# block 1

block_1/ff_map.png
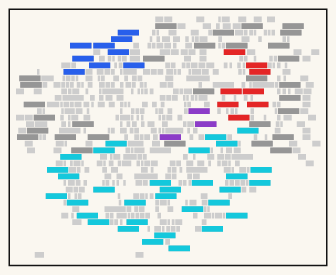
block_1/layers.png
Only two layers are drawn.
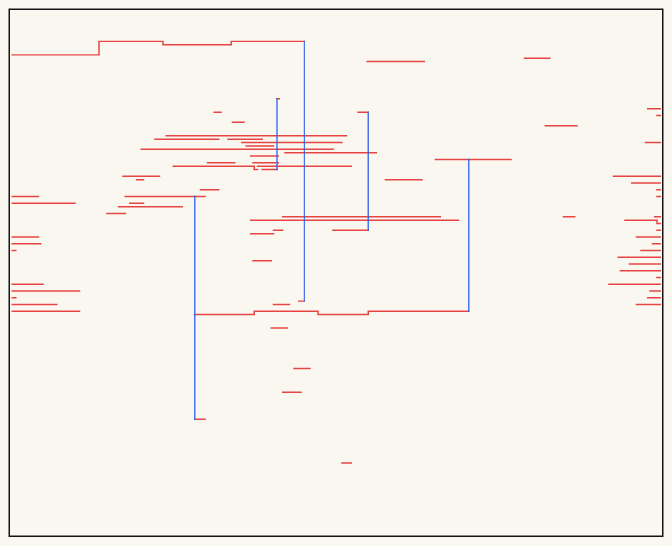
<file path="config.mk">
export PLATFORM = sky130hd
export DESIGN_NAME = eeprom_verify_seq
export DESIGN_NICKNAME = d
export VERILOG_FILES = /design/src/rtl/eeprom_verify_seq.sv
export SDC_FILE = /design/constraint.sdc
export NUM_CORES = 1
export LEC_CHECK = 0
export CAP_MARGIN = 20
export CORE_ASPECT_RATIO = 0.8
export CORE_MARGIN = 2
export CORE_UTILIZATION = 35
export DETAILED_ROUTE_END_ITERATION = 7
export GPL_TIMING_DRIVEN = 1
export SETUP_SLACK_MARGIN = 0.2
export SLEW_MARGIN = 20
export SYNTH_ARGS = -nofsm -noshare
export SYNTH_HDL_FRONTEND = slang
export SYNTH_SLANG_ARGS = --single-unit
</file>
<file path="constraint.sdc">
create_clock -name CLK -period 3.35 [get_ports CLK]
set_input_delay 0.67 -clock CLK [delete_from_list [all_inputs] [get_ports CLK]]
set_output_delay 0.67 -clock CLK [all_outputs]
set_load 0.05 [all_outputs]
</file>
<file path="src/rtl/eeprom_verify_seq.sv">
// eeprom_verify_seq
//   Command sequencer sitting directly upstream of iic_com. A run writes
//   NUM_BYTES bytes (DATA_SEED+idx) starting at BASE_ADDR, waits tWR after
//   each write, then reads every byte back and compares it with the pattern.
//   The first mismatch stops the run and is reported on Err_Addr/Err_Data.
//
// Ports
//   CLK        system clock (50 MHz)
//   RSTn       asynchronous active-low reset (shared with iic_com)
//   Go         run request, level sampled each cycle while idle/done
//   Start_Sig  to iic_com: 2'b01 write, 2'b10 read, 2'b00 idle
//   Addr_Sig   to iic_com: EEPROM word address
//   WrData     to iic_com: write byte
//   RdData     from iic_com: read byte, valid in the Done_Sig cycle
//   Done_Sig   from iic_com: one-cycle transaction-complete pulse
//   Busy       high from run start until DONE is entered
//   Pass       sticky: every byte matched
//   Fail       sticky: a mismatch was found
//   Err_Addr   address of the first mismatch
//   Err_Data   RdData at the first mismatch
//   LED        {rd_phase, Fail, Pass, Busy}
module eeprom_verify_seq #(
  parameter int unsigned NUM_BYTES = 16,
  parameter logic [7:0]  BASE_ADDR = 8'h00,
  parameter logic [7:0]  DATA_SEED = 8'h12,
  parameter int unsigned CLK_HZ    = 50_000_000,
  parameter int unsigned TWR_US    = 5000
) (
  input  logic       CLK,
  input  logic       RSTn,
  input  logic       Go,
  output logic [1:0] Start_Sig,
  output logic [7:0] Addr_Sig,
  output logic [7:0] WrData,
  input  logic [7:0] RdData,
  input  logic       Done_Sig,
  output logic       Busy,
  output logic       Pass,
  output logic       Fail,
  output logic [7:0] Err_Addr,
  output logic [7:0] Err_Data,
  output logic [3:0] LED
);

  localparam logic [31:0] TWR_CYC  = 32'((CLK_HZ / 1_000_000) * TWR_US);
  // The wait state lasts TWR_CYC cycles: the counter runs TWR_CYC-1 down to 0.
  localparam logic [31:0] TWR_LOAD = (TWR_CYC == 32'd0) ? '0 : TWR_CYC - 32'd1;
  localparam logic [8:0]  LAST_IDX = 9'(NUM_BYTES - 1);

  localparam logic [1:0] CMD_IDLE  = 2'b00;
  localparam logic [1:0] CMD_WRITE = 2'b01;
  localparam logic [1:0] CMD_READ  = 2'b10;

  typedef enum logic [2:0] {
    S_IDLE,
    S_WR_REQ,
    S_TWR_WAIT,
    S_RD_REQ,
    S_RD_GAP,
    S_DONE
  } state_t;

  state_t      state, state_nxt;
  logic [8:0]  idx, idx_nxt;
  logic [31:0] wait_cnt, wait_cnt_nxt;
  logic        rd_phase, rd_phase_nxt;

  logic [1:0]  start_nxt;
  logic [7:0]  addr_nxt, wrdata_nxt, err_addr_nxt, err_data_nxt;
  logic        busy_nxt, pass_nxt, fail_nxt;

  logic [8:0]  idx_inc;
  logic [7:0]  cur_pattern;
  logic [7:0]  inc_addr, inc_pattern;

  assign idx_inc     = idx + 9'd1;
  assign cur_pattern = DATA_SEED + idx[7:0];
  assign inc_addr    = BASE_ADDR + idx_inc[7:0];
  assign inc_pattern = DATA_SEED + idx_inc[7:0];

  always_ff @(posedge CLK or negedge RSTn) begin
    if (!RSTn) begin
      state     <= S_IDLE;
      idx       <= '0;
      wait_cnt  <= '0;
      rd_phase  <= 1'b0;
      Start_Sig <= CMD_IDLE;
      Addr_Sig  <= '0;
      WrData    <= '0;
      Busy      <= 1'b0;
      Pass      <= 1'b0;
      Fail      <= 1'b0;
      Err_Addr  <= '0;
      Err_Data  <= '0;
      LED       <= '0;
    end else begin
      state     <= state_nxt;
      idx       <= idx_nxt;
      wait_cnt  <= wait_cnt_nxt;
      rd_phase  <= rd_phase_nxt;
      Start_Sig <= start_nxt;
      Addr_Sig  <= addr_nxt;
      WrData    <= wrdata_nxt;
      Busy      <= busy_nxt;
      Pass      <= pass_nxt;
      Fail      <= fail_nxt;
      Err_Addr  <= err_addr_nxt;
      Err_Data  <= err_data_nxt;
      LED       <= {rd_phase_nxt, fail_nxt, pass_nxt, busy_nxt};
    end
  end

  // Outputs are computed one cycle ahead so that every request appears on
  // the registered Start_Sig/Addr_Sig/WrData together with its state.
  always_comb begin
    state_nxt    = state;
    idx_nxt      = idx;
    wait_cnt_nxt = wait_cnt;
    rd_phase_nxt = rd_phase;
    start_nxt    = Start_Sig;
    addr_nxt     = Addr_Sig;
    wrdata_nxt   = WrData;
    busy_nxt     = Busy;
    pass_nxt     = Pass;
    fail_nxt     = Fail;
    err_addr_nxt = Err_Addr;
    err_data_nxt = Err_Data;

    case (state)
      S_IDLE, S_DONE: begin
        if (Go) begin
          state_nxt    = S_WR_REQ;
          idx_nxt      = '0;
          rd_phase_nxt = 1'b0;
          busy_nxt     = 1'b1;
          pass_nxt     = 1'b0;
          fail_nxt     = 1'b0;
          err_addr_nxt = '0;
          err_data_nxt = '0;
          start_nxt    = CMD_WRITE;
          addr_nxt     = BASE_ADDR;
          wrdata_nxt   = DATA_SEED;
        end
      end

      S_WR_REQ: begin
        if (Done_Sig) begin
          start_nxt    = CMD_IDLE;
          wait_cnt_nxt = TWR_LOAD;
          state_nxt    = S_TWR_WAIT;
        end
      end

      S_TWR_WAIT: begin
        if (wait_cnt == 32'd0) begin
          if (idx == LAST_IDX) begin
            idx_nxt      = '0;
            rd_phase_nxt = 1'b1;
            start_nxt    = CMD_READ;
            addr_nxt     = BASE_ADDR;
            state_nxt    = S_RD_REQ;
          end else begin
            idx_nxt    = idx_inc;
            start_nxt  = CMD_WRITE;
            addr_nxt   = inc_addr;
            wrdata_nxt = inc_pattern;
            state_nxt  = S_WR_REQ;
          end
        end else begin
          wait_cnt_nxt = wait_cnt - 32'd1;
        end
      end

      S_RD_REQ: begin
        if (Done_Sig) begin
          start_nxt = CMD_IDLE;
          if (RdData != cur_pattern) begin
            fail_nxt     = 1'b1;
            err_addr_nxt = Addr_Sig;
            err_data_nxt = RdData;
            busy_nxt     = 1'b0;
            state_nxt    = S_DONE;
          end else if (idx == LAST_IDX) begin
            pass_nxt  = 1'b1;
            busy_nxt  = 1'b0;
            state_nxt = S_DONE;
          end else begin
            idx_nxt   = idx_inc;
            state_nxt = S_RD_GAP;
          end
        end
      end

      // Single idle cycle so iic_com sees Start_Sig low and re-arms.
      S_RD_GAP: begin
        start_nxt = CMD_READ;
        addr_nxt  = BASE_ADDR + idx[7:0];
        state_nxt = S_RD_REQ;
      end

      default: begin
        state_nxt = S_IDLE;
        start_nxt = CMD_IDLE;
        busy_nxt  = 1'b0;
      end
    endcase
  end

endmodule
</file>
==> results.yml <==
# flow metrics
logic_synthesis:
  yosys_cells: 495
  mux_share_pct: 1.211
  syn_nets: 511
  ys_sh_simple_pct: 23.20
  synthesis.area_um2: 4547
  synth-adder-area-share_pct: 1.101
  syn_inst: 495
grt:
  grtUsageMet3_pct: 4.101
  top_usage_layer: "met1"
  globalRouteMet2Util_pct: 23.11
  use_met1_pct: 27.27
  grt_max_degree: 83
  grt-ovfl-total: 0
  grt_pass1_wl_um: 19280
worst_setup_path:
  crit_path_max_incr_delay_ns: 0.57
  cpMostUsedCell: "a21oi_1"
  r2r_start: "idx[2]"
  crit_start: "idx[2]"
final_layout:
  nNetsFinal: 556
  seq_share_pct: 37.14
  clock_area_share_pct: 5.186
  regMostFlops: "wait_cnt"
  logic_area_um2: 2341
  drive_above_1_share_pct: 9.541
placed_design:
  pre_cts_slack_ns: 0.1282
  placed_cells: 704
  port_buffers: 52
pwr:
  switching_power_w: 0.001298
  combPwrFrac_pct: 33.1
  p_seq_share_pct: 37.2
  power_frac_clock_pct: 29.8
route:
  drt-total-wl_um: 11530
  wl_per_cell_um: 16.01
  wl_met2_um: 4660
  dr.pass1.iters: 5
clocking:
  cts_max_level: 3
  clk_pin_slew_ns: 0.07
  post_cts_buffers: 0
  cts_buffer_depth: 2
sta:
  hold_ws_ns: 0.3939
  final.setup.tns_ns: 0
floorplan:
  die_area_um2: 13920
  die_w_um: 131.4
outcome:
  outcome: "finished clean"
## Picture notes: block_1/ff_map.png
Key: cyan = `wait_cnt` [sequential cells 32]; blue = `idx` [sequential cells 9]; red = `Addr_Sig` [sequential cells 8]; purple = `state` [sequential cells 3]
Another 30 sequential cells are not colored.

## Picture notes: block_1/layers.png
Key: red = M3 [wire length 684 um]; blue = M4 [wire length 166 um]

-- synthesized netlist by cell type, types with 5 or more instances --
cell,count
a21oi_1,21
a22oi_1,6
and3_1,6
buf_2,5
clkbuf_1,14
dfrtp_1,82
inv_1,8
nand2_1,56
nand2b_1,5
nand3_1,30
nor2_1,48
nor3_1,13
nor4_1,9
o21ai_0,46
or3_1,11
xnor2_1,23
xor2_1,22
-- placed cells by master, fill, tap and decap left out, drive strengths merged, types with 2 or more instances in the layout --
cell	synthesis	routed
nand2b	5	5
a21o	4	4
a32o	2	2
nand3b	3	3
o21a	2	2
nand2	57	57
a211oi	3	3
inv	8	11
ha	4	4
nor2	48	48
clkinv	0	2
buf	14	11
a211o	2	2
clkdlybuf4s50	0	51
and3	6	6
a22oi	6	6
a22o	3	3
or3	13	13
nor4	10	10
a2111oi	2	2
and2	4	4
dfrtp	82	82
nor3b	2	2
a31oi	3	3
o21ai	49	49
mux2	3	3
nand3	30	30
a21oi	21	21
nor2b	4	4
nor3	14	14
xnor2	23	23
xor2	22	22
o31ai	2	2
o22ai	4	4
clkbuf	14	9
clkinvlp	0	2
or4	6	6
or2	4	4
nand4	3	3

# block 2

block_2/layers.png
Only two layers are drawn.
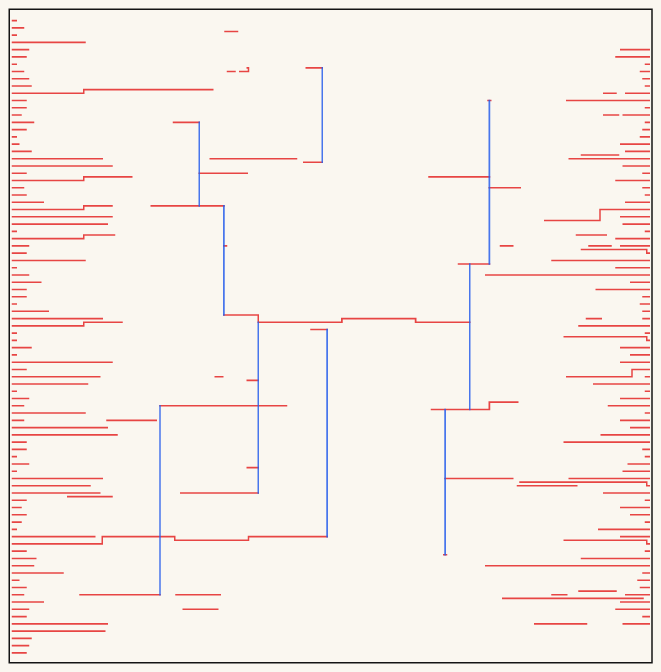
block_2/m3.png
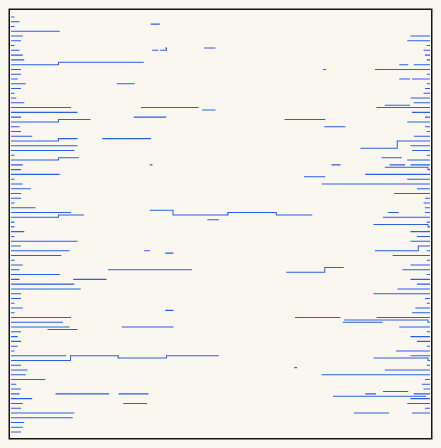
**src/rtl/ram_arbiter.sv**
```systemverilog
// ram_arbiter: two-master arbiter in front of a single-port data RAM with a fixed read latency.
// Ports:
//   clk, RSTN                 clock, asynchronous active-low reset
//   mX_req/we/addr/wdata      request from master X (0 = CPU bus, 1 = loader/debug)
//   mX_gnt                    one-cycle pulse: request accepted
//   mX_rvalid/rdata           one-cycle read-valid pulse; rdata holds the last read for that master
//   ram_we/addr/din           registered RAM command
//   ram_dout                  RAM read data, valid RD_LAT cycles after the address
//   busy                      high while an access is in progress
module ram_arbiter #(
    parameter int RD_LAT = 1
) (
    input  logic        clk,
    input  logic        RSTN,
    input  logic        m0_req,
    input  logic        m0_we,
    input  logic [9:0]  m0_addr,
    input  logic [31:0] m0_wdata,
    input  logic        m1_req,
    input  logic        m1_we,
    input  logic [9:0]  m1_addr,
    input  logic [31:0] m1_wdata,
    output logic        m0_gnt,
    output logic        m1_gnt,
    output logic        m0_rvalid,
    output logic        m1_rvalid,
    output logic [31:0] m0_rdata,
    output logic [31:0] m1_rdata,
    output logic        ram_we,
    output logic [9:0]  ram_addr,
    output logic [31:0] ram_din,
    input  logic [31:0] ram_dout,
    output logic        busy
);
    typedef enum logic [1:0] {IDLE, WR, RD, RET} state_t;

    localparam logic [1:0] LAST_CNT = 2'(RD_LAT);

    state_t      state_q, state_d;
    logic [1:0]  cnt_q, cnt_d;
    logic        last_gnt_q, last_gnt_d;
    logic        owner_q, owner_d;
    logic        win;
    logic        ram_we_q, ram_we_d;
    logic [9:0]  ram_addr_q, ram_addr_d;
    logic [31:0] ram_din_q, ram_din_d;
    logic [31:0] m0_rdata_q, m0_rdata_d, m1_rdata_q, m1_rdata_d;
    logic [1:0]  gnt_q, gnt_d;
    logic [1:0]  rvalid_q, rvalid_d;

    // On a conflict the master that did not win last time goes first.
    assign win = (m0_req && m1_req) ? ~last_gnt_q : m1_req;

    always_comb begin
        state_d    = state_q;
        cnt_d      = cnt_q;
        last_gnt_d = last_gnt_q;
        owner_d    = owner_q;
        ram_we_d   = 1'b0;
        ram_addr_d = ram_addr_q;
        ram_din_d  = ram_din_q;
        m0_rdata_d = m0_rdata_q;
        m1_rdata_d = m1_rdata_q;
        gnt_d      = 2'b00;
        rvalid_d   = 2'b00;
        case (state_q)
            IDLE: if (m0_req || m1_req) begin
                owner_d    = win;
                last_gnt_d = win;
                gnt_d      = win ? 2'b10 : 2'b01;
                ram_we_d   = win ? m1_we : m0_we;
                ram_addr_d = win ? m1_addr : m0_addr;
                ram_din_d  = win ? m1_wdata : m0_wdata;
                cnt_d      = 2'd0;
                state_d    = (win ? m1_we : m0_we) ? WR : RD;
            end
            WR: state_d = IDLE;
            // Address has been on the RAM since entry; after RD_LAT+1 cycles the
            // data is settled and RET samples it.
            RD: if (cnt_q == LAST_CNT) state_d = RET;
                else cnt_d = cnt_q + 2'd1;
            RET: begin
                rvalid_d   = owner_q ? 2'b10 : 2'b01;
                m0_rdata_d = owner_q ? m0_rdata_q : ram_dout;
                m1_rdata_d = owner_q ? ram_dout : m1_rdata_q;
                state_d    = IDLE;
            end
            default: state_d = IDLE;
        endcase
    end

    always_ff @(posedge clk or negedge RSTN) begin
        if (!RSTN) begin
            state_q    <= IDLE;
            cnt_q      <= 2'd0;
            last_gnt_q <= 1'b1;
            owner_q    <= 1'b0;
            ram_we_q   <= 1'b0;
            ram_addr_q <= 10'd0;
            ram_din_q  <= 32'd0;
            m0_rdata_q <= 32'd0;
            m1_rdata_q <= 32'd0;
            gnt_q      <= 2'b00;
            rvalid_q   <= 2'b00;
        end else begin
            state_q    <= state_d;
            cnt_q      <= cnt_d;
            last_gnt_q <= last_gnt_d;
            owner_q    <= owner_d;
            ram_we_q   <= ram_we_d;
            ram_addr_q <= ram_addr_d;
            ram_din_q  <= ram_din_d;
            m0_rdata_q <= m0_rdata_d;
            m1_rdata_q <= m1_rdata_d;
            gnt_q      <= gnt_d;
            rvalid_q   <= rvalid_d;
        end
    end

    assign m0_gnt    = gnt_q[0];
    assign m1_gnt    = gnt_q[1];
    assign m0_rvalid = rvalid_q[0];
    assign m1_rvalid = rvalid_q[1];
    assign m0_rdata  = m0_rdata_q;
    assign m1_rdata  = m1_rdata_q;
    assign ram_we    = ram_we_q;
    assign ram_addr  = ram_addr_q;
    assign ram_din   = ram_din_q;
    assign busy      = (state_q != IDLE);
endmodule

```
**config.mk**
```make
export PLATFORM = sky130hd
export DESIGN_NAME = ram_arbiter
export DESIGN_NICKNAME = d
export VERILOG_FILES = /design/src/rtl/ram_arbiter.sv
export SDC_FILE = /design/constraint.sdc
export NUM_CORES = 1
export LEC_CHECK = 0
export ABC_AREA = 1
export CORE_AREA = 2 2 118 120
export DETAILED_ROUTE_END_ITERATION = 10
export DIE_AREA = 0 0 120 122
export PLACE_DENSITY = 0.76
export SYNTH_ARGS = -nofsm -noshare
export SYNTH_HDL_FRONTEND = slang
export SYNTH_SLANG_ARGS = --single-unit
```
**constraint.sdc**
```tcl
create_clock -name clk -period 1.5 [get_ports clk]
set_clock_uncertainty 0.15 [all_clocks]
set_input_delay 0.45 -clock clk [delete_from_list [all_inputs] [get_ports clk]]
set_output_delay 0.45 -clock clk [all_outputs]
set_load 0.005 [all_outputs]
```
==> results.yml <==
# flow metrics
outcome:
  outcome: "finished, violations left"
  violations: "negative setup slack"
worst_setup_path:
  r2r_start: "last_gnt_q"
  crit_chain: "inv_1 -> nand2_4 -> buf_6"
  rr_endpoint: "ram_din[25]"
  crit_path_max_incr_delay_ns: 0.37
  cp_max_fo: 2
  cp_top_family: "flip-flops"
grt:
  grt_pass1_wl_um: 24200
sta:
  fin_ws_ns: -0.1315
  hold_violations: 0
  final-setup-viol-count: 98
route:
  vias: 5075
  wl_per_cell_um: 14.05
  drt-total-wl_um: 15460
  first_iter_violations: 354
pwr:
  top_power_group: "combinational cells"
clocking:
  post_cts_buffers: 29
  cts-root-buf: "clkbuf_16"
logic_synthesis:
  edf_count: 0
  common_cells: "231 x nand2_1, 116 x dfrtp_1, 74 x inv_1"
  async_flop_share_pct: 100.0
  synth_area_per_cell_um2: 8.585
  ys_types: 22
  synth-adder-area-share_pct: 0.2382
  ys_sh_simple_pct: 26.77
  synth_top_area_share_pct: 55.25
final_layout:
  nFillCells: 1136
  nNetsFinal: 1030
  flop_area_um2: 2929
  mostFrequentLayoutCell: "nand2_1"
  inverters: 74
floorplan:
  num_rows: 43
  die_area_um2: 14640
job:
  warnings: 28
hold_path:
  whs_endpoint: "last_gnt_q"
Notes on block_2/layers.png above:
Key: red = M3 [wire length 1500 um]; blue = M4 [wire length 245 um]

Notes on block_2/m3.png above:
The layer carries 1500 um of wire. The longest straight run is 30.6 um. 187 nets have wire on it. The layer holds 9.7% of the routed length.

[per-stage QoR]
| step | instance area (um^2) | instances | worst slack [ns] | util, % | setup TNS [ns] |
|---|---|---|---|---|---|
| 6_report | 8389 | 1100 | -0.1315 | 62.12 | -1.732 |
| 5_1_grt | 8389 | 1100 | -0.1973 | 62.12 | -5.655 |
| 4_1_cts | 8173 | 1077 | -0.1491 | 60.52 | -3.751 |
| 3_5_place_dp | 7804 | 1012 | -0.6619 | 57.79 | -28.64 |
| 3_3_place_gp | 7804 | 1012 | -0.6001 | 57.79 | -25.37 |
| 2_1_floorplan | 5254 | 612 | 0.08232 | - | 0 |
[sequential cells by signal, indices dropped and copies added, names as in the netlist]
name / flops
last_gnt_q: 1
ram_we: 1
gnt_q: 2
rvalid_q: 2
state_q: 2
ram_addr: 10
owner_q: 1
m1_rdata: 32
ram_din: 32
m0_rdata: 32
cnt_q: 2
[tightest hold or removal path: stages, from the launching register on]
cell and delay [ns]:
dfstp_2 0.37, nand2_1 0.06, nand2_1 0.04
[per-layer routing]
metal,share of wire [%],vias to the layer above
li1,-,2491
met1,42,2325
met2,46,233
met3,9.7,26
met4,1.6,0
met5,0,-

# block 3

**config.mk**
```make
export PLATFORM = sky130hd
export DESIGN_NAME = alu_share_arbiter
export DESIGN_NICKNAME = d
export VERILOG_FILES = /design/src/rtl/alu_share_arbiter_pkg.sv /design/src/rtl/alu.sv /design/src/rtl/alu_share_arbiter_rr_arbiter.sv /design/src/rtl/alu_share_arbiter.sv
export SDC_FILE = /design/constraint.sdc
export NUM_CORES = 1
export LEC_CHECK = 0
export CORE_MARGIN = 5
export CORE_UTILIZATION = 30
export CTS_BUF_LIST = sky130_fd_sc_hd__clkbuf_4 sky130_fd_sc_hd__clkbuf_8
export CTS_CLUSTER_SIZE = 40
export DETAILED_ROUTE_END_ITERATION = 8
export PLACE_DENSITY_LB_ADDON = 0.1
export SETUP_SLACK_MARGIN = 0.1
export SYNTH_ARGS = -nofsm -noshare
export SYNTH_HDL_FRONTEND = slang
export SYNTH_SLANG_ARGS = --single-unit
```
**constraint.sdc**
```tcl
create_clock -name clk -period 10.9 [get_ports clk]
set_clock_uncertainty 0.05 [all_clocks]
set_input_delay 2.18 -clock clk [delete_from_list [all_inputs] [get_ports clk]]
set_output_delay 2.18 -clock clk [all_outputs]
set_load 0.05 [all_outputs]
```
**src/rtl/alu_share_arbiter_pkg.sv**
```systemverilog
// Shared constants for the arbitrated ALU slice: MIPS ALU opcodes and datapath width.
package alu_share_arbiter_pkg;

    localparam int unsigned WORD_SIZE = 32;

    localparam logic [3:0] ALU_AND = 4'b0000;
    localparam logic [3:0] ALU_OR  = 4'b0001;
    localparam logic [3:0] ALU_ADD = 4'b0010;
    localparam logic [3:0] ALU_SUB = 4'b0110;
    localparam logic [3:0] ALU_SLT = 4'b0111;
    localparam logic [3:0] ALU_NOR = 4'b1100;

endpackage

```
**src/rtl/alu.sv**
```systemverilog
// Combinational MIPS ALU; unsupported opcodes yield a zero result.
module alu #(
    parameter int unsigned WORD_SIZE = alu_share_arbiter_pkg::WORD_SIZE
) (
    input  logic [3:0]           alu_control,
    input  logic [WORD_SIZE-1:0] a,
    input  logic [WORD_SIZE-1:0] b,
    output logic [WORD_SIZE-1:0] result,
    output logic                 zero
);
    import alu_share_arbiter_pkg::*;

    always_comb begin
        result = '0;
        case (alu_control)
            ALU_AND: result = a & b;
            ALU_OR:  result = a | b;
            ALU_ADD: result = a + b;
            ALU_SUB: result = a - b;
            ALU_SLT: result = {{(WORD_SIZE-1){1'b0}}, ($signed(a) < $signed(b))};
            ALU_NOR: result = ~(a | b);
            default: result = '0;
        endcase
    end

    assign zero = (result == '0);

endmodule

```
**src/rtl/alu_share_arbiter_rr_arbiter.sv**
```systemverilog
// Round-robin arbiter: one-hot grant to the first valid request at or after ptr.
module rr_arbiter #(
    parameter int unsigned NUM_REQ = 4,
    parameter int unsigned ID_W    = (NUM_REQ > 1) ? $clog2(NUM_REQ) : 1
) (
    input  logic [NUM_REQ-1:0] req,
    input  logic               en,
    input  logic [ID_W-1:0]    ptr,
    output logic [NUM_REQ-1:0] grant,
    output logic [ID_W-1:0]    idx
);
    logic found;

    always_comb begin
        int unsigned j;
        grant = '0;
        idx   = '0;
        found = 1'b0;
        j     = 0;
        for (int unsigned k = 0; k < NUM_REQ; k++) begin
            // Cyclic search without a modulo: ptr is always below NUM_REQ.
            j = int'(ptr) + k;
            if (j >= NUM_REQ) j = j - NUM_REQ;
            if (en && !found && req[j]) begin
                grant[j] = 1'b1;
                idx      = ID_W'(j);
                found    = 1'b1;
            end
        end
    end

endmodule

```
**src/rtl/alu_share_arbiter.sv**
```systemverilog
// Shares one ALU between NUM_REQ requesters with round-robin grant and a
// one-deep registered, backpressured response stage.
module alu_share_arbiter #(
    parameter int unsigned NUM_REQ   = 4,
    parameter int unsigned ID_W      = 2,
    parameter int unsigned WORD_SIZE = alu_share_arbiter_pkg::WORD_SIZE
) (
    input  logic                         clk,
    input  logic                         rst_n,
    input  logic [NUM_REQ-1:0]           req_valid,
    output logic [NUM_REQ-1:0]           req_ready,
    input  logic [4*NUM_REQ-1:0]         req_alu_control,
    input  logic [WORD_SIZE*NUM_REQ-1:0] req_a,
    input  logic [WORD_SIZE*NUM_REQ-1:0] req_b,
    output logic                         resp_valid,
    input  logic                         resp_ready,
    output logic [ID_W-1:0]              resp_id,
    output logic [WORD_SIZE-1:0]         resp_result,
    output logic                         resp_zero,
    output logic [15:0]                  grant_count
);
    logic                 can_accept;
    logic                 hs;
    logic [NUM_REQ-1:0]   grant;
    logic [ID_W-1:0]      gidx;
    logic [ID_W-1:0]      rr_ptr;
    logic [3:0]           alu_op;
    logic [WORD_SIZE-1:0] alu_a;
    logic [WORD_SIZE-1:0] alu_b;
    logic [WORD_SIZE-1:0] alu_result;
    logic                 alu_zero;

    assign can_accept = !resp_valid || resp_ready;

    rr_arbiter #(
        .NUM_REQ (NUM_REQ),
        .ID_W    (ID_W)
    ) u_arb (
        .req   (req_valid),
        .en    (can_accept),
        .ptr   (rr_ptr),
        .grant (grant),
        .idx   (gidx)
    );

    assign req_ready = rst_n ? grant : '0;
    assign hs        = |req_ready;

    always_comb begin
        alu_op = req_alu_control[4*int'(gidx) +: 4];
        alu_a  = req_a[WORD_SIZE*int'(gidx) +: WORD_SIZE];
        alu_b  = req_b[WORD_SIZE*int'(gidx) +: WORD_SIZE];
    end

    alu #(
        .WORD_SIZE (WORD_SIZE)
    ) u_alu (
        .alu_control (alu_op),
        .a           (alu_a),
        .b           (alu_b),
        .result      (alu_result),
        .zero        (alu_zero)
    );

    always_ff @(posedge clk or negedge rst_n) begin
        if (!rst_n) begin
            resp_valid  <= 1'b0;
            resp_id     <= '0;
            resp_result <= '0;
            resp_zero   <= 1'b0;
            grant_count <= '0;
            rr_ptr      <= '0;
        end else if (hs) begin
            resp_valid  <= 1'b1;
            resp_id     <= gidx;
            resp_result <= alu_result;
            resp_zero   <= alu_zero;
            grant_count <= grant_count + 16'd1;
            rr_ptr      <= (gidx == ID_W'(NUM_REQ-1)) ? '0 : gidx + 1'b1;
        end else if (resp_ready) begin
            resp_valid  <= 1'b0;
        end
    end

endmodule

```
block_3/layers.png
Only two layers are drawn.
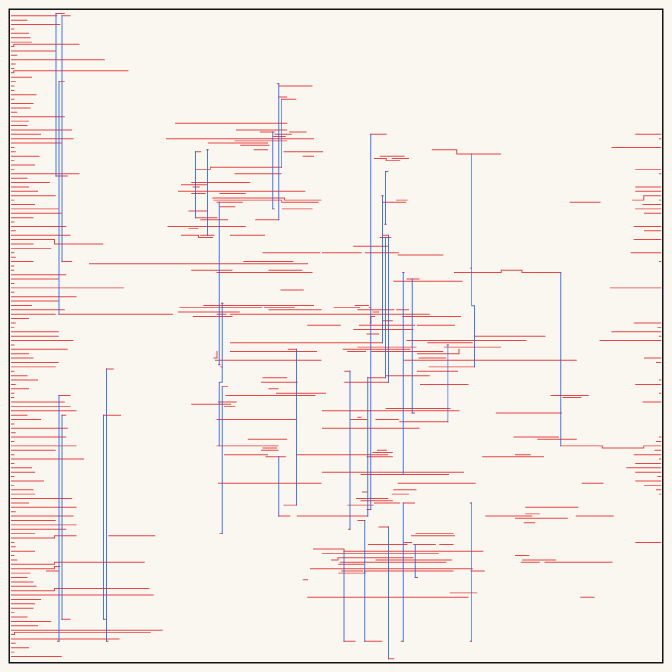
Key: blue = M4 [wire length 1640 um]; red = M3 [wire length 4540 um]

==> results.yml <==
# flow metrics
floorplan:
  die_w_um: 202.1
  num_rows: 70
final_layout:
  nNetsFinal: 2289
logic_synthesis:
  logic_family: "simple AND/OR/NAND/NOR gates"
  synth-adder-area-share_pct: 11.10
  syn_inst: 1651
  synth_area_per_cell_um2: 6.702
  area_leaders: "dfrtp_1 12%, ha_1 11%, nand2_1 10%"
outcome:
  outcome: "finished clean"
route:
  dr.pass1.iters: 5
placed_design:
  port_buffers: 334
clocking:
  holdBufCountCts: 0
  post_cts_buffers: 0
worst_setup_path:
  cp_slowest_cell: "nand2b_1"
grt:
  grt-ovfl-total: 0
job:
  max_cap_violations: 0
hold_path:
  min_path_type: "register to register"
block_3/pinout.png
Pins as bars across the die edge, other pins in gray.
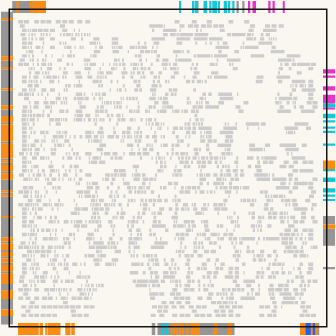
Key: magenta = `grant_count` [pins 16, direction output, edge 10 east, 6 north]; orange = `req_b` [pins 128, direction input, edge 59 west, 52 south, 11 north, 6 east]; blue = `req_valid` [pins 4, direction input, edge south]; cyan = `resp_result` [pins 32, direction output, edge 15 east, 14 north, 3 south]

==> layer usage <==
metal / up-vias / GRT usage (%)
met1: 6329 / 32.74
met3: 78 / 5.182
met2: 609 / 43.51
met4: 0 / 6.982
li1: 6475 / -
met5: - / 0
==> stage by stage <==
stage	util, %	hold slack (ns)
after detailed placement	40.41	0.4117
after global routing	40.75	0.4699
final	40.75	0.4212
after CTS	40.74	0.4285
after global placement	40.41	0.4063
after floorplan	-	0.6692
==> area by class of cell <==
type / instances / share of cell area [%]
well taps: 468 / 3.934
flip-flops and latches: 54 / 9.088
clock inverters: 2 / 0.2606
diodes: 1 / 0.01681
repair buffers: 361 / 23.79
inverters: 102 / 2.573
clock buffers: 6 / 0.5549
multi-input cells: 1389 / 59.78
==> worst max-delay path by stage <==
stage | to | slack (ns)
after detailed placement | resp_zero | 0.98
after floorplan | resp_zero | 2.54
after CTS | resp_zero | 1.30
after global placement | resp_zero | 0.96
after global routing | resp_zero | 0.61
final | resp_zero | 1.18
==> sequential cells by signal, summed over array words and instances (netlist names) <==
register     count
resp_zero        1
grant_count     16
resp_result     32
rr_ptr           2
resp_valid       1
resp_id          2

# block 4

block_4/m3.png
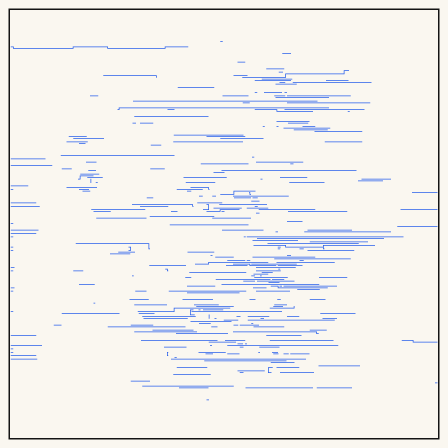
block_4/layers.png
Only two layers are drawn.
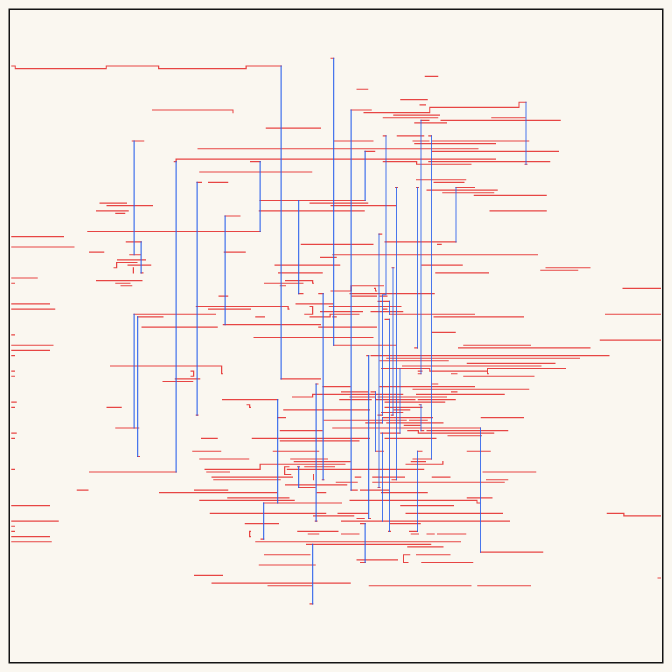
[src/rtl/tsc_capture_buffer_if.sv]
// Signal bundle between the ADC/host side and the TSC trigger-surround
// capture buffer. The master side drives control, samples and read requests.
// The slave side (the capture buffer) returns status and readout data.
interface tsc_capture_buffer_if #(
    parameter int DATA_W = 8,
    parameter int ADDR_W = 5
);
    // Control and configuration
    logic              arm;
    logic              abort;
    logic [ADDR_W-1:0] pre_len;
    logic [DATA_W-1:0] trig_level;
    logic              trig_edge;

    // ADC sample stream
    logic              adc_req;
    logic [DATA_W-1:0] adc_dat;

    // Readout handshake
    logic              rd_req;
    logic              rd_vld;
    logic [DATA_W-1:0] rd_dat;
    logic              rd_last;

    // Status
    logic              busy;
    logic              trig;
    logic              cap_rdy;

    modport master (
        output arm, abort, pre_len, trig_level, trig_edge,
        output adc_req, adc_dat, rd_req,
        input  busy, trig, cap_rdy, rd_vld, rd_dat, rd_last
    );

    modport slave (
        input  arm, abort, pre_len, trig_level, trig_edge,
        input  adc_req, adc_dat, rd_req,
        output busy, trig, cap_rdy, rd_vld, rd_dat, rd_last
    );
endinterface

[src/rtl/tsc_capture_buffer.sv]
// Trigger-surround capture buffer for the TSC datapath.
// Once armed, it records ADC samples into a circular memory. A threshold event
// freezes a DEPTH-sample window made of pre_len older samples, the trigger
// sample and DEPTH-1-pre_len newer samples. The window is then streamed out
// oldest-first, one sample per honoured rd_req, with a one-cycle read latency.
module tsc_capture_buffer #(
    parameter int DATA_W = 8,
    parameter int ADDR_W = 5
) (
    input  logic                 clk,
    input  logic                 rst,
    tsc_capture_buffer_if.slave  bus
);
    localparam int DEPTH = 1 << ADDR_W;

    typedef enum logic [2:0] {
        S_IDLE,
        S_PRE,
        S_TRIG_WAIT,
        S_POST,
        S_READ
    } state_e;

    // Sample store
    logic [DATA_W-1:0] mem [DEPTH];

    // Control state
    state_e            state_q, state_d;
    logic [ADDR_W-1:0] wr_ptr_q, wr_ptr_d;
    logic [ADDR_W-1:0] fill_q, fill_d;
    logic [ADDR_W-1:0] post_q, post_d;
    logic [ADDR_W-1:0] trig_ptr_q, trig_ptr_d;
    logic [ADDR_W-1:0] rd_ptr_q, rd_ptr_d;
    logic [ADDR_W-1:0] rd_cnt_q, rd_cnt_d;
    logic [DATA_W-1:0] prev_q, prev_d;

    // Configuration latched when an arm is accepted
    logic [ADDR_W-1:0] pre_len_q, pre_len_d;
    logic [DATA_W-1:0] trig_level_q, trig_level_d;
    logic              trig_edge_q, trig_edge_d;

    // Registered outputs
    logic              busy_q, busy_d;
    logic              trig_q, trig_d;
    logic              cap_rdy_q, cap_rdy_d;
    logic              rd_vld_q, rd_vld_d;
    logic              rd_last_q, rd_last_d;
    logic [DATA_W-1:0] rd_dat_q;

    // Per-cycle strobes
    logic wr_en;
    logic rd_en;
    logic rd_final;
    logic trig_hit;

    // Writes happen in every capturing state, reads only in READ, and abort
    // suppresses both on the edge where it is seen.
    always_comb begin
        wr_en    = bus.adc_req && !bus.abort &&
                   (state_q inside {S_PRE, S_TRIG_WAIT, S_POST});
        rd_en    = bus.rd_req && !bus.abort && (state_q == S_READ);
        rd_final = rd_en && (rd_cnt_q == '1);
        // Strict unsigned threshold test. In edge mode the previous sample
        // must also have been at or below the level, so a signal that is held
        // above the level never retriggers.
        trig_hit = wr_en && (state_q == S_TRIG_WAIT) &&
                   (bus.adc_dat > trig_level_q) &&
                   (!trig_edge_q || (prev_q <= trig_level_q));
    end

    // Next-state and next-output computation for the capture/readout sequence.
    always_comb begin
        // NOTE: every _d gets a default before any branch so that no path
        // leaves a signal unassigned, which would infer a latch.
        state_d      = state_q;
        wr_ptr_d     = wr_ptr_q;
        fill_d       = fill_q;
        post_d       = post_q;
        trig_ptr_d   = trig_ptr_q;
        rd_ptr_d     = rd_ptr_q;
        rd_cnt_d     = rd_cnt_q;
        prev_d       = prev_q;
        pre_len_d    = pre_len_q;
        trig_level_d = trig_level_q;
        trig_edge_d  = trig_edge_q;
        trig_d       = 1'b0;
        rd_vld_d     = rd_en;
        rd_last_d    = rd_final;

        // Common write side effects shared by PRE, TRIG_WAIT and POST
        if (wr_en) begin
            wr_ptr_d = wr_ptr_q + ADDR_W'(1);
            prev_d   = bus.adc_dat;
        end

        if (bus.abort) begin
            state_d = S_IDLE;
        end else begin
            case (state_q)
                S_IDLE: begin
                    if (bus.arm) begin
                        pre_len_d    = bus.pre_len;
                        trig_level_d = bus.trig_level;
                        trig_edge_d  = bus.trig_edge;
                        prev_d       = '0;
                        fill_d       = '0;
                        state_d      = (bus.pre_len == '0) ? S_TRIG_WAIT : S_PRE;
                    end
                end

                S_PRE: begin
                    if (wr_en) begin
                        fill_d = fill_q + ADDR_W'(1);
                        if (fill_d == pre_len_q) begin
                            state_d = S_TRIG_WAIT;
                        end
                    end
                end

                S_TRIG_WAIT: begin
                    if (trig_hit) begin
                        trig_d     = 1'b1;
                        trig_ptr_d = wr_ptr_q;
                        post_d     = ADDR_W'(DEPTH - 1) - pre_len_q;
                        if (pre_len_q == '1) begin
                            // No post samples: the window is complete already
                            state_d  = S_READ;
                            rd_ptr_d = wr_ptr_q - pre_len_q;
                            rd_cnt_d = '0;
                        end else begin
                            state_d = S_POST;
                        end
                    end
                end

                S_POST: begin
                    if (wr_en) begin
                        post_d = post_q - ADDR_W'(1);
                        if (post_q == ADDR_W'(1)) begin
                            state_d  = S_READ;
                            rd_ptr_d = trig_ptr_q - pre_len_q;
                            rd_cnt_d = '0;
                        end
                    end
                end

                S_READ: begin
                    if (rd_en) begin
                        rd_ptr_d = rd_ptr_q + ADDR_W'(1);
                        rd_cnt_d = rd_cnt_q + ADDR_W'(1);
                        if (rd_final) begin
                            state_d = S_IDLE;
                        end
                    end
                end

                default: begin
                    state_d = S_IDLE;
                end
            endcase
        end

        // Status flags follow the state being entered so they are registered
        busy_d    = state_d inside {S_PRE, S_TRIG_WAIT, S_POST};
        cap_rdy_d = (state_d == S_READ);
    end

    // State, pointer, configuration and output registers.
    always_ff @(posedge clk or posedge rst) begin
        // NOTE: sequential state uses non-blocking assignments only, so every
        // register samples the values from before the edge.
        if (rst) begin
            state_q      <= S_IDLE;
            wr_ptr_q     <= '0;
            fill_q       <= '0;
            post_q       <= '0;
            trig_ptr_q   <= '0;
            rd_ptr_q     <= '0;
            rd_cnt_q     <= '0;
            prev_q       <= '0;
            pre_len_q    <= '0;
            trig_level_q <= '0;
            trig_edge_q  <= 1'b0;
            busy_q       <= 1'b0;
            trig_q       <= 1'b0;
            cap_rdy_q    <= 1'b0;
            rd_vld_q     <= 1'b0;
            rd_last_q    <= 1'b0;
            rd_dat_q     <= '0;
        end else begin
            state_q      <= state_d;
            wr_ptr_q     <= wr_ptr_d;
            fill_q       <= fill_d;
            post_q       <= post_d;
            trig_ptr_q   <= trig_ptr_d;
            rd_ptr_q     <= rd_ptr_d;
            rd_cnt_q     <= rd_cnt_d;
            prev_q       <= prev_d;
            pre_len_q    <= pre_len_d;
            trig_level_q <= trig_level_d;
            trig_edge_q  <= trig_edge_d;
            busy_q       <= busy_d;
            trig_q       <= trig_d;
            cap_rdy_q    <= cap_rdy_d;
            rd_vld_q     <= rd_vld_d;
            rd_last_q    <= rd_last_d;
            if (rd_en) begin
                rd_dat_q <= mem[rd_ptr_q];
            end
        end
    end

    // Sample memory write port.
    always_ff @(posedge clk) begin
        // NOTE: the memory has no reset; a capture only ever reads locations
        // written since the arm, so stale contents are never observed.
        if (wr_en) begin
            mem[wr_ptr_q] <= bus.adc_dat;
        end
    end

    assign bus.busy    = busy_q;
    assign bus.trig    = trig_q;
    assign bus.cap_rdy = cap_rdy_q;
    assign bus.rd_vld  = rd_vld_q;
    assign bus.rd_dat  = rd_dat_q;
    assign bus.rd_last = rd_last_q;
endmodule

[src/flat_wrapper.sv]
// flat-port wrapper written by rule: the top's interface ports become plain ports
module tsc_capture_buffer_flat 
#(
    parameter int DATA_W = 8,
    parameter int ADDR_W = 5
)
  (clk, rst, bus_arm, bus_abort, bus_pre_len, bus_trig_level, bus_trig_edge, bus_adc_req, bus_adc_dat, bus_rd_req, bus_busy, bus_trig, bus_cap_rdy, bus_rd_vld, bus_rd_dat, bus_rd_last);
  tsc_capture_buffer_if #(.DATA_W(DATA_W), .ADDR_W(ADDR_W)) bus_i ();
  input  logic clk;
  input  logic rst;
  input wire logic [$bits(bus_i.arm)-1:0] bus_arm;
  input wire logic [$bits(bus_i.abort)-1:0] bus_abort;
  input wire logic [$bits(bus_i.pre_len)-1:0] bus_pre_len;
  input wire logic [$bits(bus_i.trig_level)-1:0] bus_trig_level;
  input wire logic [$bits(bus_i.trig_edge)-1:0] bus_trig_edge;
  input wire logic [$bits(bus_i.adc_req)-1:0] bus_adc_req;
  input wire logic [$bits(bus_i.adc_dat)-1:0] bus_adc_dat;
  input wire logic [$bits(bus_i.rd_req)-1:0] bus_rd_req;
  output wire logic [$bits(bus_i.busy)-1:0] bus_busy;
  output wire logic [$bits(bus_i.trig)-1:0] bus_trig;
  output wire logic [$bits(bus_i.cap_rdy)-1:0] bus_cap_rdy;
  output wire logic [$bits(bus_i.rd_vld)-1:0] bus_rd_vld;
  output wire logic [$bits(bus_i.rd_dat)-1:0] bus_rd_dat;
  output wire logic [$bits(bus_i.rd_last)-1:0] bus_rd_last;
  assign bus_i.arm = bus_arm;
  assign bus_i.abort = bus_abort;
  assign bus_i.pre_len = bus_pre_len;
  assign bus_i.trig_level = bus_trig_level;
  assign bus_i.trig_edge = bus_trig_edge;
  assign bus_i.adc_req = bus_adc_req;
  assign bus_i.adc_dat = bus_adc_dat;
  assign bus_i.rd_req = bus_rd_req;
  assign bus_busy = bus_i.busy;
  assign bus_trig = bus_i.trig;
  assign bus_cap_rdy = bus_i.cap_rdy;
  assign bus_rd_vld = bus_i.rd_vld;
  assign bus_rd_dat = bus_i.rd_dat;
  assign bus_rd_last = bus_i.rd_last;
  tsc_capture_buffer #(.DATA_W(DATA_W), .ADDR_W(ADDR_W)) u_core (.clk(clk), .rst(rst), .bus(bus_i));
endmodule
[config.mk]
export PLATFORM = sky130hd
export DESIGN_NAME = tsc_capture_buffer_flat
export DESIGN_NICKNAME = d
export VERILOG_FILES = /design/src/rtl/tsc_capture_buffer_if.sv /design/src/rtl/tsc_capture_buffer.sv /design/src/flat_wrapper.sv
export SDC_FILE = /design/constraint.sdc
export NUM_CORES = 1
export LEC_CHECK = 0
export ABC_AREA = 1
export CAP_MARGIN = 15
export CORE_MARGIN = 10
export CORE_UTILIZATION = 61
export DETAILED_ROUTE_END_ITERATION = 12
export PLACE_DENSITY = 0.81
export SLEW_MARGIN = 30
export SYNTH_ARGS = -nofsm -noshare
export SYNTH_HDL_FRONTEND = slang
export SYNTH_SLANG_ARGS = --single-unit
[constraint.sdc]
create_clock -name clk -period 2.9 [get_ports clk]
set_input_delay 0.435 -clock clk [delete_from_list [all_inputs] [get_ports clk]]
set_output_delay 0.435 -clock clk [all_outputs]
set_load 0.02 [all_outputs]
==> results.yml <==
# flow metrics
clocking:
  cts_resized: 0
  cts_buffer_depth: 3
  post_cts_buffers: 0
floorplan:
  tap_cells: 285
  initCoreUtil_pct: 61.82
  die_area_um2: 29400
final_layout:
  clock_area_share_pct: 6.373
  nNetsFinal: 1391
  fin_util_pct: 70.67
  seq_share_pct: 58.71
worst_setup_path:
  worst-r2r-setup-slack_ns: 0.26
  rr_endpoint: "u_core.rd_ptr_q[4]"
  path_depth: 12
  ff2ff_path_depth: 12
  crit_chain: "inv_2 -> nand3_1 -> inv_1 -> o21ai_0 -> fa_1 -> nand3_1 -> nand3_1 -> a21oi_1 -> nand3b_1 -> o21ai_0 -> nand2_1 -> nand2_1"
  cp_top_family: "simple AND/OR/NAND/NOR gates"
route:
  viasPerCell: 6.069
  dr.pass1.iters: 6
  wl_per_cell_um: 21.49
  drc: 0
sta:
  drv_slew: 0
  fin_crit_sh_pct: 91.19
  grt_setup_unrepaired: "false"
logic_synthesis:
  common_cells: "256 x edfxtp_1, 225 x nor2_1, 169 x nand2_1"
  async_flop_share_pct: 20.99
  synth-adder-area-share_pct: 2.825
  ys_types: 43
  ys_warn_count: 0
  yosys_area_um2: 14000
  syn_nets: 1313
grt:
  grt_max_degree: 69
  grtUsageMet3_pct: 4.217
  top_usage_layer: "met2"
outcome:
  outcome: "finished clean"
## Picture notes: block_4/m3.png
The wires run mostly horizontal. The longest straight run is 84.0 um. The layer carries 3510 um of wire. The layer holds 9.9% of the routed length.

## Picture notes: block_4/layers.png
Key: red = M3 [wire length 3510 um]; blue = M4 [wire length 1440 um]

report_power, final:
part           leakage [nW]  switching, W  internal, W  total (W)
registers              3.18      0.000316      0.00526    0.00557
logic                  2.41       0.00273      0.00125    0.00398
clock network         0.490       0.00169      0.00231    0.00400
total                  6.08       0.00473      0.00881     0.0135
stage by stage:
step | total power, W | area, um^2 | setup slack (ns) | hold WS, ns
detailed placement | 0.009505 | 14980 | 0.1752 | 0.4717
global placement | 0.009387 | 14980 | 0.2424 | 0.4603
floorplan | 0.008148 | 14000 | 0.5341 | 0.4355
finish | 0.01354 | 16000 | 0.2554 | 0.2780
global route | 0.01419 | 16000 | 0.01713 | 0.3181
CTS | 0.01349 | 16000 | 0.2908 | 0.2817
state kept, by name, indices dropped and copies added (netlist names):
name,count
u_core.bus.busy,1
u_core.mem,256
u_core.fill_q,5
u_core.wr_ptr_q,5
u_core.bus.rd_vld,1
u_core.bus.rd_dat,8
u_core.rd_cnt_q,5
u_core.pre_len_q,5
u_core.bus.cap_rdy,1
u_core.post_q,5
u_core.bus.trig,1
u_core.trig_level_q,8
u_core.rd_ptr_q,5
u_core.trig_ptr_q,5
u_core.prev_q,8
u_core.trig_edge_q,1
u_core.state_q,3
u_core.bus.rd_last,1

# block 5

===== src/rtl/box_arb_pkg.sv =====
// ============================================================================
// Module      : box_arb_pkg
// Description : Shared constants, state type and helpers for box_arbiter.
// Revision    : 1.0 - initial release
// ============================================================================
`default_nettype none

package box_arb_pkg;

  localparam int NUM_REQ = 8;
  localparam int SEL_W   = 3;

  typedef enum logic [0:0] {
    IDLE = 1'b0,
    BUSY = 1'b1
  } state_e;

  // One-hot vector with only bit idx set.
  function automatic logic [NUM_REQ-1:0] onehot(input logic [SEL_W-1:0] idx);
    logic [NUM_REQ-1:0] r;
    r      = '0;
    r[idx] = 1'b1;
    return r;
  endfunction

endpackage

`default_nettype wire


===== src/rtl/box_arbiter_rr_pick.sv =====
// ============================================================================
// Module      : rr_pick
// Description : Combinational round-robin pick. Rotates req so that bit ptr
//               sits at position 0, priority-encodes the lowest set bit and
//               adds ptr back to recover the absolute index.
// Revision    : 1.0 - initial release
// ============================================================================
`default_nettype none

module rr_pick
  import box_arb_pkg::*;
(
  input  logic [NUM_REQ-1:0] req,
  input  logic [SEL_W-1:0]   ptr,
  output logic               any,
  output logic [SEL_W-1:0]   idx
);

  logic [NUM_REQ-1:0] w_rot;
  logic [SEL_W-1:0]   w_off;

  // Rotate so the search starts at ptr; index arithmetic wraps mod 8.
  always_comb begin
    w_rot = '0;
    for (int k = 0; k < NUM_REQ; k++) begin
      w_rot[k] = req[ptr + SEL_W'(k)];
    end
  end

  // Lowest set bit of the rotated vector wins.
  always_comb begin
    w_off = '0;
    for (int k = NUM_REQ - 1; k >= 0; k--) begin
      if (w_rot[k]) begin
        w_off = SEL_W'(k);
      end
    end
  end

  assign idx = ptr + w_off;
  assign any = |req;

endmodule

`default_nettype wire


===== src/rtl/box_arbiter.sv =====
// ============================================================================
// Module      : box_arbiter
// Description : Packet-granular round-robin scheduler for the shared 8-input
//               box datapath, with a registered valid/ready output stage and
//               a stall timeout that releases a requester stuck mid-packet.
// Revision    : 1.0 - initial release
// ============================================================================
`default_nettype none

module box_arbiter
  import box_arb_pkg::*;
#(
  parameter int WIREWIDTH = 1,
  parameter int TIMEOUT   = 15
) (
  input  logic                 clk,
  input  logic                 rst_n,
  input  logic [NUM_REQ-1:0]   req,
  input  logic [NUM_REQ-1:0]   last,
  input  logic [WIREWIDTH:0]   d0,
  input  logic [WIREWIDTH:0]   d1,
  input  logic [WIREWIDTH:0]   d2,
  input  logic [WIREWIDTH:0]   d3,
  input  logic [WIREWIDTH:0]   d4,
  input  logic [WIREWIDTH:0]   d5,
  input  logic [WIREWIDTH:0]   d6,
  input  logic [WIREWIDTH:0]   d7,
  output logic [NUM_REQ-1:0]   ack,
  output logic [NUM_REQ-1:0]   gnt,
  output logic [SEL_W-1:0]     sel,
  output logic [WIREWIDTH:0]   o,
  output logic                 o_valid,
  output logic                 o_last,
  input  logic                 o_ready,
  output logic                 err
);

  localparam int             CNT_W  = (TIMEOUT > 0) ? $clog2(TIMEOUT + 1) : 1;
  localparam bit             TO_EN  = (TIMEOUT > 0);
  localparam logic [CNT_W:0] TO_VAL = (CNT_W + 1)'(TIMEOUT);

  state_e               state_q;
  logic [NUM_REQ-1:0]   gnt_q;
  logic [SEL_W-1:0]     sel_q;
  logic [SEL_W-1:0]     ptr_q;
  logic [CNT_W-1:0]     cnt_q;
  logic [WIREWIDTH:0]   o_q;
  logic                 o_valid_q;
  logic                 o_last_q;
  logic                 err_q;

  logic [WIREWIDTH:0]   w_d [NUM_REQ];
  logic [WIREWIDTH:0]   w_sel_d;
  logic                 w_any;
  logic [SEL_W-1:0]     w_idx;
  logic                 w_ld;
  logic                 w_busy;
  logic                 w_take;
  logic                 w_stall;
  logic [CNT_W:0]       w_cnt_nxt;
  logic [CNT_W-1:0]     w_cnt_sat;
  logic                 w_timeout;

  assign w_d[0] = d0;
  assign w_d[1] = d1;
  assign w_d[2] = d2;
  assign w_d[3] = d3;
  assign w_d[4] = d4;
  assign w_d[5] = d5;
  assign w_d[6] = d6;
  assign w_d[7] = d7;
  assign w_sel_d = w_d[sel_q];

  rr_pick u_pick (
    .req (req),
    .ptr (ptr_q),
    .any (w_any),
    .idx (w_idx)
  );

  // The output register can accept a new beat when empty or draining.
  assign w_ld    = !o_valid_q | o_ready;
  assign w_busy  = (state_q == BUSY);
  assign w_take  = w_busy & req[sel_q] & w_ld;
  // Backpressure (w_ld low) is not a requester stall.
  assign w_stall = w_busy & !req[sel_q] & w_ld;

  assign w_cnt_nxt = {1'b0, cnt_q} + 1'b1;
  assign w_cnt_sat = (&cnt_q) ? cnt_q : w_cnt_nxt[CNT_W-1:0];
  assign w_timeout = TO_EN & w_stall & (w_cnt_nxt == TO_VAL);

  assign ack     = w_take ? onehot(sel_q) : '0;
  assign gnt     = gnt_q;
  assign sel     = sel_q;
  assign o       = o_q;
  assign o_valid = o_valid_q;
  assign o_last  = o_last_q;
  assign err     = err_q;

  // Grant FSM: pick in IDLE, hold through the packet, release on last/timeout.
  always_ff @(posedge clk or negedge rst_n) begin
    if (!rst_n) begin
      state_q <= IDLE;
      gnt_q   <= '0;
      sel_q   <= '0;
      ptr_q   <= '0;
      cnt_q   <= '0;
      err_q   <= 1'b0;
    end else begin
      err_q <= 1'b0;
      case (state_q)
        IDLE: begin
          cnt_q <= '0;
          if (w_any) begin
            state_q <= BUSY;
            gnt_q   <= onehot(w_idx);
            sel_q   <= w_idx;
          end
        end
        BUSY: begin
          if (w_take) begin
            cnt_q <= '0;
            if (last[sel_q]) begin
              state_q <= IDLE;
              gnt_q   <= '0;
              ptr_q   <= sel_q + 1'b1;
            end
          end else if (w_stall) begin
            if (w_timeout) begin
              state_q <= IDLE;
              gnt_q   <= '0;
              ptr_q   <= sel_q + 1'b1;
              cnt_q   <= '0;
              err_q   <= 1'b1;
            end else begin
              cnt_q <= w_cnt_sat;
            end
          end
        end
        default: begin
          state_q <= IDLE;
        end
      endcase
    end
  end

  // Output stage: load a taken beat, otherwise drain on o_ready.
  always_ff @(posedge clk or negedge rst_n) begin
    if (!rst_n) begin
      o_q       <= '0;
      o_valid_q <= 1'b0;
      o_last_q  <= 1'b0;
    end else if (w_take) begin
      o_q       <= w_sel_d;
      o_valid_q <= 1'b1;
      o_last_q  <= last[sel_q];
    end else if (o_ready) begin
      o_valid_q <= 1'b0;
    end
  end

endmodule

`default_nettype wire


===== config.mk =====
export PLATFORM = sky130hd
export DESIGN_NAME = box_arbiter
export DESIGN_NICKNAME = d
export VERILOG_FILES = /design/src/rtl/box_arb_pkg.sv /design/src/rtl/box_arbiter_rr_pick.sv /design/src/rtl/box_arbiter.sv
export SDC_FILE = /design/constraint.sdc
export NUM_CORES = 1
export LEC_CHECK = 0
export CORE_ASPECT_RATIO = 1.4
export CORE_MARGIN = 2
export CORE_UTILIZATION = 45
export CTS_CLUSTER_SIZE = 40
export DETAILED_ROUTE_END_ITERATION = 12
export PLACE_DENSITY = 0.74
export SLEW_MARGIN = 5
export SYNTH_ARGS = -nofsm -noshare
export SYNTH_HDL_FRONTEND = slang
export SYNTH_SLANG_ARGS = --single-unit

===== constraint.sdc =====
create_clock -name clk -period 5 [get_ports clk]
set_input_delay 1 -clock clk [delete_from_list [all_inputs] [get_ports clk]]
set_output_delay 1 -clock clk [all_outputs]
set_load 0.02 [all_outputs]

block_5/pinout.png
Pins as bars across the die edge, other pins in gray.
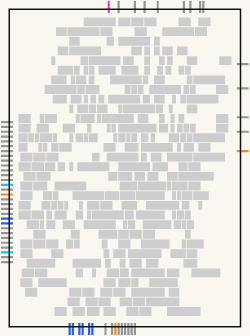
Key: magenta = `o_ready` [pins 1, direction input, edge north]; blue = `last` [pins 8, direction input, edge 6 south, 2 west]; orange = `sel` [pins 3, direction output, edge 1 south, 1 west, 1 east]; cyan = `d1` [pins 2, direction input, edge west]

block_5/m3.png
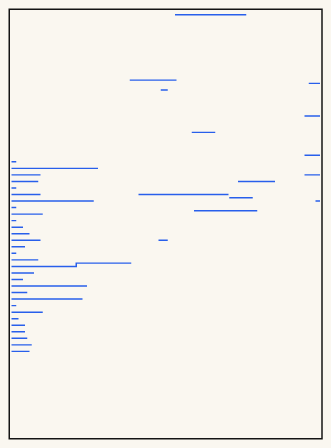
The wires run mostly horizontal. The layer carries 254 um of wire. 42 nets have wire on it.

synthesized netlist by cell type, types with 4 or more instances:
master    instances
a21oi_1           6
a31oi_1           5
buf_2             7
clkbuf_1          8
dfrtp_1          24
ha_1              6
inv_1             9
mux2_2            8
mux2i_1          12
mux4_1            6
mux4_2            9
nand2_1          14
nand2b_1          4
nand3_1          21
nand3b_1          5
nor2_1           16
nor2b_1           4
nor4_1            5
o21ai_0           8
o21ai_1           7
o311ai_0          8
xor2_1            4
routing by layer:
metal	wire length [um]	track usage, %
met5	0	0
met4	44	3.675
met3	254	2.897
met2	2967	38.05
met1	2251	22.95
path summary, 6_finish.rpt:
kind / start / to / slack (ns) / cells past startpoint
worst max-delay path: req[6] / ack[6] / 0.38 / 8
worst min-delay path: o[1] / o[1] / 0.56 / 2
worst max register to register: ptr_q[1] / gnt[2] / 0.73 / 11
worst min register to register: o[1] / o[1] / 0.56 / 2
max in group asynchronous: rst_n / ptr_q[2] / 3.04 / 1
min in group asynchronous: rst_n / gnt[1] / 1.30 / 1
worst max-delay path, delay by kind of cell:
kind,cells,cell delay (ns)
compound gates,2,0.42
simple gates,3,0.91
mux,1,0.10
buf+inv,2,1.20
==> results.yml <==
# flow metrics
outcome:
  outcome: "finished clean"
logic_synthesis:
  synth_top_area_share_pct: 25.83
  yosys.area.top_type: "dfrtp_1"
  ys_warn_count: 0
  flop_cell: "dfrtp_1"
  ys_seq_elements: 24
route:
  postRouteAntennaNets: 0
  wl_per_cell_um: 15.77
pwr:
  powerDensity_nw_per_um2: 701.0
  p_leak_nw: 1.160
sta:
  slew_headroom_pct: 27.31
  finClkSkew_ns: 0.007559
worst_setup_path:
  critPathCaptureType: "output pin"
  cpMostUsedCell: "clkdlybuf4s50_1"
  crit_path_max_incr_delay_ns: 0.64
final_layout:
  clock_area_share_pct: 2.386
  nFillCells: 442
clocking:
  post_cts_buffers: 0
grt:
  grt-ovfl-total: 0
placed_design:
  dpl_cell_area_um2: 2918

# block 6

block_6/ff_map.png
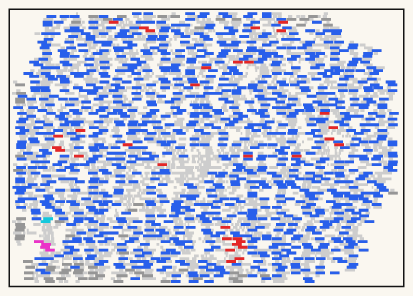
block_6/pinout.png
Pins as bars across the die edge, other pins in gray.
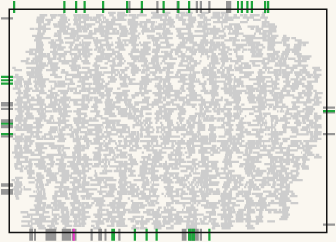
--- src/rtl/matrix_mem_responder.sv ---
// Memory-side responder for the matrix multiplier: serialized load/store requests
// against a word-addressed scratchpad, answered after a fixed latency with a done pulse.
module matrix_mem_responder #(
  parameter int unsigned DEPTH     = 32,
  parameter logic [31:0] BASE_ADDR = 32'h0000_0000,
  parameter int unsigned LATENCY   = 2
) (
  input  logic        clk,
  input  logic        rst,
  input  logic [31:0] address_in,
  input  logic        we,
  input  logic [31:0] data_in,
  output logic [31:0] data_out,
  input  logic        start_memory_transaction,
  output logic        done_memory_transaction,
  output logic        err
);

  localparam int unsigned DATA_W = 32;
  localparam int unsigned CNT_W  = 4;
  localparam int unsigned IDX_W  = (DEPTH > 1) ? $clog2(DEPTH) : 1;

  localparam logic [1:0] S_IDLE    = 2'd0;
  localparam logic [1:0] S_WAIT    = 2'd1;
  localparam logic [1:0] S_RESP    = 2'd2;
  localparam logic [1:0] S_RELEASE = 2'd3;

  logic [1:0]        state_q, state_d;
  logic [CNT_W-1:0]  cnt_q, cnt_d;
  logic [DATA_W-1:0] addr_q, addr_d;
  logic              we_q, we_d;
  logic [DATA_W-1:0] wdata_q, wdata_d;
  logic [DATA_W-1:0] data_out_q, data_out_d;
  logic              done_q, done_d;
  logic              err_q, err_d;
  logic              mem_we_c;

  logic [DATA_W-1:0] mem_q [DEPTH];

  // Decode of the captured request; the subtract wraps for addresses below the base.
  logic [DATA_W-1:0] word_c;
  logic              legal_c;
  logic [IDX_W-1:0]  idx_c;

  assign word_c  = (addr_q - BASE_ADDR) >> 2;
  assign legal_c = (addr_q[1:0] == 2'b00) && (addr_q >= BASE_ADDR) &&
                   (word_c < DATA_W'(DEPTH));
  assign idx_c   = IDX_W'(word_c);

  always_comb begin
    state_d    = state_q;
    cnt_d      = cnt_q;
    addr_d     = addr_q;
    we_d       = we_q;
    wdata_d    = wdata_q;
    data_out_d = data_out_q;
    err_d      = err_q;
    done_d     = 1'b0;
    mem_we_c   = 1'b0;
    case (state_q)
      S_IDLE: begin
        if (start_memory_transaction) begin
          addr_d  = address_in;
          we_d    = we;
          wdata_d = data_in;
          cnt_d   = CNT_W'(LATENCY - 1);
          state_d = (LATENCY == 1) ? S_RESP : S_WAIT;
        end
      end
      S_WAIT: begin
        cnt_d = cnt_q - CNT_W'(1);
        if (cnt_q <= CNT_W'(1)) state_d = S_RESP;
      end
      S_RESP: begin
        done_d  = 1'b1;
        err_d   = !legal_c;
        state_d = S_RELEASE;
        if (we_q) begin
          mem_we_c = legal_c;
        end else begin
          data_out_d = legal_c ? mem_q[idx_c] : '0;
        end
      end
      S_RELEASE: begin
        // Holding the strobe high must not launch a second request.
        if (!start_memory_transaction) state_d = S_IDLE;
      end
      default: state_d = S_IDLE;
    endcase
  end

  always_ff @(posedge clk or negedge rst) begin
    if (!rst) begin
      state_q    <= S_IDLE;
      cnt_q      <= '0;
      addr_q     <= '0;
      we_q       <= 1'b0;
      wdata_q    <= '0;
      data_out_q <= '0;
      done_q     <= 1'b0;
      err_q      <= 1'b0;
    end else begin
      state_q    <= state_d;
      cnt_q      <= cnt_d;
      addr_q     <= addr_d;
      we_q       <= we_d;
      wdata_q    <= wdata_d;
      data_out_q <= data_out_d;
      done_q     <= done_d;
      err_q      <= err_d;
    end
  end

  // Scratchpad storage, cleared on reset.
  always_ff @(posedge clk or negedge rst) begin
    if (!rst) begin
      for (int unsigned i = 0; i < DEPTH; i++) mem_q[i] <= '0;
    end else if (mem_we_c) begin
      mem_q[idx_c] <= wdata_q;
    end
  end

  assign data_out                = data_out_q;
  assign done_memory_transaction = done_q;
  assign err                     = err_q;

endmodule
--- config.mk ---
export PLATFORM = sky130hd
export DESIGN_NAME = matrix_mem_responder
export DESIGN_NICKNAME = d
export VERILOG_FILES = /design/src/rtl/matrix_mem_responder.sv
export SDC_FILE = /design/constraint.sdc
export NUM_CORES = 2
export LEC_CHECK = 0
export CORE_ASPECT_RATIO = 0.7
export CORE_UTILIZATION = 53
export CTS_CLUSTER_SIZE = 25
export DETAILED_ROUTE_END_ITERATION = 8
export DONT_BUFFER_PORTS = 1
export PLACE_DENSITY_LB_ADDON = 0.1
export SYNTH_ARGS = -nofsm -noshare
export SYNTH_HDL_FRONTEND = slang
export SYNTH_SLANG_ARGS = --single-unit
--- constraint.sdc ---
create_clock -name clk -period 3.5 [get_ports clk]
set_input_delay 1.05 -clock clk [delete_from_list [all_inputs] [get_ports clk]]
set_output_delay 1.05 -clock clk [all_outputs]
set_load 0.05 [all_outputs]
==> results.yml <==
# flow metrics
clocking:
  cts-root-buf: "clkbuf_16"
  post_cts_buffers: 0
  cts_resized: 0
  cts_max_level: 3
  clk_pin_slew_ns: 0.06
route:
  drt-total-wl_um: 139500
  postRouteAntennaNets: 0
  vias: 28840
  drc: 0
  dr.pass1.iters: 5
worst_setup_path:
  rr_endpoint: "mem_q[170]"
  crit_start: "addr_q[14]"
  cp.arrival_ns: 4.00
logic_synthesis:
  flop_cell: "dfrtp_1"
  ys_types: 63
  async_flop_share_pct: 100.0
  mux_share_pct: 36.63
  synth-adder-area-share_pct: 0.1453
  syn_inst: 3213
  ys_sh_simple_pct: 2.290
  synth_top_area_share_pct: 54.67
  top_cell: "dfrtp_1"
pwr:
  seq-power_w: 0.0152
  p_leak_nw: 27.34
  p_clk_w: 0.0123
  top_power_group: "registers"
  p_int_w: 0.02377
floorplan:
  initCoreUtil_pct: 53.68
  io_pins: 102
  fp.dieH_um: 263.3
grt:
  grt_util_all_layers_pct: 28.84
  grt-ovfl-total: 0
  grt_max_degree: 1130
  first_global_vias: 30890
placed_design:
  dpl_cell_area_um2: 53230
final_layout:
  nNetsFinal: 3243
  lay_top_cells: "1125 x dfrtp_1, 790 x mux2_2, 240 x mux2_4"
  mostFrequentLayoutCell: "dfrtp_1"
  drive_above_1_share_pct: 50.23
  area_growth_pct: 10.52
outcome:
  outcome: "finished clean"
sta:
  finClkSkew_ns: 0.02470
  tightestPinTransition_ns: 1.292
hold_path:
  min_path_type: "input port to async pin"
## Picture notes: block_6/ff_map.png
Key: magenta = `cnt_q` [sequential cells 4, where south-west]; cyan = `state_q` [sequential cells 2]; red = `data_out` [sequential cells 32, where widely spread]; blue = `mem_q` [sequential cells 1024, where widely spread]
Another 67 sequential cells are not colored.

## Picture notes: block_6/pinout.png
Key: magenta = `start_memory_transaction` [pins 1, direction input, edge south]; green = `data_in` [pins 32, direction input, edge 16 north, 10 south, 5 west, 1 east]
All pins by edge: 50 south, 26 north, 21 west, 5 east.

-- layout make-up --
cell class / instances / area [um^2]
Clock buffer: 159 / 3181
Inverter: 5 / 18.77
Antenna cell: 2 / 5.005
Multi-Input combinational cell: 1774 / 21780
Clock inverter: 45 / 538.0
Sequential cell: 1129 / 28260
Fill cell: 7145 / 39160
Timing Repair Buffer: 149 / 1752
Tap cell: 1261 / 1578
-- worst max-delay path: stages (launching register included) --
cell and delay, ns:
dfrtp_1 0.38, nor4_1 0.85, nand3_1 0.28, or4_4 0.79
nor2_8 0.40, buf_12 0.24, mux2_4 0.31
-- layer usage --
layer	routed length, um	global-route usage [%]
met4	3334	6.906
met1	65170	43.79
met2	61880	42.22
met5	0	0
met3	9074	6.553
-- metrics by stage --
stage / setup slack [ns] / power, W
after global placement: 0.1479 / 0.02380
final: 0.09583 / 0.03638
after detailed placement: 0.1626 / 0.02397
after floorplan: 1.072 / 0.02008
after global routing: 0.03829 / 0.03766
after CTS: 0.1456 / 0.03625
-- flip-flops by register name, summed over array words and instances (netlist names) --
signal                   cells
data_out                    32
mem_q                     1024
cnt_q                        4
done_memory_transaction      1
err                          1
addr_q                      32
we_q                         1
wdata_q                     32
state_q                      2

# block 7

block_7/ff_map.png
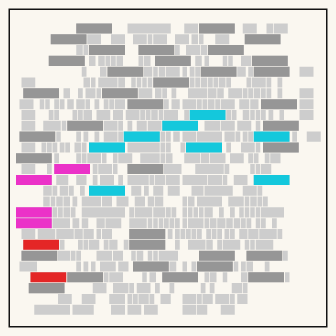
block_7/layers.png
Only two layers are drawn.
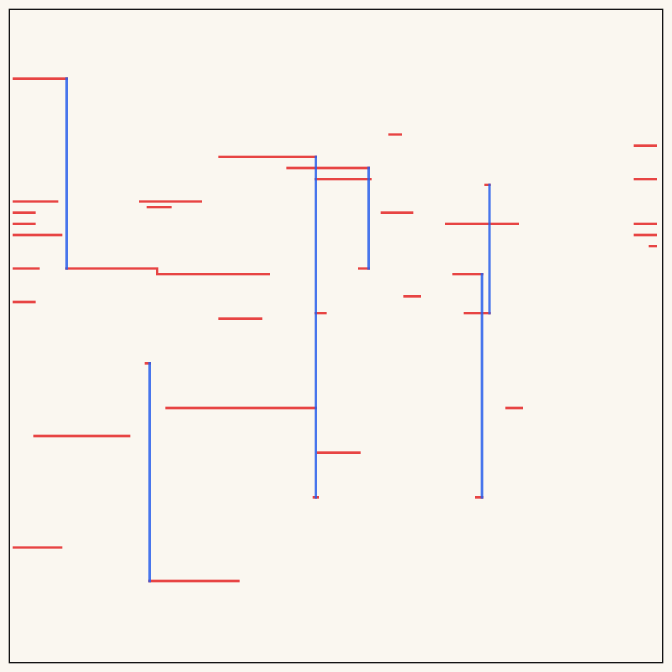
block_7/congestion_map.png
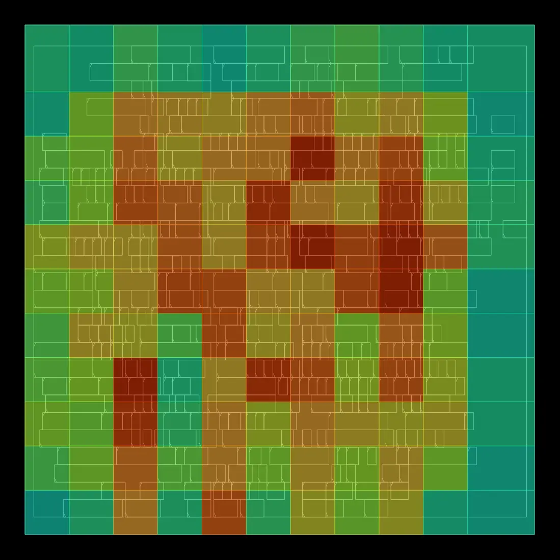
<file path="src/rtl/seq_divider8.sv">
// Multi-cycle restoring shift-subtract divider, one quotient bit per clock.
// Optional macro SIGNED_DIV_EN selects two's-complement operands (adds one SIGN cycle).
module seq_divider8 #(
    parameter int WIDTH = 8
) (
    input  logic             clk,
    input  logic             rst_n,
    input  logic             start,
    input  logic [WIDTH-1:0] dividend,
    input  logic [WIDTH-1:0] divisor,
    output logic             busy,
    output logic             done,
    output logic [WIDTH-1:0] quotient,
    output logic [WIDTH-1:0] remainder,
    output logic             div_by_zero
);

    localparam int CW = $clog2(WIDTH + 1);
    localparam logic [CW-1:0]    CNT_ONE  = {{(CW-1){1'b0}}, 1'b1};
    localparam logic [CW-1:0]    CNT_INIT = CW'(WIDTH);
    localparam logic [WIDTH-1:0] ZERO_W   = {WIDTH{1'b0}};
    localparam logic [WIDTH-1:0] ONES_W   = {WIDTH{1'b1}};

    typedef enum logic [1:0] {
        S_IDLE = 2'd0,
        S_RUN  = 2'd1,
        S_SIGN = 2'd2,
        S_DONE = 2'd3
    } state_t;

    state_t           r_state;
    state_t           w_state_nxt;
    logic [WIDTH-1:0] r_p;
    logic [WIDTH-1:0] r_q;
    logic [WIDTH-1:0] r_dvsr;
    logic [CW-1:0]    r_cnt;
    logic             r_busy;
    logic             r_done;
    logic [WIDTH-1:0] r_quot;
    logic [WIDTH-1:0] r_rem;
    logic             r_dz;
    logic             w_busy_nxt;
    logic             w_done_nxt;
    logic             w_last;
    logic [WIDTH:0]   w_shift;
    logic [WIDTH:0]   w_diff;
    logic [WIDTH-1:0] w_p_nxt;
    logic [WIDTH-1:0] w_q_nxt;

`ifdef SIGNED_DIV_EN
    localparam logic [WIDTH-1:0] ONE_W = {{(WIDTH-1){1'b0}}, 1'b1};

    logic r_neg_q;
    logic r_neg_r;

    function automatic logic [WIDTH-1:0] f_neg(input logic [WIDTH-1:0] v);
        return ~v + ONE_W;
    endfunction

    function automatic logic [WIDTH-1:0] f_abs(input logic [WIDTH-1:0] v);
        return v[WIDTH-1] ? f_neg(v) : v;
    endfunction
`endif

    assign busy        = r_busy;
    assign done        = r_done;
    assign quotient    = r_quot;
    assign remainder   = r_rem;
    assign div_by_zero = r_dz;

    assign w_last = (r_cnt == CNT_ONE);

    // One restoring step: the partial remainder never exceeds the divisor, so WIDTH bits hold it.
    always_comb begin
        w_shift = {r_p, r_q[WIDTH-1]};
        w_diff  = w_shift - {1'b0, r_dvsr};
        if (!w_diff[WIDTH]) begin
            w_p_nxt = w_diff[WIDTH-1:0];
            w_q_nxt = {r_q[WIDTH-2:0], 1'b1};
        end else begin
            w_p_nxt = w_shift[WIDTH-1:0];
            w_q_nxt = {r_q[WIDTH-2:0], 1'b0};
        end
    end

    // State register.
    always_ff @(posedge clk or negedge rst_n) begin
        if (!rst_n) begin
            r_state <= S_IDLE;
        end else begin
            r_state <= w_state_nxt;
        end
    end

    // Next-state logic.
    always_comb begin
        w_state_nxt = r_state;
        case (r_state)
            S_IDLE: begin
                if (start) begin
                    w_state_nxt = (divisor == ZERO_W) ? S_DONE : S_RUN;
                end else begin
                    w_state_nxt = S_IDLE;
                end
            end
            S_RUN: begin
                if (w_last) begin
`ifdef SIGNED_DIV_EN
                    w_state_nxt = S_SIGN;
`else
                    w_state_nxt = S_DONE;
`endif
                end else begin
                    w_state_nxt = S_RUN;
                end
            end
            S_SIGN:  w_state_nxt = S_DONE;
            S_DONE:  w_state_nxt = S_IDLE;
            default: w_state_nxt = S_IDLE;
        endcase
    end

    // Output decode from the next state so busy/done come straight from flops.
    always_comb begin
        w_busy_nxt = 1'b0;
        w_done_nxt = 1'b0;
        case (w_state_nxt)
            S_RUN, S_SIGN: w_busy_nxt = 1'b1;
            S_DONE:        w_done_nxt = 1'b1;
            default: begin
                w_busy_nxt = 1'b0;
                w_done_nxt = 1'b0;
            end
        endcase
    end

    // Handshake output registers.
    always_ff @(posedge clk or negedge rst_n) begin
        if (!rst_n) begin
            r_busy <= 1'b0;
            r_done <= 1'b0;
        end else begin
            r_busy <= w_busy_nxt;
            r_done <= w_done_nxt;
        end
    end

    // Operand capture, iteration datapath and result registers.
    always_ff @(posedge clk or negedge rst_n) begin
        if (!rst_n) begin
            r_p    <= ZERO_W;
            r_q    <= ZERO_W;
            r_dvsr <= ZERO_W;
            r_cnt  <= {CW{1'b0}};
            r_quot <= ZERO_W;
            r_rem  <= ZERO_W;
            r_dz   <= 1'b0;
`ifdef SIGNED_DIV_EN
            r_neg_q <= 1'b0;
            r_neg_r <= 1'b0;
`endif
        end else begin
            case (r_state)
                S_IDLE: begin
                    if (start) begin
                        r_dz <= 1'b0;
                        if (divisor == ZERO_W) begin
                            // Divide-by-zero: all-ones quotient, raw dividend as remainder.
                            r_quot <= ONES_W;
                            r_rem  <= dividend;
                            r_dz   <= 1'b1;
                        end else begin
                            r_p   <= ZERO_W;
                            r_cnt <= CNT_INIT;
`ifdef SIGNED_DIV_EN
                            r_q     <= f_abs(dividend);
                            r_dvsr  <= f_abs(divisor);
                            r_neg_q <= dividend[WIDTH-1] ^ divisor[WIDTH-1];
                            r_neg_r <= dividend[WIDTH-1];
`else
                            r_q    <= dividend;
                            r_dvsr <= divisor;
`endif
                        end
                    end
                end
                S_RUN: begin
                    r_p   <= w_p_nxt;
                    r_q   <= w_q_nxt;
                    r_cnt <= r_cnt - CNT_ONE;
`ifndef SIGNED_DIV_EN
                    if (w_last) begin
                        r_quot <= w_q_nxt;
                        r_rem  <= w_p_nxt;
                    end
`endif
                end
                S_SIGN: begin
`ifdef SIGNED_DIV_EN
                    // Truncating division: remainder takes the dividend's sign.
                    r_quot <= r_neg_q ? f_neg(r_q) : r_q;
                    r_rem  <= r_neg_r ? f_neg(r_p) : r_p;
`endif
                end
                S_DONE: begin
                    r_cnt <= {CW{1'b0}};
                end
                default: begin
                    r_cnt <= {CW{1'b0}};
                end
            endcase
        end
    end

endmodule
</file>
<file path="config.mk">
export PLATFORM = sky130hd
export DESIGN_NAME = seq_divider8
export DESIGN_NICKNAME = d
export VERILOG_FILES = /design/src/rtl/seq_divider8.sv
export SDC_FILE = /design/constraint.sdc
export NUM_CORES = 1
export LEC_CHECK = 0
export ABC_AREA = 1
export CAP_MARGIN = 25
export CORE_MARGIN = 1
export CORE_UTILIZATION = 50
export CTS_CLUSTER_DIAMETER = 80
export CTS_CLUSTER_SIZE = 40
export DETAILED_ROUTE_END_ITERATION = 6
export PLACE_DENSITY = 0.8
export SYNTH_ARGS = -nofsm -noshare
export SYNTH_HDL_FRONTEND = slang
export SYNTH_SLANG_ARGS = --single-unit
</file>
<file path="constraint.sdc">
create_clock -name clk -period 1.8 [get_ports clk]
set_clock_uncertainty 0.05 [all_clocks]
set_input_delay 0.18 -clock clk [delete_from_list [all_inputs] [get_ports clk]]
set_output_delay 0.18 -clock clk [all_outputs]
set_load 0.005 [all_outputs]
</file>
==> results.yml <==
# flow metrics
worst_setup_path:
  cp_max_fo: 5
  ff2ff_path_depth: 14
  cp_slowest_cell: "dfrtp_1"
  crit_start: "r_q[7]"
  critPathCaptureType: "register"
  crit_chain: "inv_1 -> ha_2 -> inv_2 -> fa_2 -> nand2_2 -> nand2_4 -> nand3_4 -> nand2_4 -> nand2_4 -> nand2_4 -> nand3_2 -> nand2_1 -> nand2_1 -> nand2_1"
  cp-start-kind: "register"
logic_synthesis:
  flop_cell: "dfrtp_1"
  synth-adder-area-share_pct: 6.928
  syn_nets: 416
  yosys_cells: 381
  yosys_area_um2: 2998
  synth_top_area_share_pct: 40.90
  yosys.area.top_type: "dfrtp_1"
  area_leaders: "dfrtp_1 41%, nand2_1 16%, inv_1 7.4%"
  common_cells: "124 x nand2_1, 59 x inv_1, 49 x dfrtp_1"
placed_design:
  routabilityCongestion: 0.8210
  placed_cells: 506
sta:
  final-setup-viol-count: 18
  fin_ws_ns: -0.1735
  fmax_mhz: 506.7
  slew_headroom_pct: 73.05
pwr:
  total_power_w: 0.006517
  irDropWorstVdd_mv: 1.068
  p_leak_nw: 2.016
grt:
  grt_util_all_layers_pct: 22.90
  grt_pass1_wl_um: 11240
route:
  drt-total-wl_um: 6459
  dr.pass1.iters: 4
outcome:
  violations: "negative setup slack"
  outcome: "finished, violations left"
job:
  warnings: 33
final_layout:
  area_growth_pct: 27.75
floorplan:
  initCoreUtil_pct: 53.14
  fp.dieH_um: 79.43
  num_rows: 27
clocking:
  cts-root-buf: "clkbuf_8"
About block_7/ff_map.png:
Key: magenta = `r_cnt` [sequential cells 4, where west]; red = `r_state` [sequential cells 2]; cyan = `r_p` [sequential cells 8]

About block_7/layers.png:
Key: blue = M4 [wire length 146 um]; red = M3 [wire length 187 um]

About block_7/congestion_map.png:
GR peak layer: met2
met2 GRT Util: 40.94%
met3 Resource Use GR: 4.229%

[cell type report]
type / instances / share of cell area (%)
multi-input combinational: 259 / 40.80
sequential: 49 / 32.02
timing repair buffer: 64 / 14.90
inverter: 64 / 6.338
tap: 72 / 2.352
clock buffer: 5 / 1.797
clock inverter: 3 / 1.797
[state kept, by name, indices dropped and copies added, names as in the netlist]
register and flops:
quotient 8, r_dvsr 8, r_p 8, r_q 8, remainder 8, r_cnt 4
r_state 2, busy 1, div_by_zero 1, done 1
[worst min-delay path by stage]
stage / startpoint / endpoint / slack (ns) / cells after the start
after floorplan: rst_n / busy / -0.17 / 0
after global placement: rst_n / r_q[6] / 0.07 / 1
final: rst_n / r_q[6] / 0.26 / 2
after detailed placement: rst_n / r_q[6] / 0.07 / 1
after CTS: rst_n / r_q[6] / 0.27 / 2
after global routing: rst_n / r_q[6] / 0.30 / 2
[power by group]
part           switching, W  internal [W]
Sequential         0.000267       0.00155
Combinational       0.00219       0.00156
Clock              0.000383      0.000559
[repair_timing]
item | CTS | global route
pin swaps | 2 | 2
setup buffers | 0 | 0
setup endpoints to repair | 25 | 25
hold buffers | 1 | 0
resized | 6 | 11
gates cloned | 1 | 0
endpoints found under the hold margin | 16 | 0

# block 8

--- src/rtl/mvm_pkg.sv ---
//==============================================================================
// Module      : mvm_pkg
// Description : Shared types and default widths for the MVM engine controllers.
// Revision    : 1.0 - initial release
//==============================================================================
`default_nettype none

package mvm_pkg;

    localparam int VEC_ADDRW_DEF  = 8;
    localparam int MAT_ADDRW_DEF  = 9;
    localparam int NUM_OLANES_DEF = 8;
    localparam int DATAW_DEF      = 64;

    typedef enum logic {
        DEST_VEC = 1'b0,
        DEST_MAT = 1'b1
    } dest_e;

    typedef enum logic [0:0] {
        ST_IDLE = 1'b0,
        ST_LOAD = 1'b1
    } wr_state_e;

endpackage

`default_nettype wire

--- src/rtl/mvm_write_ctrl.sv ---
//==============================================================================
// Module      : mvm_write_ctrl
// Description : Streams command-sized bursts of words into the vector memory or
//               one output lane's matrix memory, one word per cycle peak.
// Revision    : 1.0 - initial release
//==============================================================================
`default_nettype none

module mvm_write_ctrl
    import mvm_pkg::*;
#(
    parameter int VEC_ADDRW  = VEC_ADDRW_DEF,
    parameter int MAT_ADDRW  = MAT_ADDRW_DEF,
    parameter int NUM_OLANES = NUM_OLANES_DEF,
    parameter int DATAW      = DATAW_DEF,
    parameter int LANEW      = $clog2(NUM_OLANES)
) (
    input  logic                  clk,
    input  logic                  rst,
    input  logic                  cmd_valid,
    output logic                  cmd_ready,
    input  logic                  cmd_dest,
    input  logic [LANEW-1:0]      cmd_lane,
    input  logic [MAT_ADDRW-1:0]  cmd_start_addr,
    input  logic [MAT_ADDRW:0]    cmd_num_words,
    input  logic [DATAW-1:0]      idata,
    input  logic                  ivalid,
    output logic                  iready,
    input  logic                  mvm_busy,
    output logic [DATAW-1:0]      vec_wdata,
    output logic [VEC_ADDRW-1:0]  vec_waddr,
    output logic                  vec_wen,
    output logic [DATAW-1:0]      mat_wdata,
    output logic [MAT_ADDRW-1:0]  mat_waddr,
    output logic [NUM_OLANES-1:0] mat_wen,
    output logic                  busy,
    output logic                  done
);

    localparam logic [MAT_ADDRW:0]   c_rem_zero = '0;
    localparam logic [MAT_ADDRW:0]   c_rem_one  = {{MAT_ADDRW{1'b0}}, 1'b1};
    localparam logic [MAT_ADDRW-1:0] c_addr_one = {{(MAT_ADDRW-1){1'b0}}, 1'b1};

    wr_state_e             state_q,   state_d;
    dest_e                 dest_q,    dest_d;
    logic [LANEW-1:0]      lane_q,    lane_d;
    logic [MAT_ADDRW-1:0]  addr_q,    addr_d;
    logic [MAT_ADDRW:0]    rem_q,     rem_d;
    logic [MAT_ADDRW-1:0]  waddr_q,   waddr_d;
    logic [DATAW-1:0]      wdata_q,   wdata_d;
    logic                  vec_wen_q, vec_wen_d;
    logic [NUM_OLANES-1:0] mat_wen_q, mat_wen_d;
    logic                  busy_q,    busy_d;
    logic                  done_q,    done_d;

    logic w_cmd_hs;
    logic w_data_hs;

    // Both ready signals fall the moment the compute side claims the memories.
    assign cmd_ready = (state_q == ST_IDLE) && !mvm_busy;
    assign iready    = (state_q == ST_LOAD) && !mvm_busy;
    assign w_cmd_hs  = cmd_valid && cmd_ready;
    assign w_data_hs = ivalid && iready;

    always_comb begin
        state_d   = state_q;
        dest_d    = dest_q;
        lane_d    = lane_q;
        addr_d    = addr_q;
        rem_d     = rem_q;
        waddr_d   = waddr_q;
        wdata_d   = wdata_q;
        vec_wen_d = 1'b0;
        mat_wen_d = '0;
        done_d    = 1'b0;

        case (state_q)
            ST_IDLE: begin
                if (w_cmd_hs) begin
                    dest_d = dest_e'(cmd_dest);
                    lane_d = cmd_lane;
                    addr_d = cmd_start_addr;
                    rem_d  = cmd_num_words;
                    if (cmd_num_words == c_rem_zero) begin
                        done_d = 1'b1;
                    end else begin
                        state_d = ST_LOAD;
                    end
                end
            end
            ST_LOAD: begin
                if (w_data_hs) begin
                    waddr_d = addr_q;
                    wdata_d = idata;
                    if (dest_q == DEST_VEC) begin
                        vec_wen_d = 1'b1;
                    end else begin
                        mat_wen_d[lane_q] = 1'b1;
                    end
                    // Counter wraps naturally; the vector port only sees the low bits.
                    addr_d = addr_q + c_addr_one;
                    rem_d  = rem_q - c_rem_one;
                    if (rem_q == c_rem_one) begin
                        state_d = ST_IDLE;
                        done_d  = 1'b1;
                    end
                end
            end
            default: begin
                state_d = ST_IDLE;
            end
        endcase

        // Busy covers the registered final write, which lands after leaving LOAD.
        busy_d = (state_d == ST_LOAD) || ((state_q == ST_LOAD) && done_d);
    end

    always_ff @(posedge clk or posedge rst) begin
        if (rst) begin
            state_q   <= ST_IDLE;
            dest_q    <= DEST_VEC;
            lane_q    <= '0;
            addr_q    <= '0;
            rem_q     <= '0;
            waddr_q   <= '0;
            wdata_q   <= '0;
            vec_wen_q <= 1'b0;
            mat_wen_q <= '0;
            busy_q    <= 1'b0;
            done_q    <= 1'b0;
        end else begin
            state_q   <= state_d;
            dest_q    <= dest_d;
            lane_q    <= lane_d;
            addr_q    <= addr_d;
            rem_q     <= rem_d;
            waddr_q   <= waddr_d;
            wdata_q   <= wdata_d;
            vec_wen_q <= vec_wen_d;
            mat_wen_q <= mat_wen_d;
            busy_q    <= busy_d;
            done_q    <= done_d;
        end
    end

    assign vec_wdata = wdata_q;
    assign vec_waddr = waddr_q[VEC_ADDRW-1:0];
    assign vec_wen   = vec_wen_q;
    assign mat_wdata = wdata_q;
    assign mat_waddr = waddr_q;
    assign mat_wen   = mat_wen_q;
    assign busy      = busy_q;
    assign done      = done_q;

endmodule

`default_nettype wire

--- config.mk ---
export PLATFORM = sky130hd
export DESIGN_NAME = mvm_write_ctrl
export DESIGN_NICKNAME = d
export VERILOG_FILES = /design/src/rtl/mvm_pkg.sv /design/src/rtl/mvm_write_ctrl.sv
export SDC_FILE = /design/constraint.sdc
export NUM_CORES = 1
export LEC_CHECK = 0
export ABC_AREA = 0
export CORE_ASPECT_RATIO = 0.8
export CORE_MARGIN = 1.5
export CORE_UTILIZATION = 44
export DETAILED_ROUTE_END_ITERATION = 10
export PLACE_DENSITY_LB_ADDON = 0.05
export SYNTH_ARGS = -nofsm -noshare
export SYNTH_HDL_FRONTEND = slang
export SYNTH_SLANG_ARGS = --single-unit
--- constraint.sdc ---
create_clock -name clk -period 5.1 [get_ports clk]
set_input_delay 0.765 -clock clk [delete_from_list [all_inputs] [get_ports clk]]
set_output_delay 0.765 -clock clk [all_outputs]
set_load 0.05 [all_outputs]
block_8/congestion_map.png
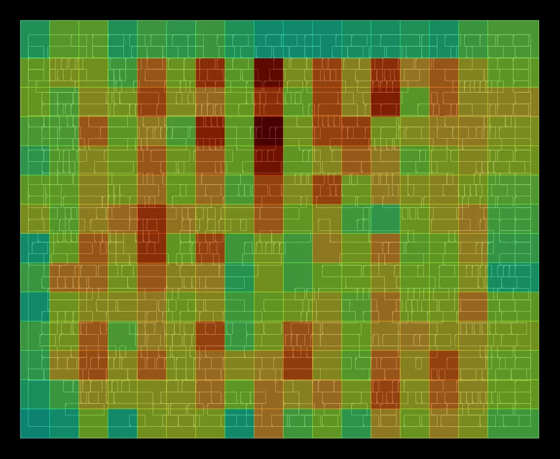
met3 Resource Use GR: 5.787%
end-of-flow core utilization: 67.73%
WL/cell: 15.42 um
GR peak layer: met2
grt met1 use: 27.47%

block_8/ff_map.png
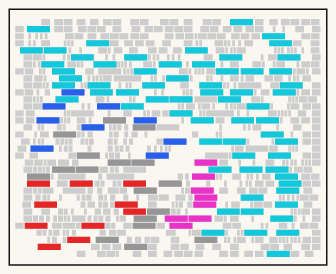
Key: blue = `mat_waddr` [sequential cells 9]; magenta = `mat_wen` [sequential cells 8, where south]; cyan = `mat_wdata` [sequential cells 64, where widely spread]; red = `rem_q` [sequential cells 10, where south-west]
Another 17 sequential cells are not colored.

metal layers:
metal	GRT usage, %	routed length, um	up-vias
met1	27.47	5594	2036
met4	6.082	243	0
li1	-	-	2086
met3	5.787	910	20
met5	0	0	-
met2	39.36	6806	176
Yosys cell counts (all sizes together) (4+ instances only):
master,count
mux2i,4
o21ai,16
nand3,9
inv,6
mux2,4
nor4,7
a21oi,18
buf,84
dfrtp,108
nand2,232
clkbuf,13
o22ai,12
nor3,8
nor2,9
how the worst max path moves through the flow:
stage	endpoint	slack, ns
4_1_cts	iready	1.87
5_1_grt	iready	1.75
2_1_floorplan	addr_q[0]	1.49
3_5_place_dp	iready	1.91
6_report	iready	1.88
3_3_place_gp	iready	1.91
final cells by class:
class                      count  area share [%]
clock inverter                 5           1.683
inverter                       6          0.3366
tap                          144           2.424
multi-input combinational    353           22.18
timing repair buffer         253           33.93
sequential                   108           36.36
clock buffer                  10           3.080
flip-flops by register name, summed over array words and instances, names as in the netlist, 3 cells and up:
| signal | count |
|---|---|
| lane_q | 3 |
| mat_wen | 8 |
| rem_q | 10 |
| mat_waddr | 9 |
| addr_q | 9 |
| mat_wdata | 64 |
==> results.yml <==
# flow metrics
logic_synthesis:
  logic_family: "simple AND/OR/NAND/NOR gates"
  synthXorXnorAreaFrac_pct: 0
  yosys_cells: 564
  ys_warn_count: 0
  yosys.area_share.aoi_pct: 7.024
  synth-adder-area-share_pct: 0.7472
hold_path:
  whs_endpoint: "mat_waddr[8]"
  min_path_type: "register to register"
  worstHoldStart: "mat_waddr[8]"
floorplan:
  io_pins: 250
  num_rows: 34
  die_w_um: 122.5
  initCoreUtil_pct: 45.77
clocking:
  clock_latency_ns: 0.34
  holdBufCountCts: 0
  clk_pin_slew_ns: 0.06
  cts_buffer_depth: 2
  cts-root-buf: "clkbuf_16"
  cts_resized: 0
  post_cts_buffers: 0
worst_setup_path:
  cp_max_fo: 31
  crit_type: "register to output pin"
  cp_top_family: "flip-flops"
  worstPathRequired_ns: 4.34
route:
  drc: 0
pwr:
  switching_power_w: 0.001754
  combPwrFrac_pct: 47.2
  p_seq_share_pct: 32.1
  irDropWorstVdd_mv: 0.4304
sta:
  drv_slew: 0
  grt_setup_unrepaired: "false"
  slew_headroom_pct: 32.19
outcome:
  outcome: "finished clean"
placed_design:
  pre_cts_slack_ns: 1.912

# block 9

block_9/pinout.png
Pins as bars across the die edge, other pins in gray.
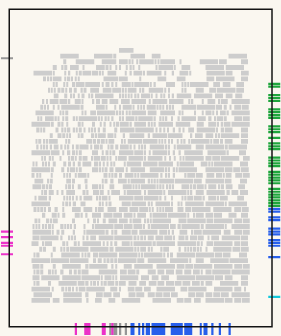
block_9/layers.png
Only two layers are drawn.
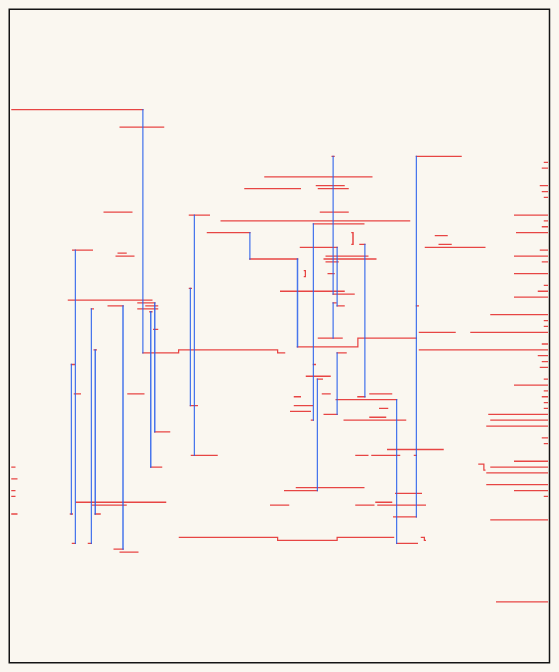
block_9/ff_map.png
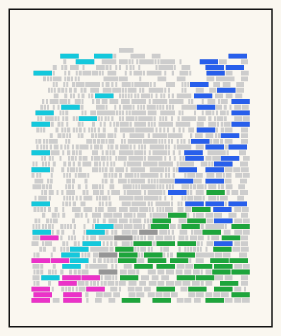
===== src/rtl/nn_pkg.sv =====
// nn_pkg: shared widths, fixed-point constant and FSM encoding for the output neuron
package nn_pkg;
  localparam int HW = 10;
  localparam int WW = 8;
  localparam int OW = 12;
  localparam int FRAC = 7;
  typedef enum logic [1:0] {IDLE, MAC, ACT, DONE} state_e;
endpackage


===== src/rtl/neuron_mac_unit.sv =====
// neuron_mac_unit: signed multiply-accumulate of an unsigned hidden value and a signed weight
module neuron_mac_unit #(
  parameter int HW = nn_pkg::HW,
  parameter int WW = nn_pkg::WW,
  parameter int AW = 21
) (
  input  logic                 clk_i,
  input  logic                 rst_i,
  input  logic                 clr_i,
  input  logic                 en_i,
  input  logic [HW-1:0]        a_i,
  input  logic signed [WW-1:0] b_i,
  output logic signed [AW-1:0] acc_o
);
  logic signed [HW+WW:0] prod;
  logic signed [AW-1:0] acc_q, acc_d;
  assign prod = $signed({1'b0, a_i}) * b_i;
  always_comb acc_d = clr_i ? '0 : en_i ? acc_q + AW'(prod) : acc_q;
  always_ff @(posedge clk_i or negedge rst_i)
    if (!rst_i) acc_q <= '0;
    else acc_q <= acc_d;
  assign acc_o = acc_q;
endmodule


===== src/rtl/output_neuron.sv =====
// output_neuron: sequential dot product of hidden values and weights, then ReLU and saturation
module output_neuron #(
  parameter int N_IN = 4,
  parameter int HW   = nn_pkg::HW,
  parameter int WW   = nn_pkg::WW,
  parameter int OW   = nn_pkg::OW
) (
  input  logic               clk_i,
  input  logic               rst_i,
  input  logic               en_i,
  input  logic [N_IN*HW-1:0] hidden_i,
  input  logic [N_IN*WW-1:0] weights_i,
  input  logic               in_valid_i,
  output logic               in_ready_o,
  output logic               out_valid_o,
  input  logic               out_ready_i,
  output logic [OW-1:0]      out_o
);
  import nn_pkg::*;
  localparam int AW = HW + WW + $clog2(N_IN) + 1;
  localparam int IW = N_IN > 1 ? $clog2(N_IN) : 1;
  localparam logic signed [AW-1:0] OMAX = AW'(2**OW - 1);
  state_e state_q, state_d;
  logic [N_IN*HW-1:0] h_q, h_d;
  logic [N_IN*WW-1:0] w_q, w_d;
  logic [IW-1:0] idx_q, idx_d;
  logic [OW-1:0] out_q, out_d;
  logic accept, last;
  logic signed [AW-1:0] acc, shifted;
  assign in_ready_o = en_i && state_q == IDLE;
  assign accept = in_ready_o && in_valid_i;
  assign last = idx_q == IW'(N_IN - 1);
  assign shifted = acc >>> FRAC;
  assign out_valid_o = state_q == DONE;
  assign out_o = out_q;
  neuron_mac_unit #(.HW(HW), .WW(WW), .AW(AW)) u_mac (
    .clk_i (clk_i),
    .rst_i (rst_i),
    .clr_i (accept),
    .en_i  (en_i && state_q == MAC),
    .a_i   (h_q[idx_q*HW +: HW]),
    .b_i   ($signed(w_q[idx_q*WW +: WW])),
    .acc_o (acc)
  );
  always_comb begin
    state_d = state_q;
    h_d = h_q;
    w_d = w_q;
    idx_d = idx_q;
    out_d = out_q;
    if (en_i)
      case (state_q)
        IDLE: if (in_valid_i) begin
          h_d = hidden_i;
          w_d = weights_i;
          idx_d = '0;
          state_d = MAC;
        end
        MAC: begin
          idx_d = last ? '0 : idx_q + IW'(1);
          state_d = last ? ACT : MAC;
        end
        ACT: begin
          out_d = shifted < 0 ? '0 : shifted > OMAX ? OW'(OMAX) : shifted[OW-1:0];
          state_d = DONE;
        end
        default: state_d = out_ready_i ? IDLE : DONE;
      endcase
  end
  always_ff @(posedge clk_i or negedge rst_i)
    if (!rst_i) begin
      state_q <= IDLE;
      h_q <= '0;
      w_q <= '0;
      idx_q <= '0;
      out_q <= '0;
    end else begin
      state_q <= state_d;
      h_q <= h_d;
      w_q <= w_d;
      idx_q <= idx_d;
      out_q <= out_d;
    end
endmodule


===== config.mk =====
export PLATFORM = sky130hd
export DESIGN_NAME = output_neuron
export DESIGN_NICKNAME = d
export VERILOG_FILES = /design/src/rtl/nn_pkg.sv /design/src/rtl/neuron_mac_unit.sv /design/src/rtl/output_neuron.sv
export SDC_FILE = /design/constraint.sdc
export NUM_CORES = 1
export LEC_CHECK = 0
export ABC_AREA = 1
export CORE_ASPECT_RATIO = 1.25
export CORE_MARGIN = 10
export CORE_UTILIZATION = 62
export CTS_CLUSTER_DIAMETER = 100
export CTS_CLUSTER_SIZE = 16
export DETAILED_ROUTE_END_ITERATION = 16
export HOLD_SLACK_MARGIN = 0.15
export PLACE_DENSITY = 0.86
export RECOVER_POWER = 100
export SYNTH_ARGS = -nofsm -noshare
export SYNTH_HDL_FRONTEND = slang
export SYNTH_SLANG_ARGS = --single-unit

===== constraint.sdc =====
create_clock -name clk_i -period 11.3 [get_ports clk_i]
set_clock_uncertainty 0.2 [all_clocks]
set_input_delay 1.13 -clock clk_i [delete_from_list [all_inputs] [get_ports clk_i]]
set_output_delay 1.13 -clock clk_i [all_outputs]
set_load 0.05 [all_outputs]

==> results.yml <==
# flow metrics
outcome:
  outcome: "finished, violations left"
  violations: "max-capacitance violations, max-slew violations"
sta:
  drv_slew: 186
final_layout:
  n_all_buffers: 93
  mostFrequentLayoutCell: "nand2_1"
placed_design:
  routabilityCongestion: 1.010
grt:
  grt_util_all_layers_pct: 22.83
  antenna_found_initial: 0
logic_synthesis:
  synthXorXnorAreaFrac_pct: 1.435
  synthesis.area_um2: 8547
worst_setup_path:
  rr_endpoint: "u_mac.acc_o[18]"
clocking:
  cts-root-buf: "clkbuf_16"
  clk_pin_slew_ns: 0.08
floorplan:
  die_w_um: 125.0
job:
  max_cap_violations: 3
About block_9/pinout.png:
Key: green = `weights_i` [pins 32, direction input, edge east]; cyan = `rst_i` [pins 1, direction input, edge east]; magenta = `out_o` [pins 12, direction output, edge 7 south, 5 west]; blue = `hidden_i` [pins 40, direction input, edge 29 south, 11 east]
All pins by edge: 44 east, 41 south, 6 west.

About block_9/layers.png:
Key: red = M3 [wire length 921 um]; blue = M4 [wire length 775 um]

About block_9/ff_map.png:
Key: blue = `w_q` [sequential cells 32]; magenta = `out_o` [sequential cells 12, where south-west]; cyan = `u_mac.acc_o` [sequential cells 21]; green = `h_q` [sequential cells 40]
Another 4 sequential cells are not colored.

[cell usage after synthesis, types with 2 or more instances]
master,count,area (um^2)
a31oi_1,6,37.54
nand2_4,2,22.52
xor2_1,8,70.07
o21ai_1,3,15.01
a32oi_1,17,148.9
fa_1,50,1001
buf_6,10,112.6
nor3_1,8,40.04
o21ai_0,47,235.2
ha_1,69,863.3
mux2_2,2,22.52
buf_2,6,30.03
a21o_1,8,60.06
clkbuf_1,4,15.01
nor2_1,102,382.9
a21oi_1,51,255.2
o21bai_1,3,22.52
inv_2,7,26.28
nand3_1,31,155.2
buf_4,2,15.01
mux2_1,70,788.3
dfrtp_1,109,2728
xnor2_1,6,52.55
clkinv_1,2,7.510
inv_1,143,536.8
nand2_1,206,773.2
[worst max-delay path: cells and delay by family (launching register included)]
family	cells	cell delay, ns
AND-OR/OR-AND	4	1.06
AND/OR/NAND/NOR	12	1.60
flip-flops	1	0.66
XOR/XNOR	1	0.16
buffers and inverters	6	1.79
adder cells (fa/ha/maj)	6	2.84
[cell families after synthesis]
group                      Yosys count
DFF                                109
buffers and inverters              175
xor gates and xnor gates            14
muxes                               72
AOI/OAI and AO/OA                  142
and+or+nand+nor                    356
adders and majority gates          119

# block 10

block_10/pinout.png
Pins as bars across the die edge, other pins in gray.
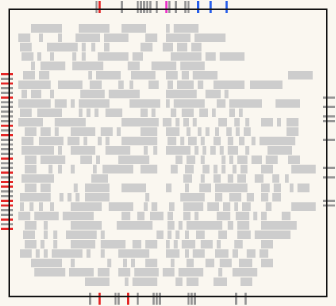
$ cat config.mk
export PLATFORM = sky130hd
export DESIGN_NAME = pipe1_lmsm_seq_flat
export DESIGN_NICKNAME = d
export VERILOG_FILES = /design/src/rtl/risc_pkg.sv /design/src/rtl/pipe1_lmsm_seq_if.sv /design/src/rtl/pipe1_lmsm_seq_lsb_clear8.sv /design/src/rtl/pipe1_lmsm_seq.sv /design/src/flat_wrapper.sv
export SDC_FILE = /design/constraint.sdc
export NUM_CORES = 1
export LEC_CHECK = 0
export ABC_AREA = 1
export CELL_PAD_IN_SITES_DETAIL_PLACEMENT = 1
export CELL_PAD_IN_SITES_GLOBAL_PLACEMENT = 1
export CORE_ASPECT_RATIO = 0.9
export CORE_MARGIN = 2
export CORE_UTILIZATION = 28
export CTS_CLUSTER_SIZE = 24
export DETAILED_ROUTE_END_ITERATION = 12
export PLACE_DENSITY = 0.81
export SYNTH_ARGS = -nofsm -noshare
export SYNTH_HDL_FRONTEND = slang
export SYNTH_SLANG_ARGS = --single-unit
export TNS_END_PERCENT = 20
$ cat constraint.sdc
create_clock -name clk -period 1.8 [get_ports clk]
set_clock_uncertainty 0.2 [all_clocks]
set_input_delay 0.27 -clock clk [delete_from_list [all_inputs] [get_ports clk]]
set_output_delay 0.27 -clock clk [all_outputs]
set_load 0.1 [all_outputs]
$ cat src/rtl/risc_pkg.sv
`default_nettype none
// ---- risc_pkg : shared opcodes, bubble encoding and IF/ID stage states ---- rev 1.0

package risc_pkg;

   localparam logic [3:0]  OP_LM  = 4'b0110;
   localparam logic [3:0]  OP_SM  = 4'b0111;
   localparam logic [15:0] NOP_IR = 16'hF000;

   typedef enum logic [1:0] {
      EMPTY  = 2'd0,
      SINGLE = 2'd1,
      MULTI  = 2'd2
   } stage_state_t;

   function automatic logic is_lmsm(input logic [15:0] ir);
      return (ir[15:12] == OP_LM) || (ir[15:12] == OP_SM);
   endfunction

endpackage

`default_nettype wire

$ cat src/rtl/pipe1_lmsm_seq_if.sv
`default_nettype none
// ---- pipe1_lmsm_seq_if : fetch-side inputs and decode-side outputs of the IF/ID stage ---- rev 1.0

interface pipe1_lmsm_seq_if;

   logic [15:0] if_pc;
   logic [15:0] if_ir;
   logic        if_valid;
   logic        stall;
   logic        flush;
   logic [15:0] id_pc;
   logic [15:0] id_ir;
   logic        id_valid;
   logic        fetch_hold;
   logic [2:0]  lmsm_offset;

   modport master (
      output if_pc, if_ir, if_valid, stall, flush,
      input  id_pc, id_ir, id_valid, fetch_hold, lmsm_offset
   );

   modport slave (
      input  if_pc, if_ir, if_valid, stall, flush,
      output id_pc, id_ir, id_valid, fetch_hold, lmsm_offset
   );

endinterface

`default_nettype wire

$ cat src/rtl/pipe1_lmsm_seq_lsb_clear8.sv
`default_nettype none
// ---- lsb_clear8 : clears the lowest set bit of an 8-bit mask and classifies its population ---- rev 1.0

module lsb_clear8 (
   input  logic [7:0] mask,
   output logic [7:0] cleared,
   output logic       multi,
   output logic       one
);

   assign cleared = mask & (mask - 8'd1);
   // A nonzero remainder means at least two bits were set.
   assign multi   = (cleared != 8'd0);
   assign one     = (mask != 8'd0) && (cleared == 8'd0);

endmodule

`default_nettype wire

$ cat src/rtl/pipe1_lmsm_seq.sv
`default_nettype none
// ---- pipe1_lmsm_seq : IF/ID pipeline register that expands LM/SM into one slot per mask bit ----
// ---- sequencing enabled by macro LMSM_SEQ_EN ---- rev 1.0

module pipe1_lmsm_seq
   import risc_pkg::*;
(
   input  logic            clk,
   input  logic            reset_n,
   pipe1_lmsm_seq_if.slave bus
);

`ifdef LMSM_SEQ_EN
   localparam bit SEQ_EN = 1'b1;
`else
   localparam bit SEQ_EN = 1'b0;
`endif

   stage_state_t state;

   logic [7:0] sel_mask;
   logic [7:0] cur_cleared;
   logic [7:0] nxt_cleared;
   logic       cur_multi;
   logic       cur_one;
   logic       nxt_multi;
   logic       nxt_one;
   logic       to_multi;
   logic       unused_flags;

   // One classifier serves both the capture decision and the per-step mask update.
   assign sel_mask = (state == MULTI) ? bus.id_ir[7:0] : bus.if_ir[7:0];

   lsb_clear8 u_cur (
      .mask    (sel_mask),
      .cleared (cur_cleared),
      .multi   (cur_multi),
      .one     (cur_one)
   );

   lsb_clear8 u_nxt (
      .mask    (cur_cleared),
      .cleared (nxt_cleared),
      .multi   (nxt_multi),
      .one     (nxt_one)
   );

   assign to_multi     = SEQ_EN && bus.if_valid && is_lmsm(bus.if_ir) && cur_multi;
   assign unused_flags = ^{cur_one, nxt_multi, nxt_cleared};

`ifdef LMSM_SEQ_EN
   assign bus.fetch_hold = (state == MULTI);
`else
   assign bus.fetch_hold = 1'b0;
`endif

   always_ff @(posedge clk or negedge reset_n) begin
      if (!reset_n) begin
         bus.id_pc       <= 16'h0000;
         bus.id_ir       <= NOP_IR;
         bus.id_valid    <= 1'b0;
         bus.lmsm_offset <= 3'd0;
         state           <= EMPTY;
      end else if (bus.flush) begin
         bus.id_ir       <= NOP_IR;
         bus.id_valid    <= 1'b0;
         bus.lmsm_offset <= 3'd0;
         state           <= EMPTY;
      end else if (!bus.stall) begin
         if (state == MULTI) begin
            bus.id_ir[7:0]  <= cur_cleared;
            bus.lmsm_offset <= bus.lmsm_offset + 3'd1;
            state           <= nxt_one ? SINGLE : MULTI;
         end else begin
            bus.id_pc       <= bus.if_pc;
            bus.id_ir       <= bus.if_ir;
            bus.id_valid    <= bus.if_valid;
            bus.lmsm_offset <= 3'd0;
            if (to_multi)
               state <= MULTI;
            else if (bus.if_valid)
               state <= SINGLE;
            else
               state <= EMPTY;
         end
      end
   end

endmodule

`default_nettype wire

$ cat src/flat_wrapper.sv
// flat-port wrapper written by rule: the top's interface ports become plain ports
module pipe1_lmsm_seq_flat import risc_pkg::*;
  (clk, reset_n, bus_if_pc, bus_if_ir, bus_if_valid, bus_stall, bus_flush, bus_id_pc, bus_id_ir, bus_id_valid, bus_fetch_hold, bus_lmsm_offset);
  pipe1_lmsm_seq_if bus_i ();
  input  logic clk;
  input  logic reset_n;
  input wire logic [$bits(bus_i.if_pc)-1:0] bus_if_pc;
  input wire logic [$bits(bus_i.if_ir)-1:0] bus_if_ir;
  input wire logic [$bits(bus_i.if_valid)-1:0] bus_if_valid;
  input wire logic [$bits(bus_i.stall)-1:0] bus_stall;
  input wire logic [$bits(bus_i.flush)-1:0] bus_flush;
  output wire logic [$bits(bus_i.id_pc)-1:0] bus_id_pc;
  output wire logic [$bits(bus_i.id_ir)-1:0] bus_id_ir;
  output wire logic [$bits(bus_i.id_valid)-1:0] bus_id_valid;
  output wire logic [$bits(bus_i.fetch_hold)-1:0] bus_fetch_hold;
  output wire logic [$bits(bus_i.lmsm_offset)-1:0] bus_lmsm_offset;
  assign bus_i.if_pc = bus_if_pc;
  assign bus_i.if_ir = bus_if_ir;
  assign bus_i.if_valid = bus_if_valid;
  assign bus_i.stall = bus_stall;
  assign bus_i.flush = bus_flush;
  assign bus_id_pc = bus_i.id_pc;
  assign bus_id_ir = bus_i.id_ir;
  assign bus_id_valid = bus_i.id_valid;
  assign bus_fetch_hold = bus_i.fetch_hold;
  assign bus_lmsm_offset = bus_i.lmsm_offset;
  pipe1_lmsm_seq u_core (.clk(clk), .reset_n(reset_n), .bus(bus_i));
endmodule
==> results.yml <==
# flow metrics
final_layout:
  drive_above_1_share_pct: 38.70
  area_growth_pct: 82.79
pwr:
  powerDensity_nw_per_um2: 828.3
  switching_power_w: 0.001141
  p_int_w: 0.001788
sta:
  final-setup-viol-count: 2
  fin_ws_ns: -0.1487
  fmax_mhz: 513.2
outcome:
  violations: "negative setup slack"
  outcome: "finished, violations left"
worst_setup_path:
  crit_path_end: "u_core.state[1]"
  cp_top_family: "simple AND/OR/NAND/NOR gates"
floorplan:
  io_pins: 74
logic_synthesis:
  syn_inst: 221
clocking:
  holdBufCountCts: 1
  cts_max_level: 2
  cts_resized: 7
route:
  wl_per_cell_um: 15.25
  wl_met1_um: 2466
  vias: 1869
  drt-total-wl_um: 6297
  first_iter_violations: 80
## Picture notes: block_10/pinout.png
Key: blue = `bus_lmsm_offset` [pins 3, direction output, edge north]; magenta = `bus_fetch_hold` [pins 1, direction output, edge north]; red = `bus_if_pc` [pins 16, direction input, edge 13 west, 2 south, 1 north]

layout make-up:
type	count	share of cell area (%)
multi-input combinational	154	25.62
clock buffer	5	1.946
sequential	38	27.78
inverter	22	2.406
clock inverter	3	1.132
tap	90	3.185
timing repair buffer	101	37.93
worst register-to-register path: stages, from the launching register on:
cell and delay [ns]:
dfrtp_1 0.40, inv_4 0.09, buf_4 0.15, nand3_1 0.11, nand2_2 0.11, nand2_2 0.07
a21oi_4 0.15, nand2_1 0.08, nand2_1 0.08, nand3_2 0.06, nor2_2 0.13, nand3_1 0.07
nand2_1 0.06, nand2_1 0.06
layout by cell type (no fill, tap or decap), types with 2 or more instances in the layout:
master	count
buf_6	2
inv_2	2
nand2_1	72
buf_12	39
o22a_1	4
nand4_1	2
dfrtp_4	6
nor2_1	5
nor2_2	4
buf_4	23
nand3_1	10
dfrtp_2	3
o22ai_1	3
o21ai_0	5
clkbuf_8	5
a32o_1	4
clkinv_2	2
dfrtp_1	25
nand2_4	7
o21ai_2	3
dfstp_2	4
a21oi_1	2
a22o_1	5
nand2_2	10
nand3_2	8
clkdlybuf4s50_1	35
inv_1	19

# block 11

$ cat src/rtl/wb_regfile.sv
// Write-back stage register file: decodes the W-stage instruction into a single
// write port, holds $1..$31 with same-cycle read bypass, and counts retired instructions.
module wb_regfile (
  input  logic        Clk,
  input  logic        Reset,
  input  logic [31:0] IR_W,
  input  logic [31:0] PC4_W,
  input  logic [31:0] AO_W,
  input  logic [31:0] DR_W,
  input  logic [31:0] SH_W,
  input  logic [4:0]  A1,
  input  logic [4:0]  A2,
  output logic [31:0] RD1,
  output logic [31:0] RD2,
  output logic        WE_W,
  output logic [4:0]  WA_W,
  output logic [31:0] WD_W,
  output logic [31:0] Retired
);

  localparam logic [5:0] OP_SPECIAL = 6'h00;
  localparam logic [5:0] OP_JAL     = 6'h03;
  localparam logic [5:0] OP_LB      = 6'h20;
  localparam logic [5:0] OP_LH      = 6'h21;
  localparam logic [5:0] OP_LW      = 6'h23;
  localparam logic [5:0] OP_LBU     = 6'h24;
  localparam logic [5:0] OP_LHU     = 6'h25;
  localparam logic [5:0] FN_JR      = 6'h08;
  localparam logic [5:0] FN_JALR    = 6'h09;
  localparam logic [5:0] FN_MFHI    = 6'h10;
  localparam logic [5:0] FN_MFLO    = 6'h12;

  logic [5:0]  op;
  logic [5:0]  fn;
  logic [4:0]  rt;
  logic [4:0]  rd;
  logic [31:0] link_addr;
  logic [7:0]  ld_byte;
  logic [15:0] ld_half;
  logic        wr_sel;
  logic [4:0]  wr_tgt;
  logic [31:0] wr_data;
  logic [31:0] regs [1:31];
  logic [31:0] retired_q;
  logic        unused_ir_bits;

  assign op        = IR_W[31:26];
  assign fn        = IR_W[5:0];
  assign rt        = IR_W[20:16];
  assign rd        = IR_W[15:11];
  assign link_addr = PC4_W + 32'd4;
  assign ld_byte   = DR_W[{AO_W[1:0], 3'b000} +: 8];
  assign ld_half   = DR_W[{AO_W[1], 4'b0000} +: 16];

  // rs and shamt never influence the write-back decision.
  assign unused_ir_bits = ^{IR_W[25:21], IR_W[10:6]};

  always_comb begin
    // NOTE: every output of this block gets a default first, so no path leaves it unassigned and no latch is inferred.
    wr_sel  = 1'b0;
    wr_tgt  = '0;
    wr_data = '0;
    case (op)
      OP_SPECIAL: begin
        if (fn != FN_JR) begin
          wr_sel = 1'b1;
          wr_tgt = rd;
          if (fn == FN_MFHI || fn == FN_MFLO) wr_data = SH_W;
          else if (fn == FN_JALR)              wr_data = link_addr;
          else                                 wr_data = AO_W;
        end
      end
      OP_JAL: begin
        wr_sel  = 1'b1;
        wr_tgt  = 5'd31;
        wr_data = link_addr;
      end
      6'h08, 6'h09, 6'h0A, 6'h0B, 6'h0C, 6'h0D, 6'h0E, 6'h0F: begin
        wr_sel  = 1'b1;
        wr_tgt  = rt;
        wr_data = AO_W;
      end
      OP_LW: begin
        wr_sel  = 1'b1;
        wr_tgt  = rt;
        wr_data = DR_W;
      end
      OP_LB, OP_LBU: begin
        wr_sel  = 1'b1;
        wr_tgt  = rt;
        wr_data = {{24{ld_byte[7] & (op == OP_LB)}}, ld_byte};
      end
      OP_LH, OP_LHU: begin
        wr_sel  = 1'b1;
        wr_tgt  = rt;
        wr_data = {{16{ld_half[15] & (op == OP_LH)}}, ld_half};
      end
      default: ;
    endcase
  end

  // A write to $0 still shows its target and data, but never asserts the enable.
  assign WE_W = wr_sel && (wr_tgt != 5'd0);
  assign WA_W = wr_tgt;
  assign WD_W = wr_data;

  always_ff @(posedge Clk or negedge Reset) begin
    if (!Reset) begin
      // NOTE: the whole array is cleared by reset, because every register must read 0 the moment reset is applied.
      for (int i = 1; i < 32; i++) regs[i] <= '0;
    end else if (WE_W) begin
      // NOTE: sequential state is updated with non-blocking assignments only, so every always_ff sees pre-edge values.
      regs[WA_W] <= WD_W;
    end
  end

  always_ff @(posedge Clk or negedge Reset) begin
    if (!Reset)              retired_q <= '0;
    else if (IR_W != 32'd0)  retired_q <= retired_q + 32'd1;
  end

  assign Retired = retired_q;

  // Reads bypass the pending write so a consumer in the same cycle sees the new value.
  assign RD1 = (A1 == 5'd0)               ? 32'd0 :
               (WE_W && (A1 == WA_W))     ? WD_W  : regs[A1];
  assign RD2 = (A2 == 5'd0)               ? 32'd0 :
               (WE_W && (A2 == WA_W))     ? WD_W  : regs[A2];

endmodule

$ cat config.mk
export PLATFORM = sky130hd
export DESIGN_NAME = wb_regfile
export DESIGN_NICKNAME = d
export VERILOG_FILES = /design/src/rtl/wb_regfile.sv
export SDC_FILE = /design/constraint.sdc
export NUM_CORES = 2
export LEC_CHECK = 0
export ABC_AREA = 1
export CAP_MARGIN = 30
export CORE_MARGIN = 4
export CORE_UTILIZATION = 44
export CTS_CLUSTER_DIAMETER = 150
export DETAILED_ROUTE_END_ITERATION = 10
export PLACE_DENSITY = 0.64
export SKIP_LAST_GASP = 1
export SYNTH_ARGS = -nofsm -noshare
export SYNTH_HDL_FRONTEND = slang
export SYNTH_SLANG_ARGS = --single-unit
export TNS_END_PERCENT = 50
$ cat constraint.sdc
create_clock -name Clk -period 3.46 [get_ports Clk]
set_clock_uncertainty 0.05 [all_clocks]
set_input_delay 0.692 -clock Clk [delete_from_list [all_inputs] [get_ports Clk]]
set_output_delay 0.692 -clock Clk [all_outputs]
set_load 0.01 [all_outputs]
block_11/ff_map.png
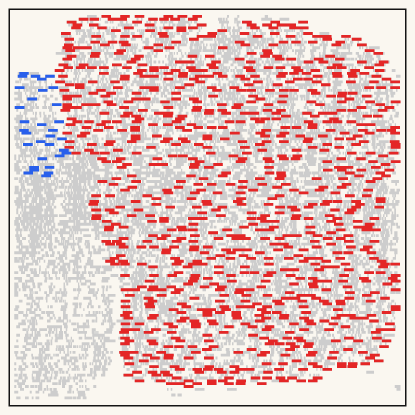
Key: red = `regs` [sequential cells 992, where widely spread]; blue = `Retired` [sequential cells 32]

==> results.yml <==
# flow metrics
outcome:
  outcome: "finished, violations left"
  violations: "negative setup slack"
final_layout:
  mostFrequentLayoutCell: "nand2_1"
  flop_area_um2: 25620
  area_growth_pct: 31.57
  regMostFlops: "regs"
  drive_above_1_share_pct: 18.99
pwr:
  irDropWorstVdd_mv: 0.4735
  p_comb_w: 0.00707
  seq-power_w: 0.0135
  combPwrFrac_pct: 21.0
  p_int_w: 0.02314
logic_synthesis:
  yosys.area_share.aoi_pct: 24.99
  ys_types: 55
  ys_warn_count: 0
  common_cells: "2168 x nand2_1, 1512 x o21ai_0, 1024 x dfrtp_1"
  synthesis.area_um2: 60050
  synthXorXnorAreaFrac_pct: 0.5251
  mux_share_pct: 0
  synth_top_area_share_pct: 42.67
clocking:
  post_cts_buffers: 90
  clock_latency_ns: 0.78
  holdBufCountCts: 1
  cts_resized: 671
sta:
  hold_violations: 0
  final-setup-viol-count: 61
  grt_setup_unrepaired: "true"
  hold_ws_ns: 0.3696
  fmax_mhz: 276.7
  final.setup.tns_ns: -3.897
  fin_ws_ns: -0.1546
placed_design:
  dpl_cell_area_um2: 71970
  port_buffers: 305
  routabilityCongestion: 0.9844
route:
  postRouteAntennaNets: 0
  top_layer: "met5"
  dr.pass1.iters: 7
grt:
  first_global_vias: 63030
  antenna_found_initial: 12
hold_path:
  min_path_type: "input port to async pin"
worst_setup_path:
  cp.arrival_ns: 2.87
  crit_type: "input port to output pin"
floorplan:
  coreArea_um2: 135500
  initCoreUtil_pct: 44.33
  fp.dieH_um: 377.4
block_11/congestion_map.png
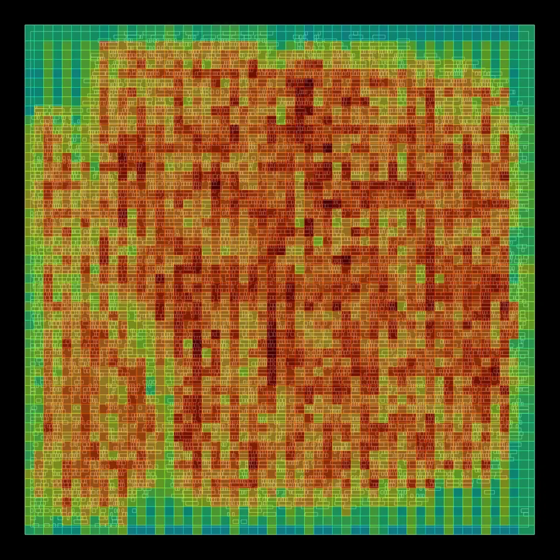
met3 Resource Use GR: 15.67%
grt met1 use: 51.44%
all-layer global routing usage: 38.93%

[cell type report]
cell class	instances	share of cell area (%)
Antenna cell	6	0.01900
Clock buffer	157	4.143
Clock inverter	53	0.9581
Inverter	661	3.269
Multi-Input combinational cell	6037	38.68
Sequential cell	1024	32.43
Tap cell	1781	2.820
Timing Repair Buffer	1301	17.68
[how the worst max path moves through the flow]
| stage | startpoint | endpoint | slack, ns | cells after the start |
|---|---|---|---|---|
| 3_3_place_gp | IR_W[31] | RD1[25] | -0.95 | 16 |
| 4_1_cts | DR_W[10] | WD_W[2] | -0.13 | 10 |
| 2_1_floorplan | IR_W[26] | RD1[11] | 0.34 | 13 |
| 5_1_grt | IR_W[30] | RD2[28] | -0.24 | 17 |
| 6_report | A2[0] | RD2[0] | -0.15 | 14 |
| 3_5_place_dp | IR_W[31] | RD1[25] | -1.02 | 16 |
[critical path: stages]
cell and delay (ns):
buf_16 0.15, buf_12 0.17, buf_4 0.16, a21oi_1 0.14
o21ai_0 0.10, nand3_1 0.09, nand3_1 0.19, a21oi_1 0.22
buf_4 0.17, a21o_1 0.22, nand2_1 0.10, nand2_1 0.09
inv_1 0.05, dlygate4sd2_1 0.30


==> layout pictures side by side <==
The metal 3 layer.
shot_01.png
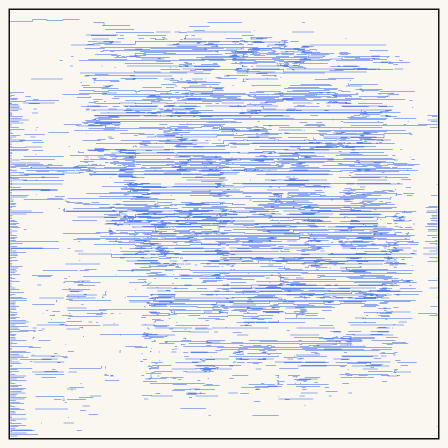
shot_02.png
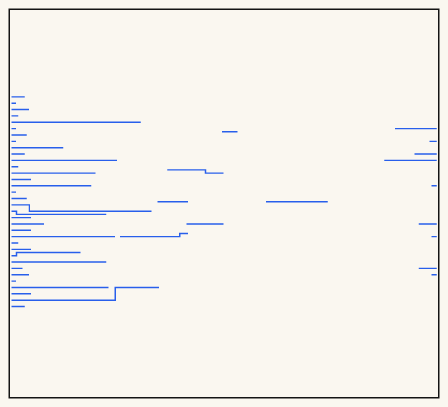
shot_03.png
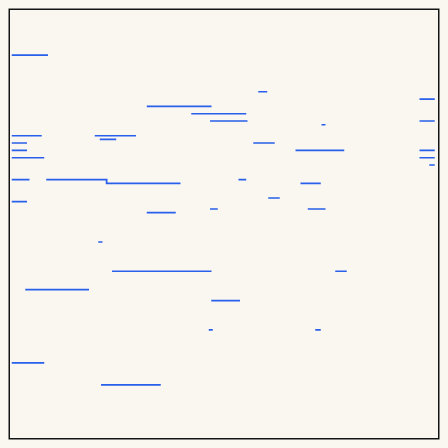
shot_04.png
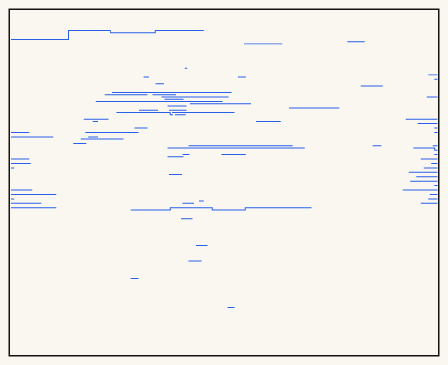
shot_05.png
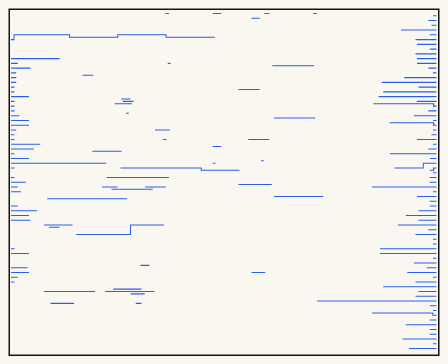
shot_06.png
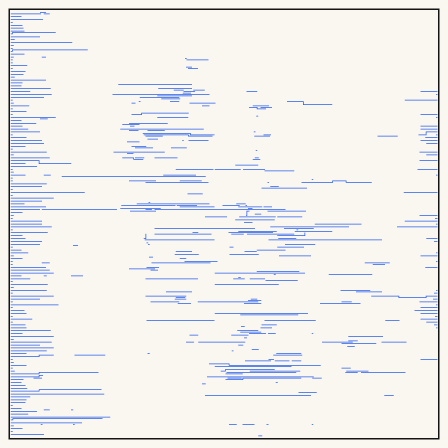
block 8 -> shot_05.png
block 11 -> shot_01.png
block 7 -> shot_03.png
block 10 -> shot_02.png
block 3 -> shot_06.png
block 1 -> shot_04.png

Key to shot_05.png:
The wires run mostly horizontal. 133 nets have wire on it.


## Gallery

I/O pins on the die edge.
Pins as bars across the die edge, other pins in gray.
Plate I
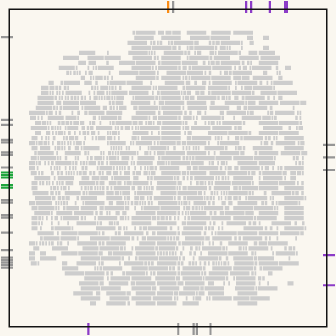
Plate II
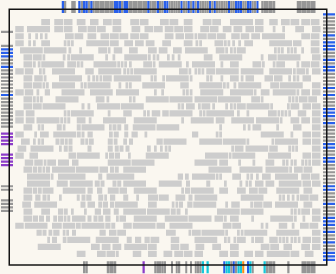
Plate III
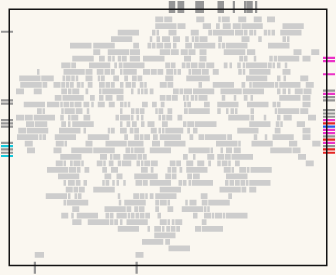
Plate IV
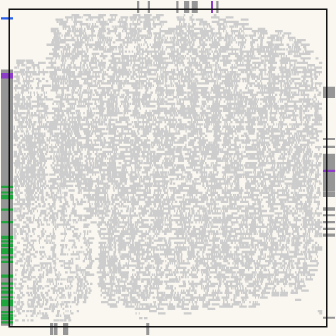
Plate V
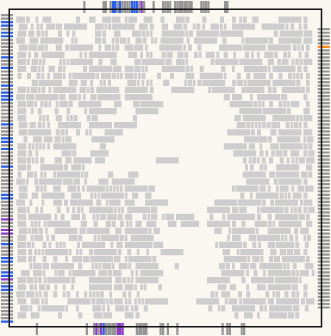
Plate VI
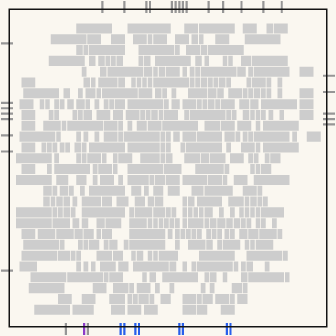
Of these, most pins: Plate IV
block 1 -> Plate III
block 11 -> Plate IV
block 4 -> Plate I
block 8 -> Plate II
block 7 -> Plate VI
block 2 -> Plate V

Power figures rest on the tool's default switching activity, not on a simulated workload.
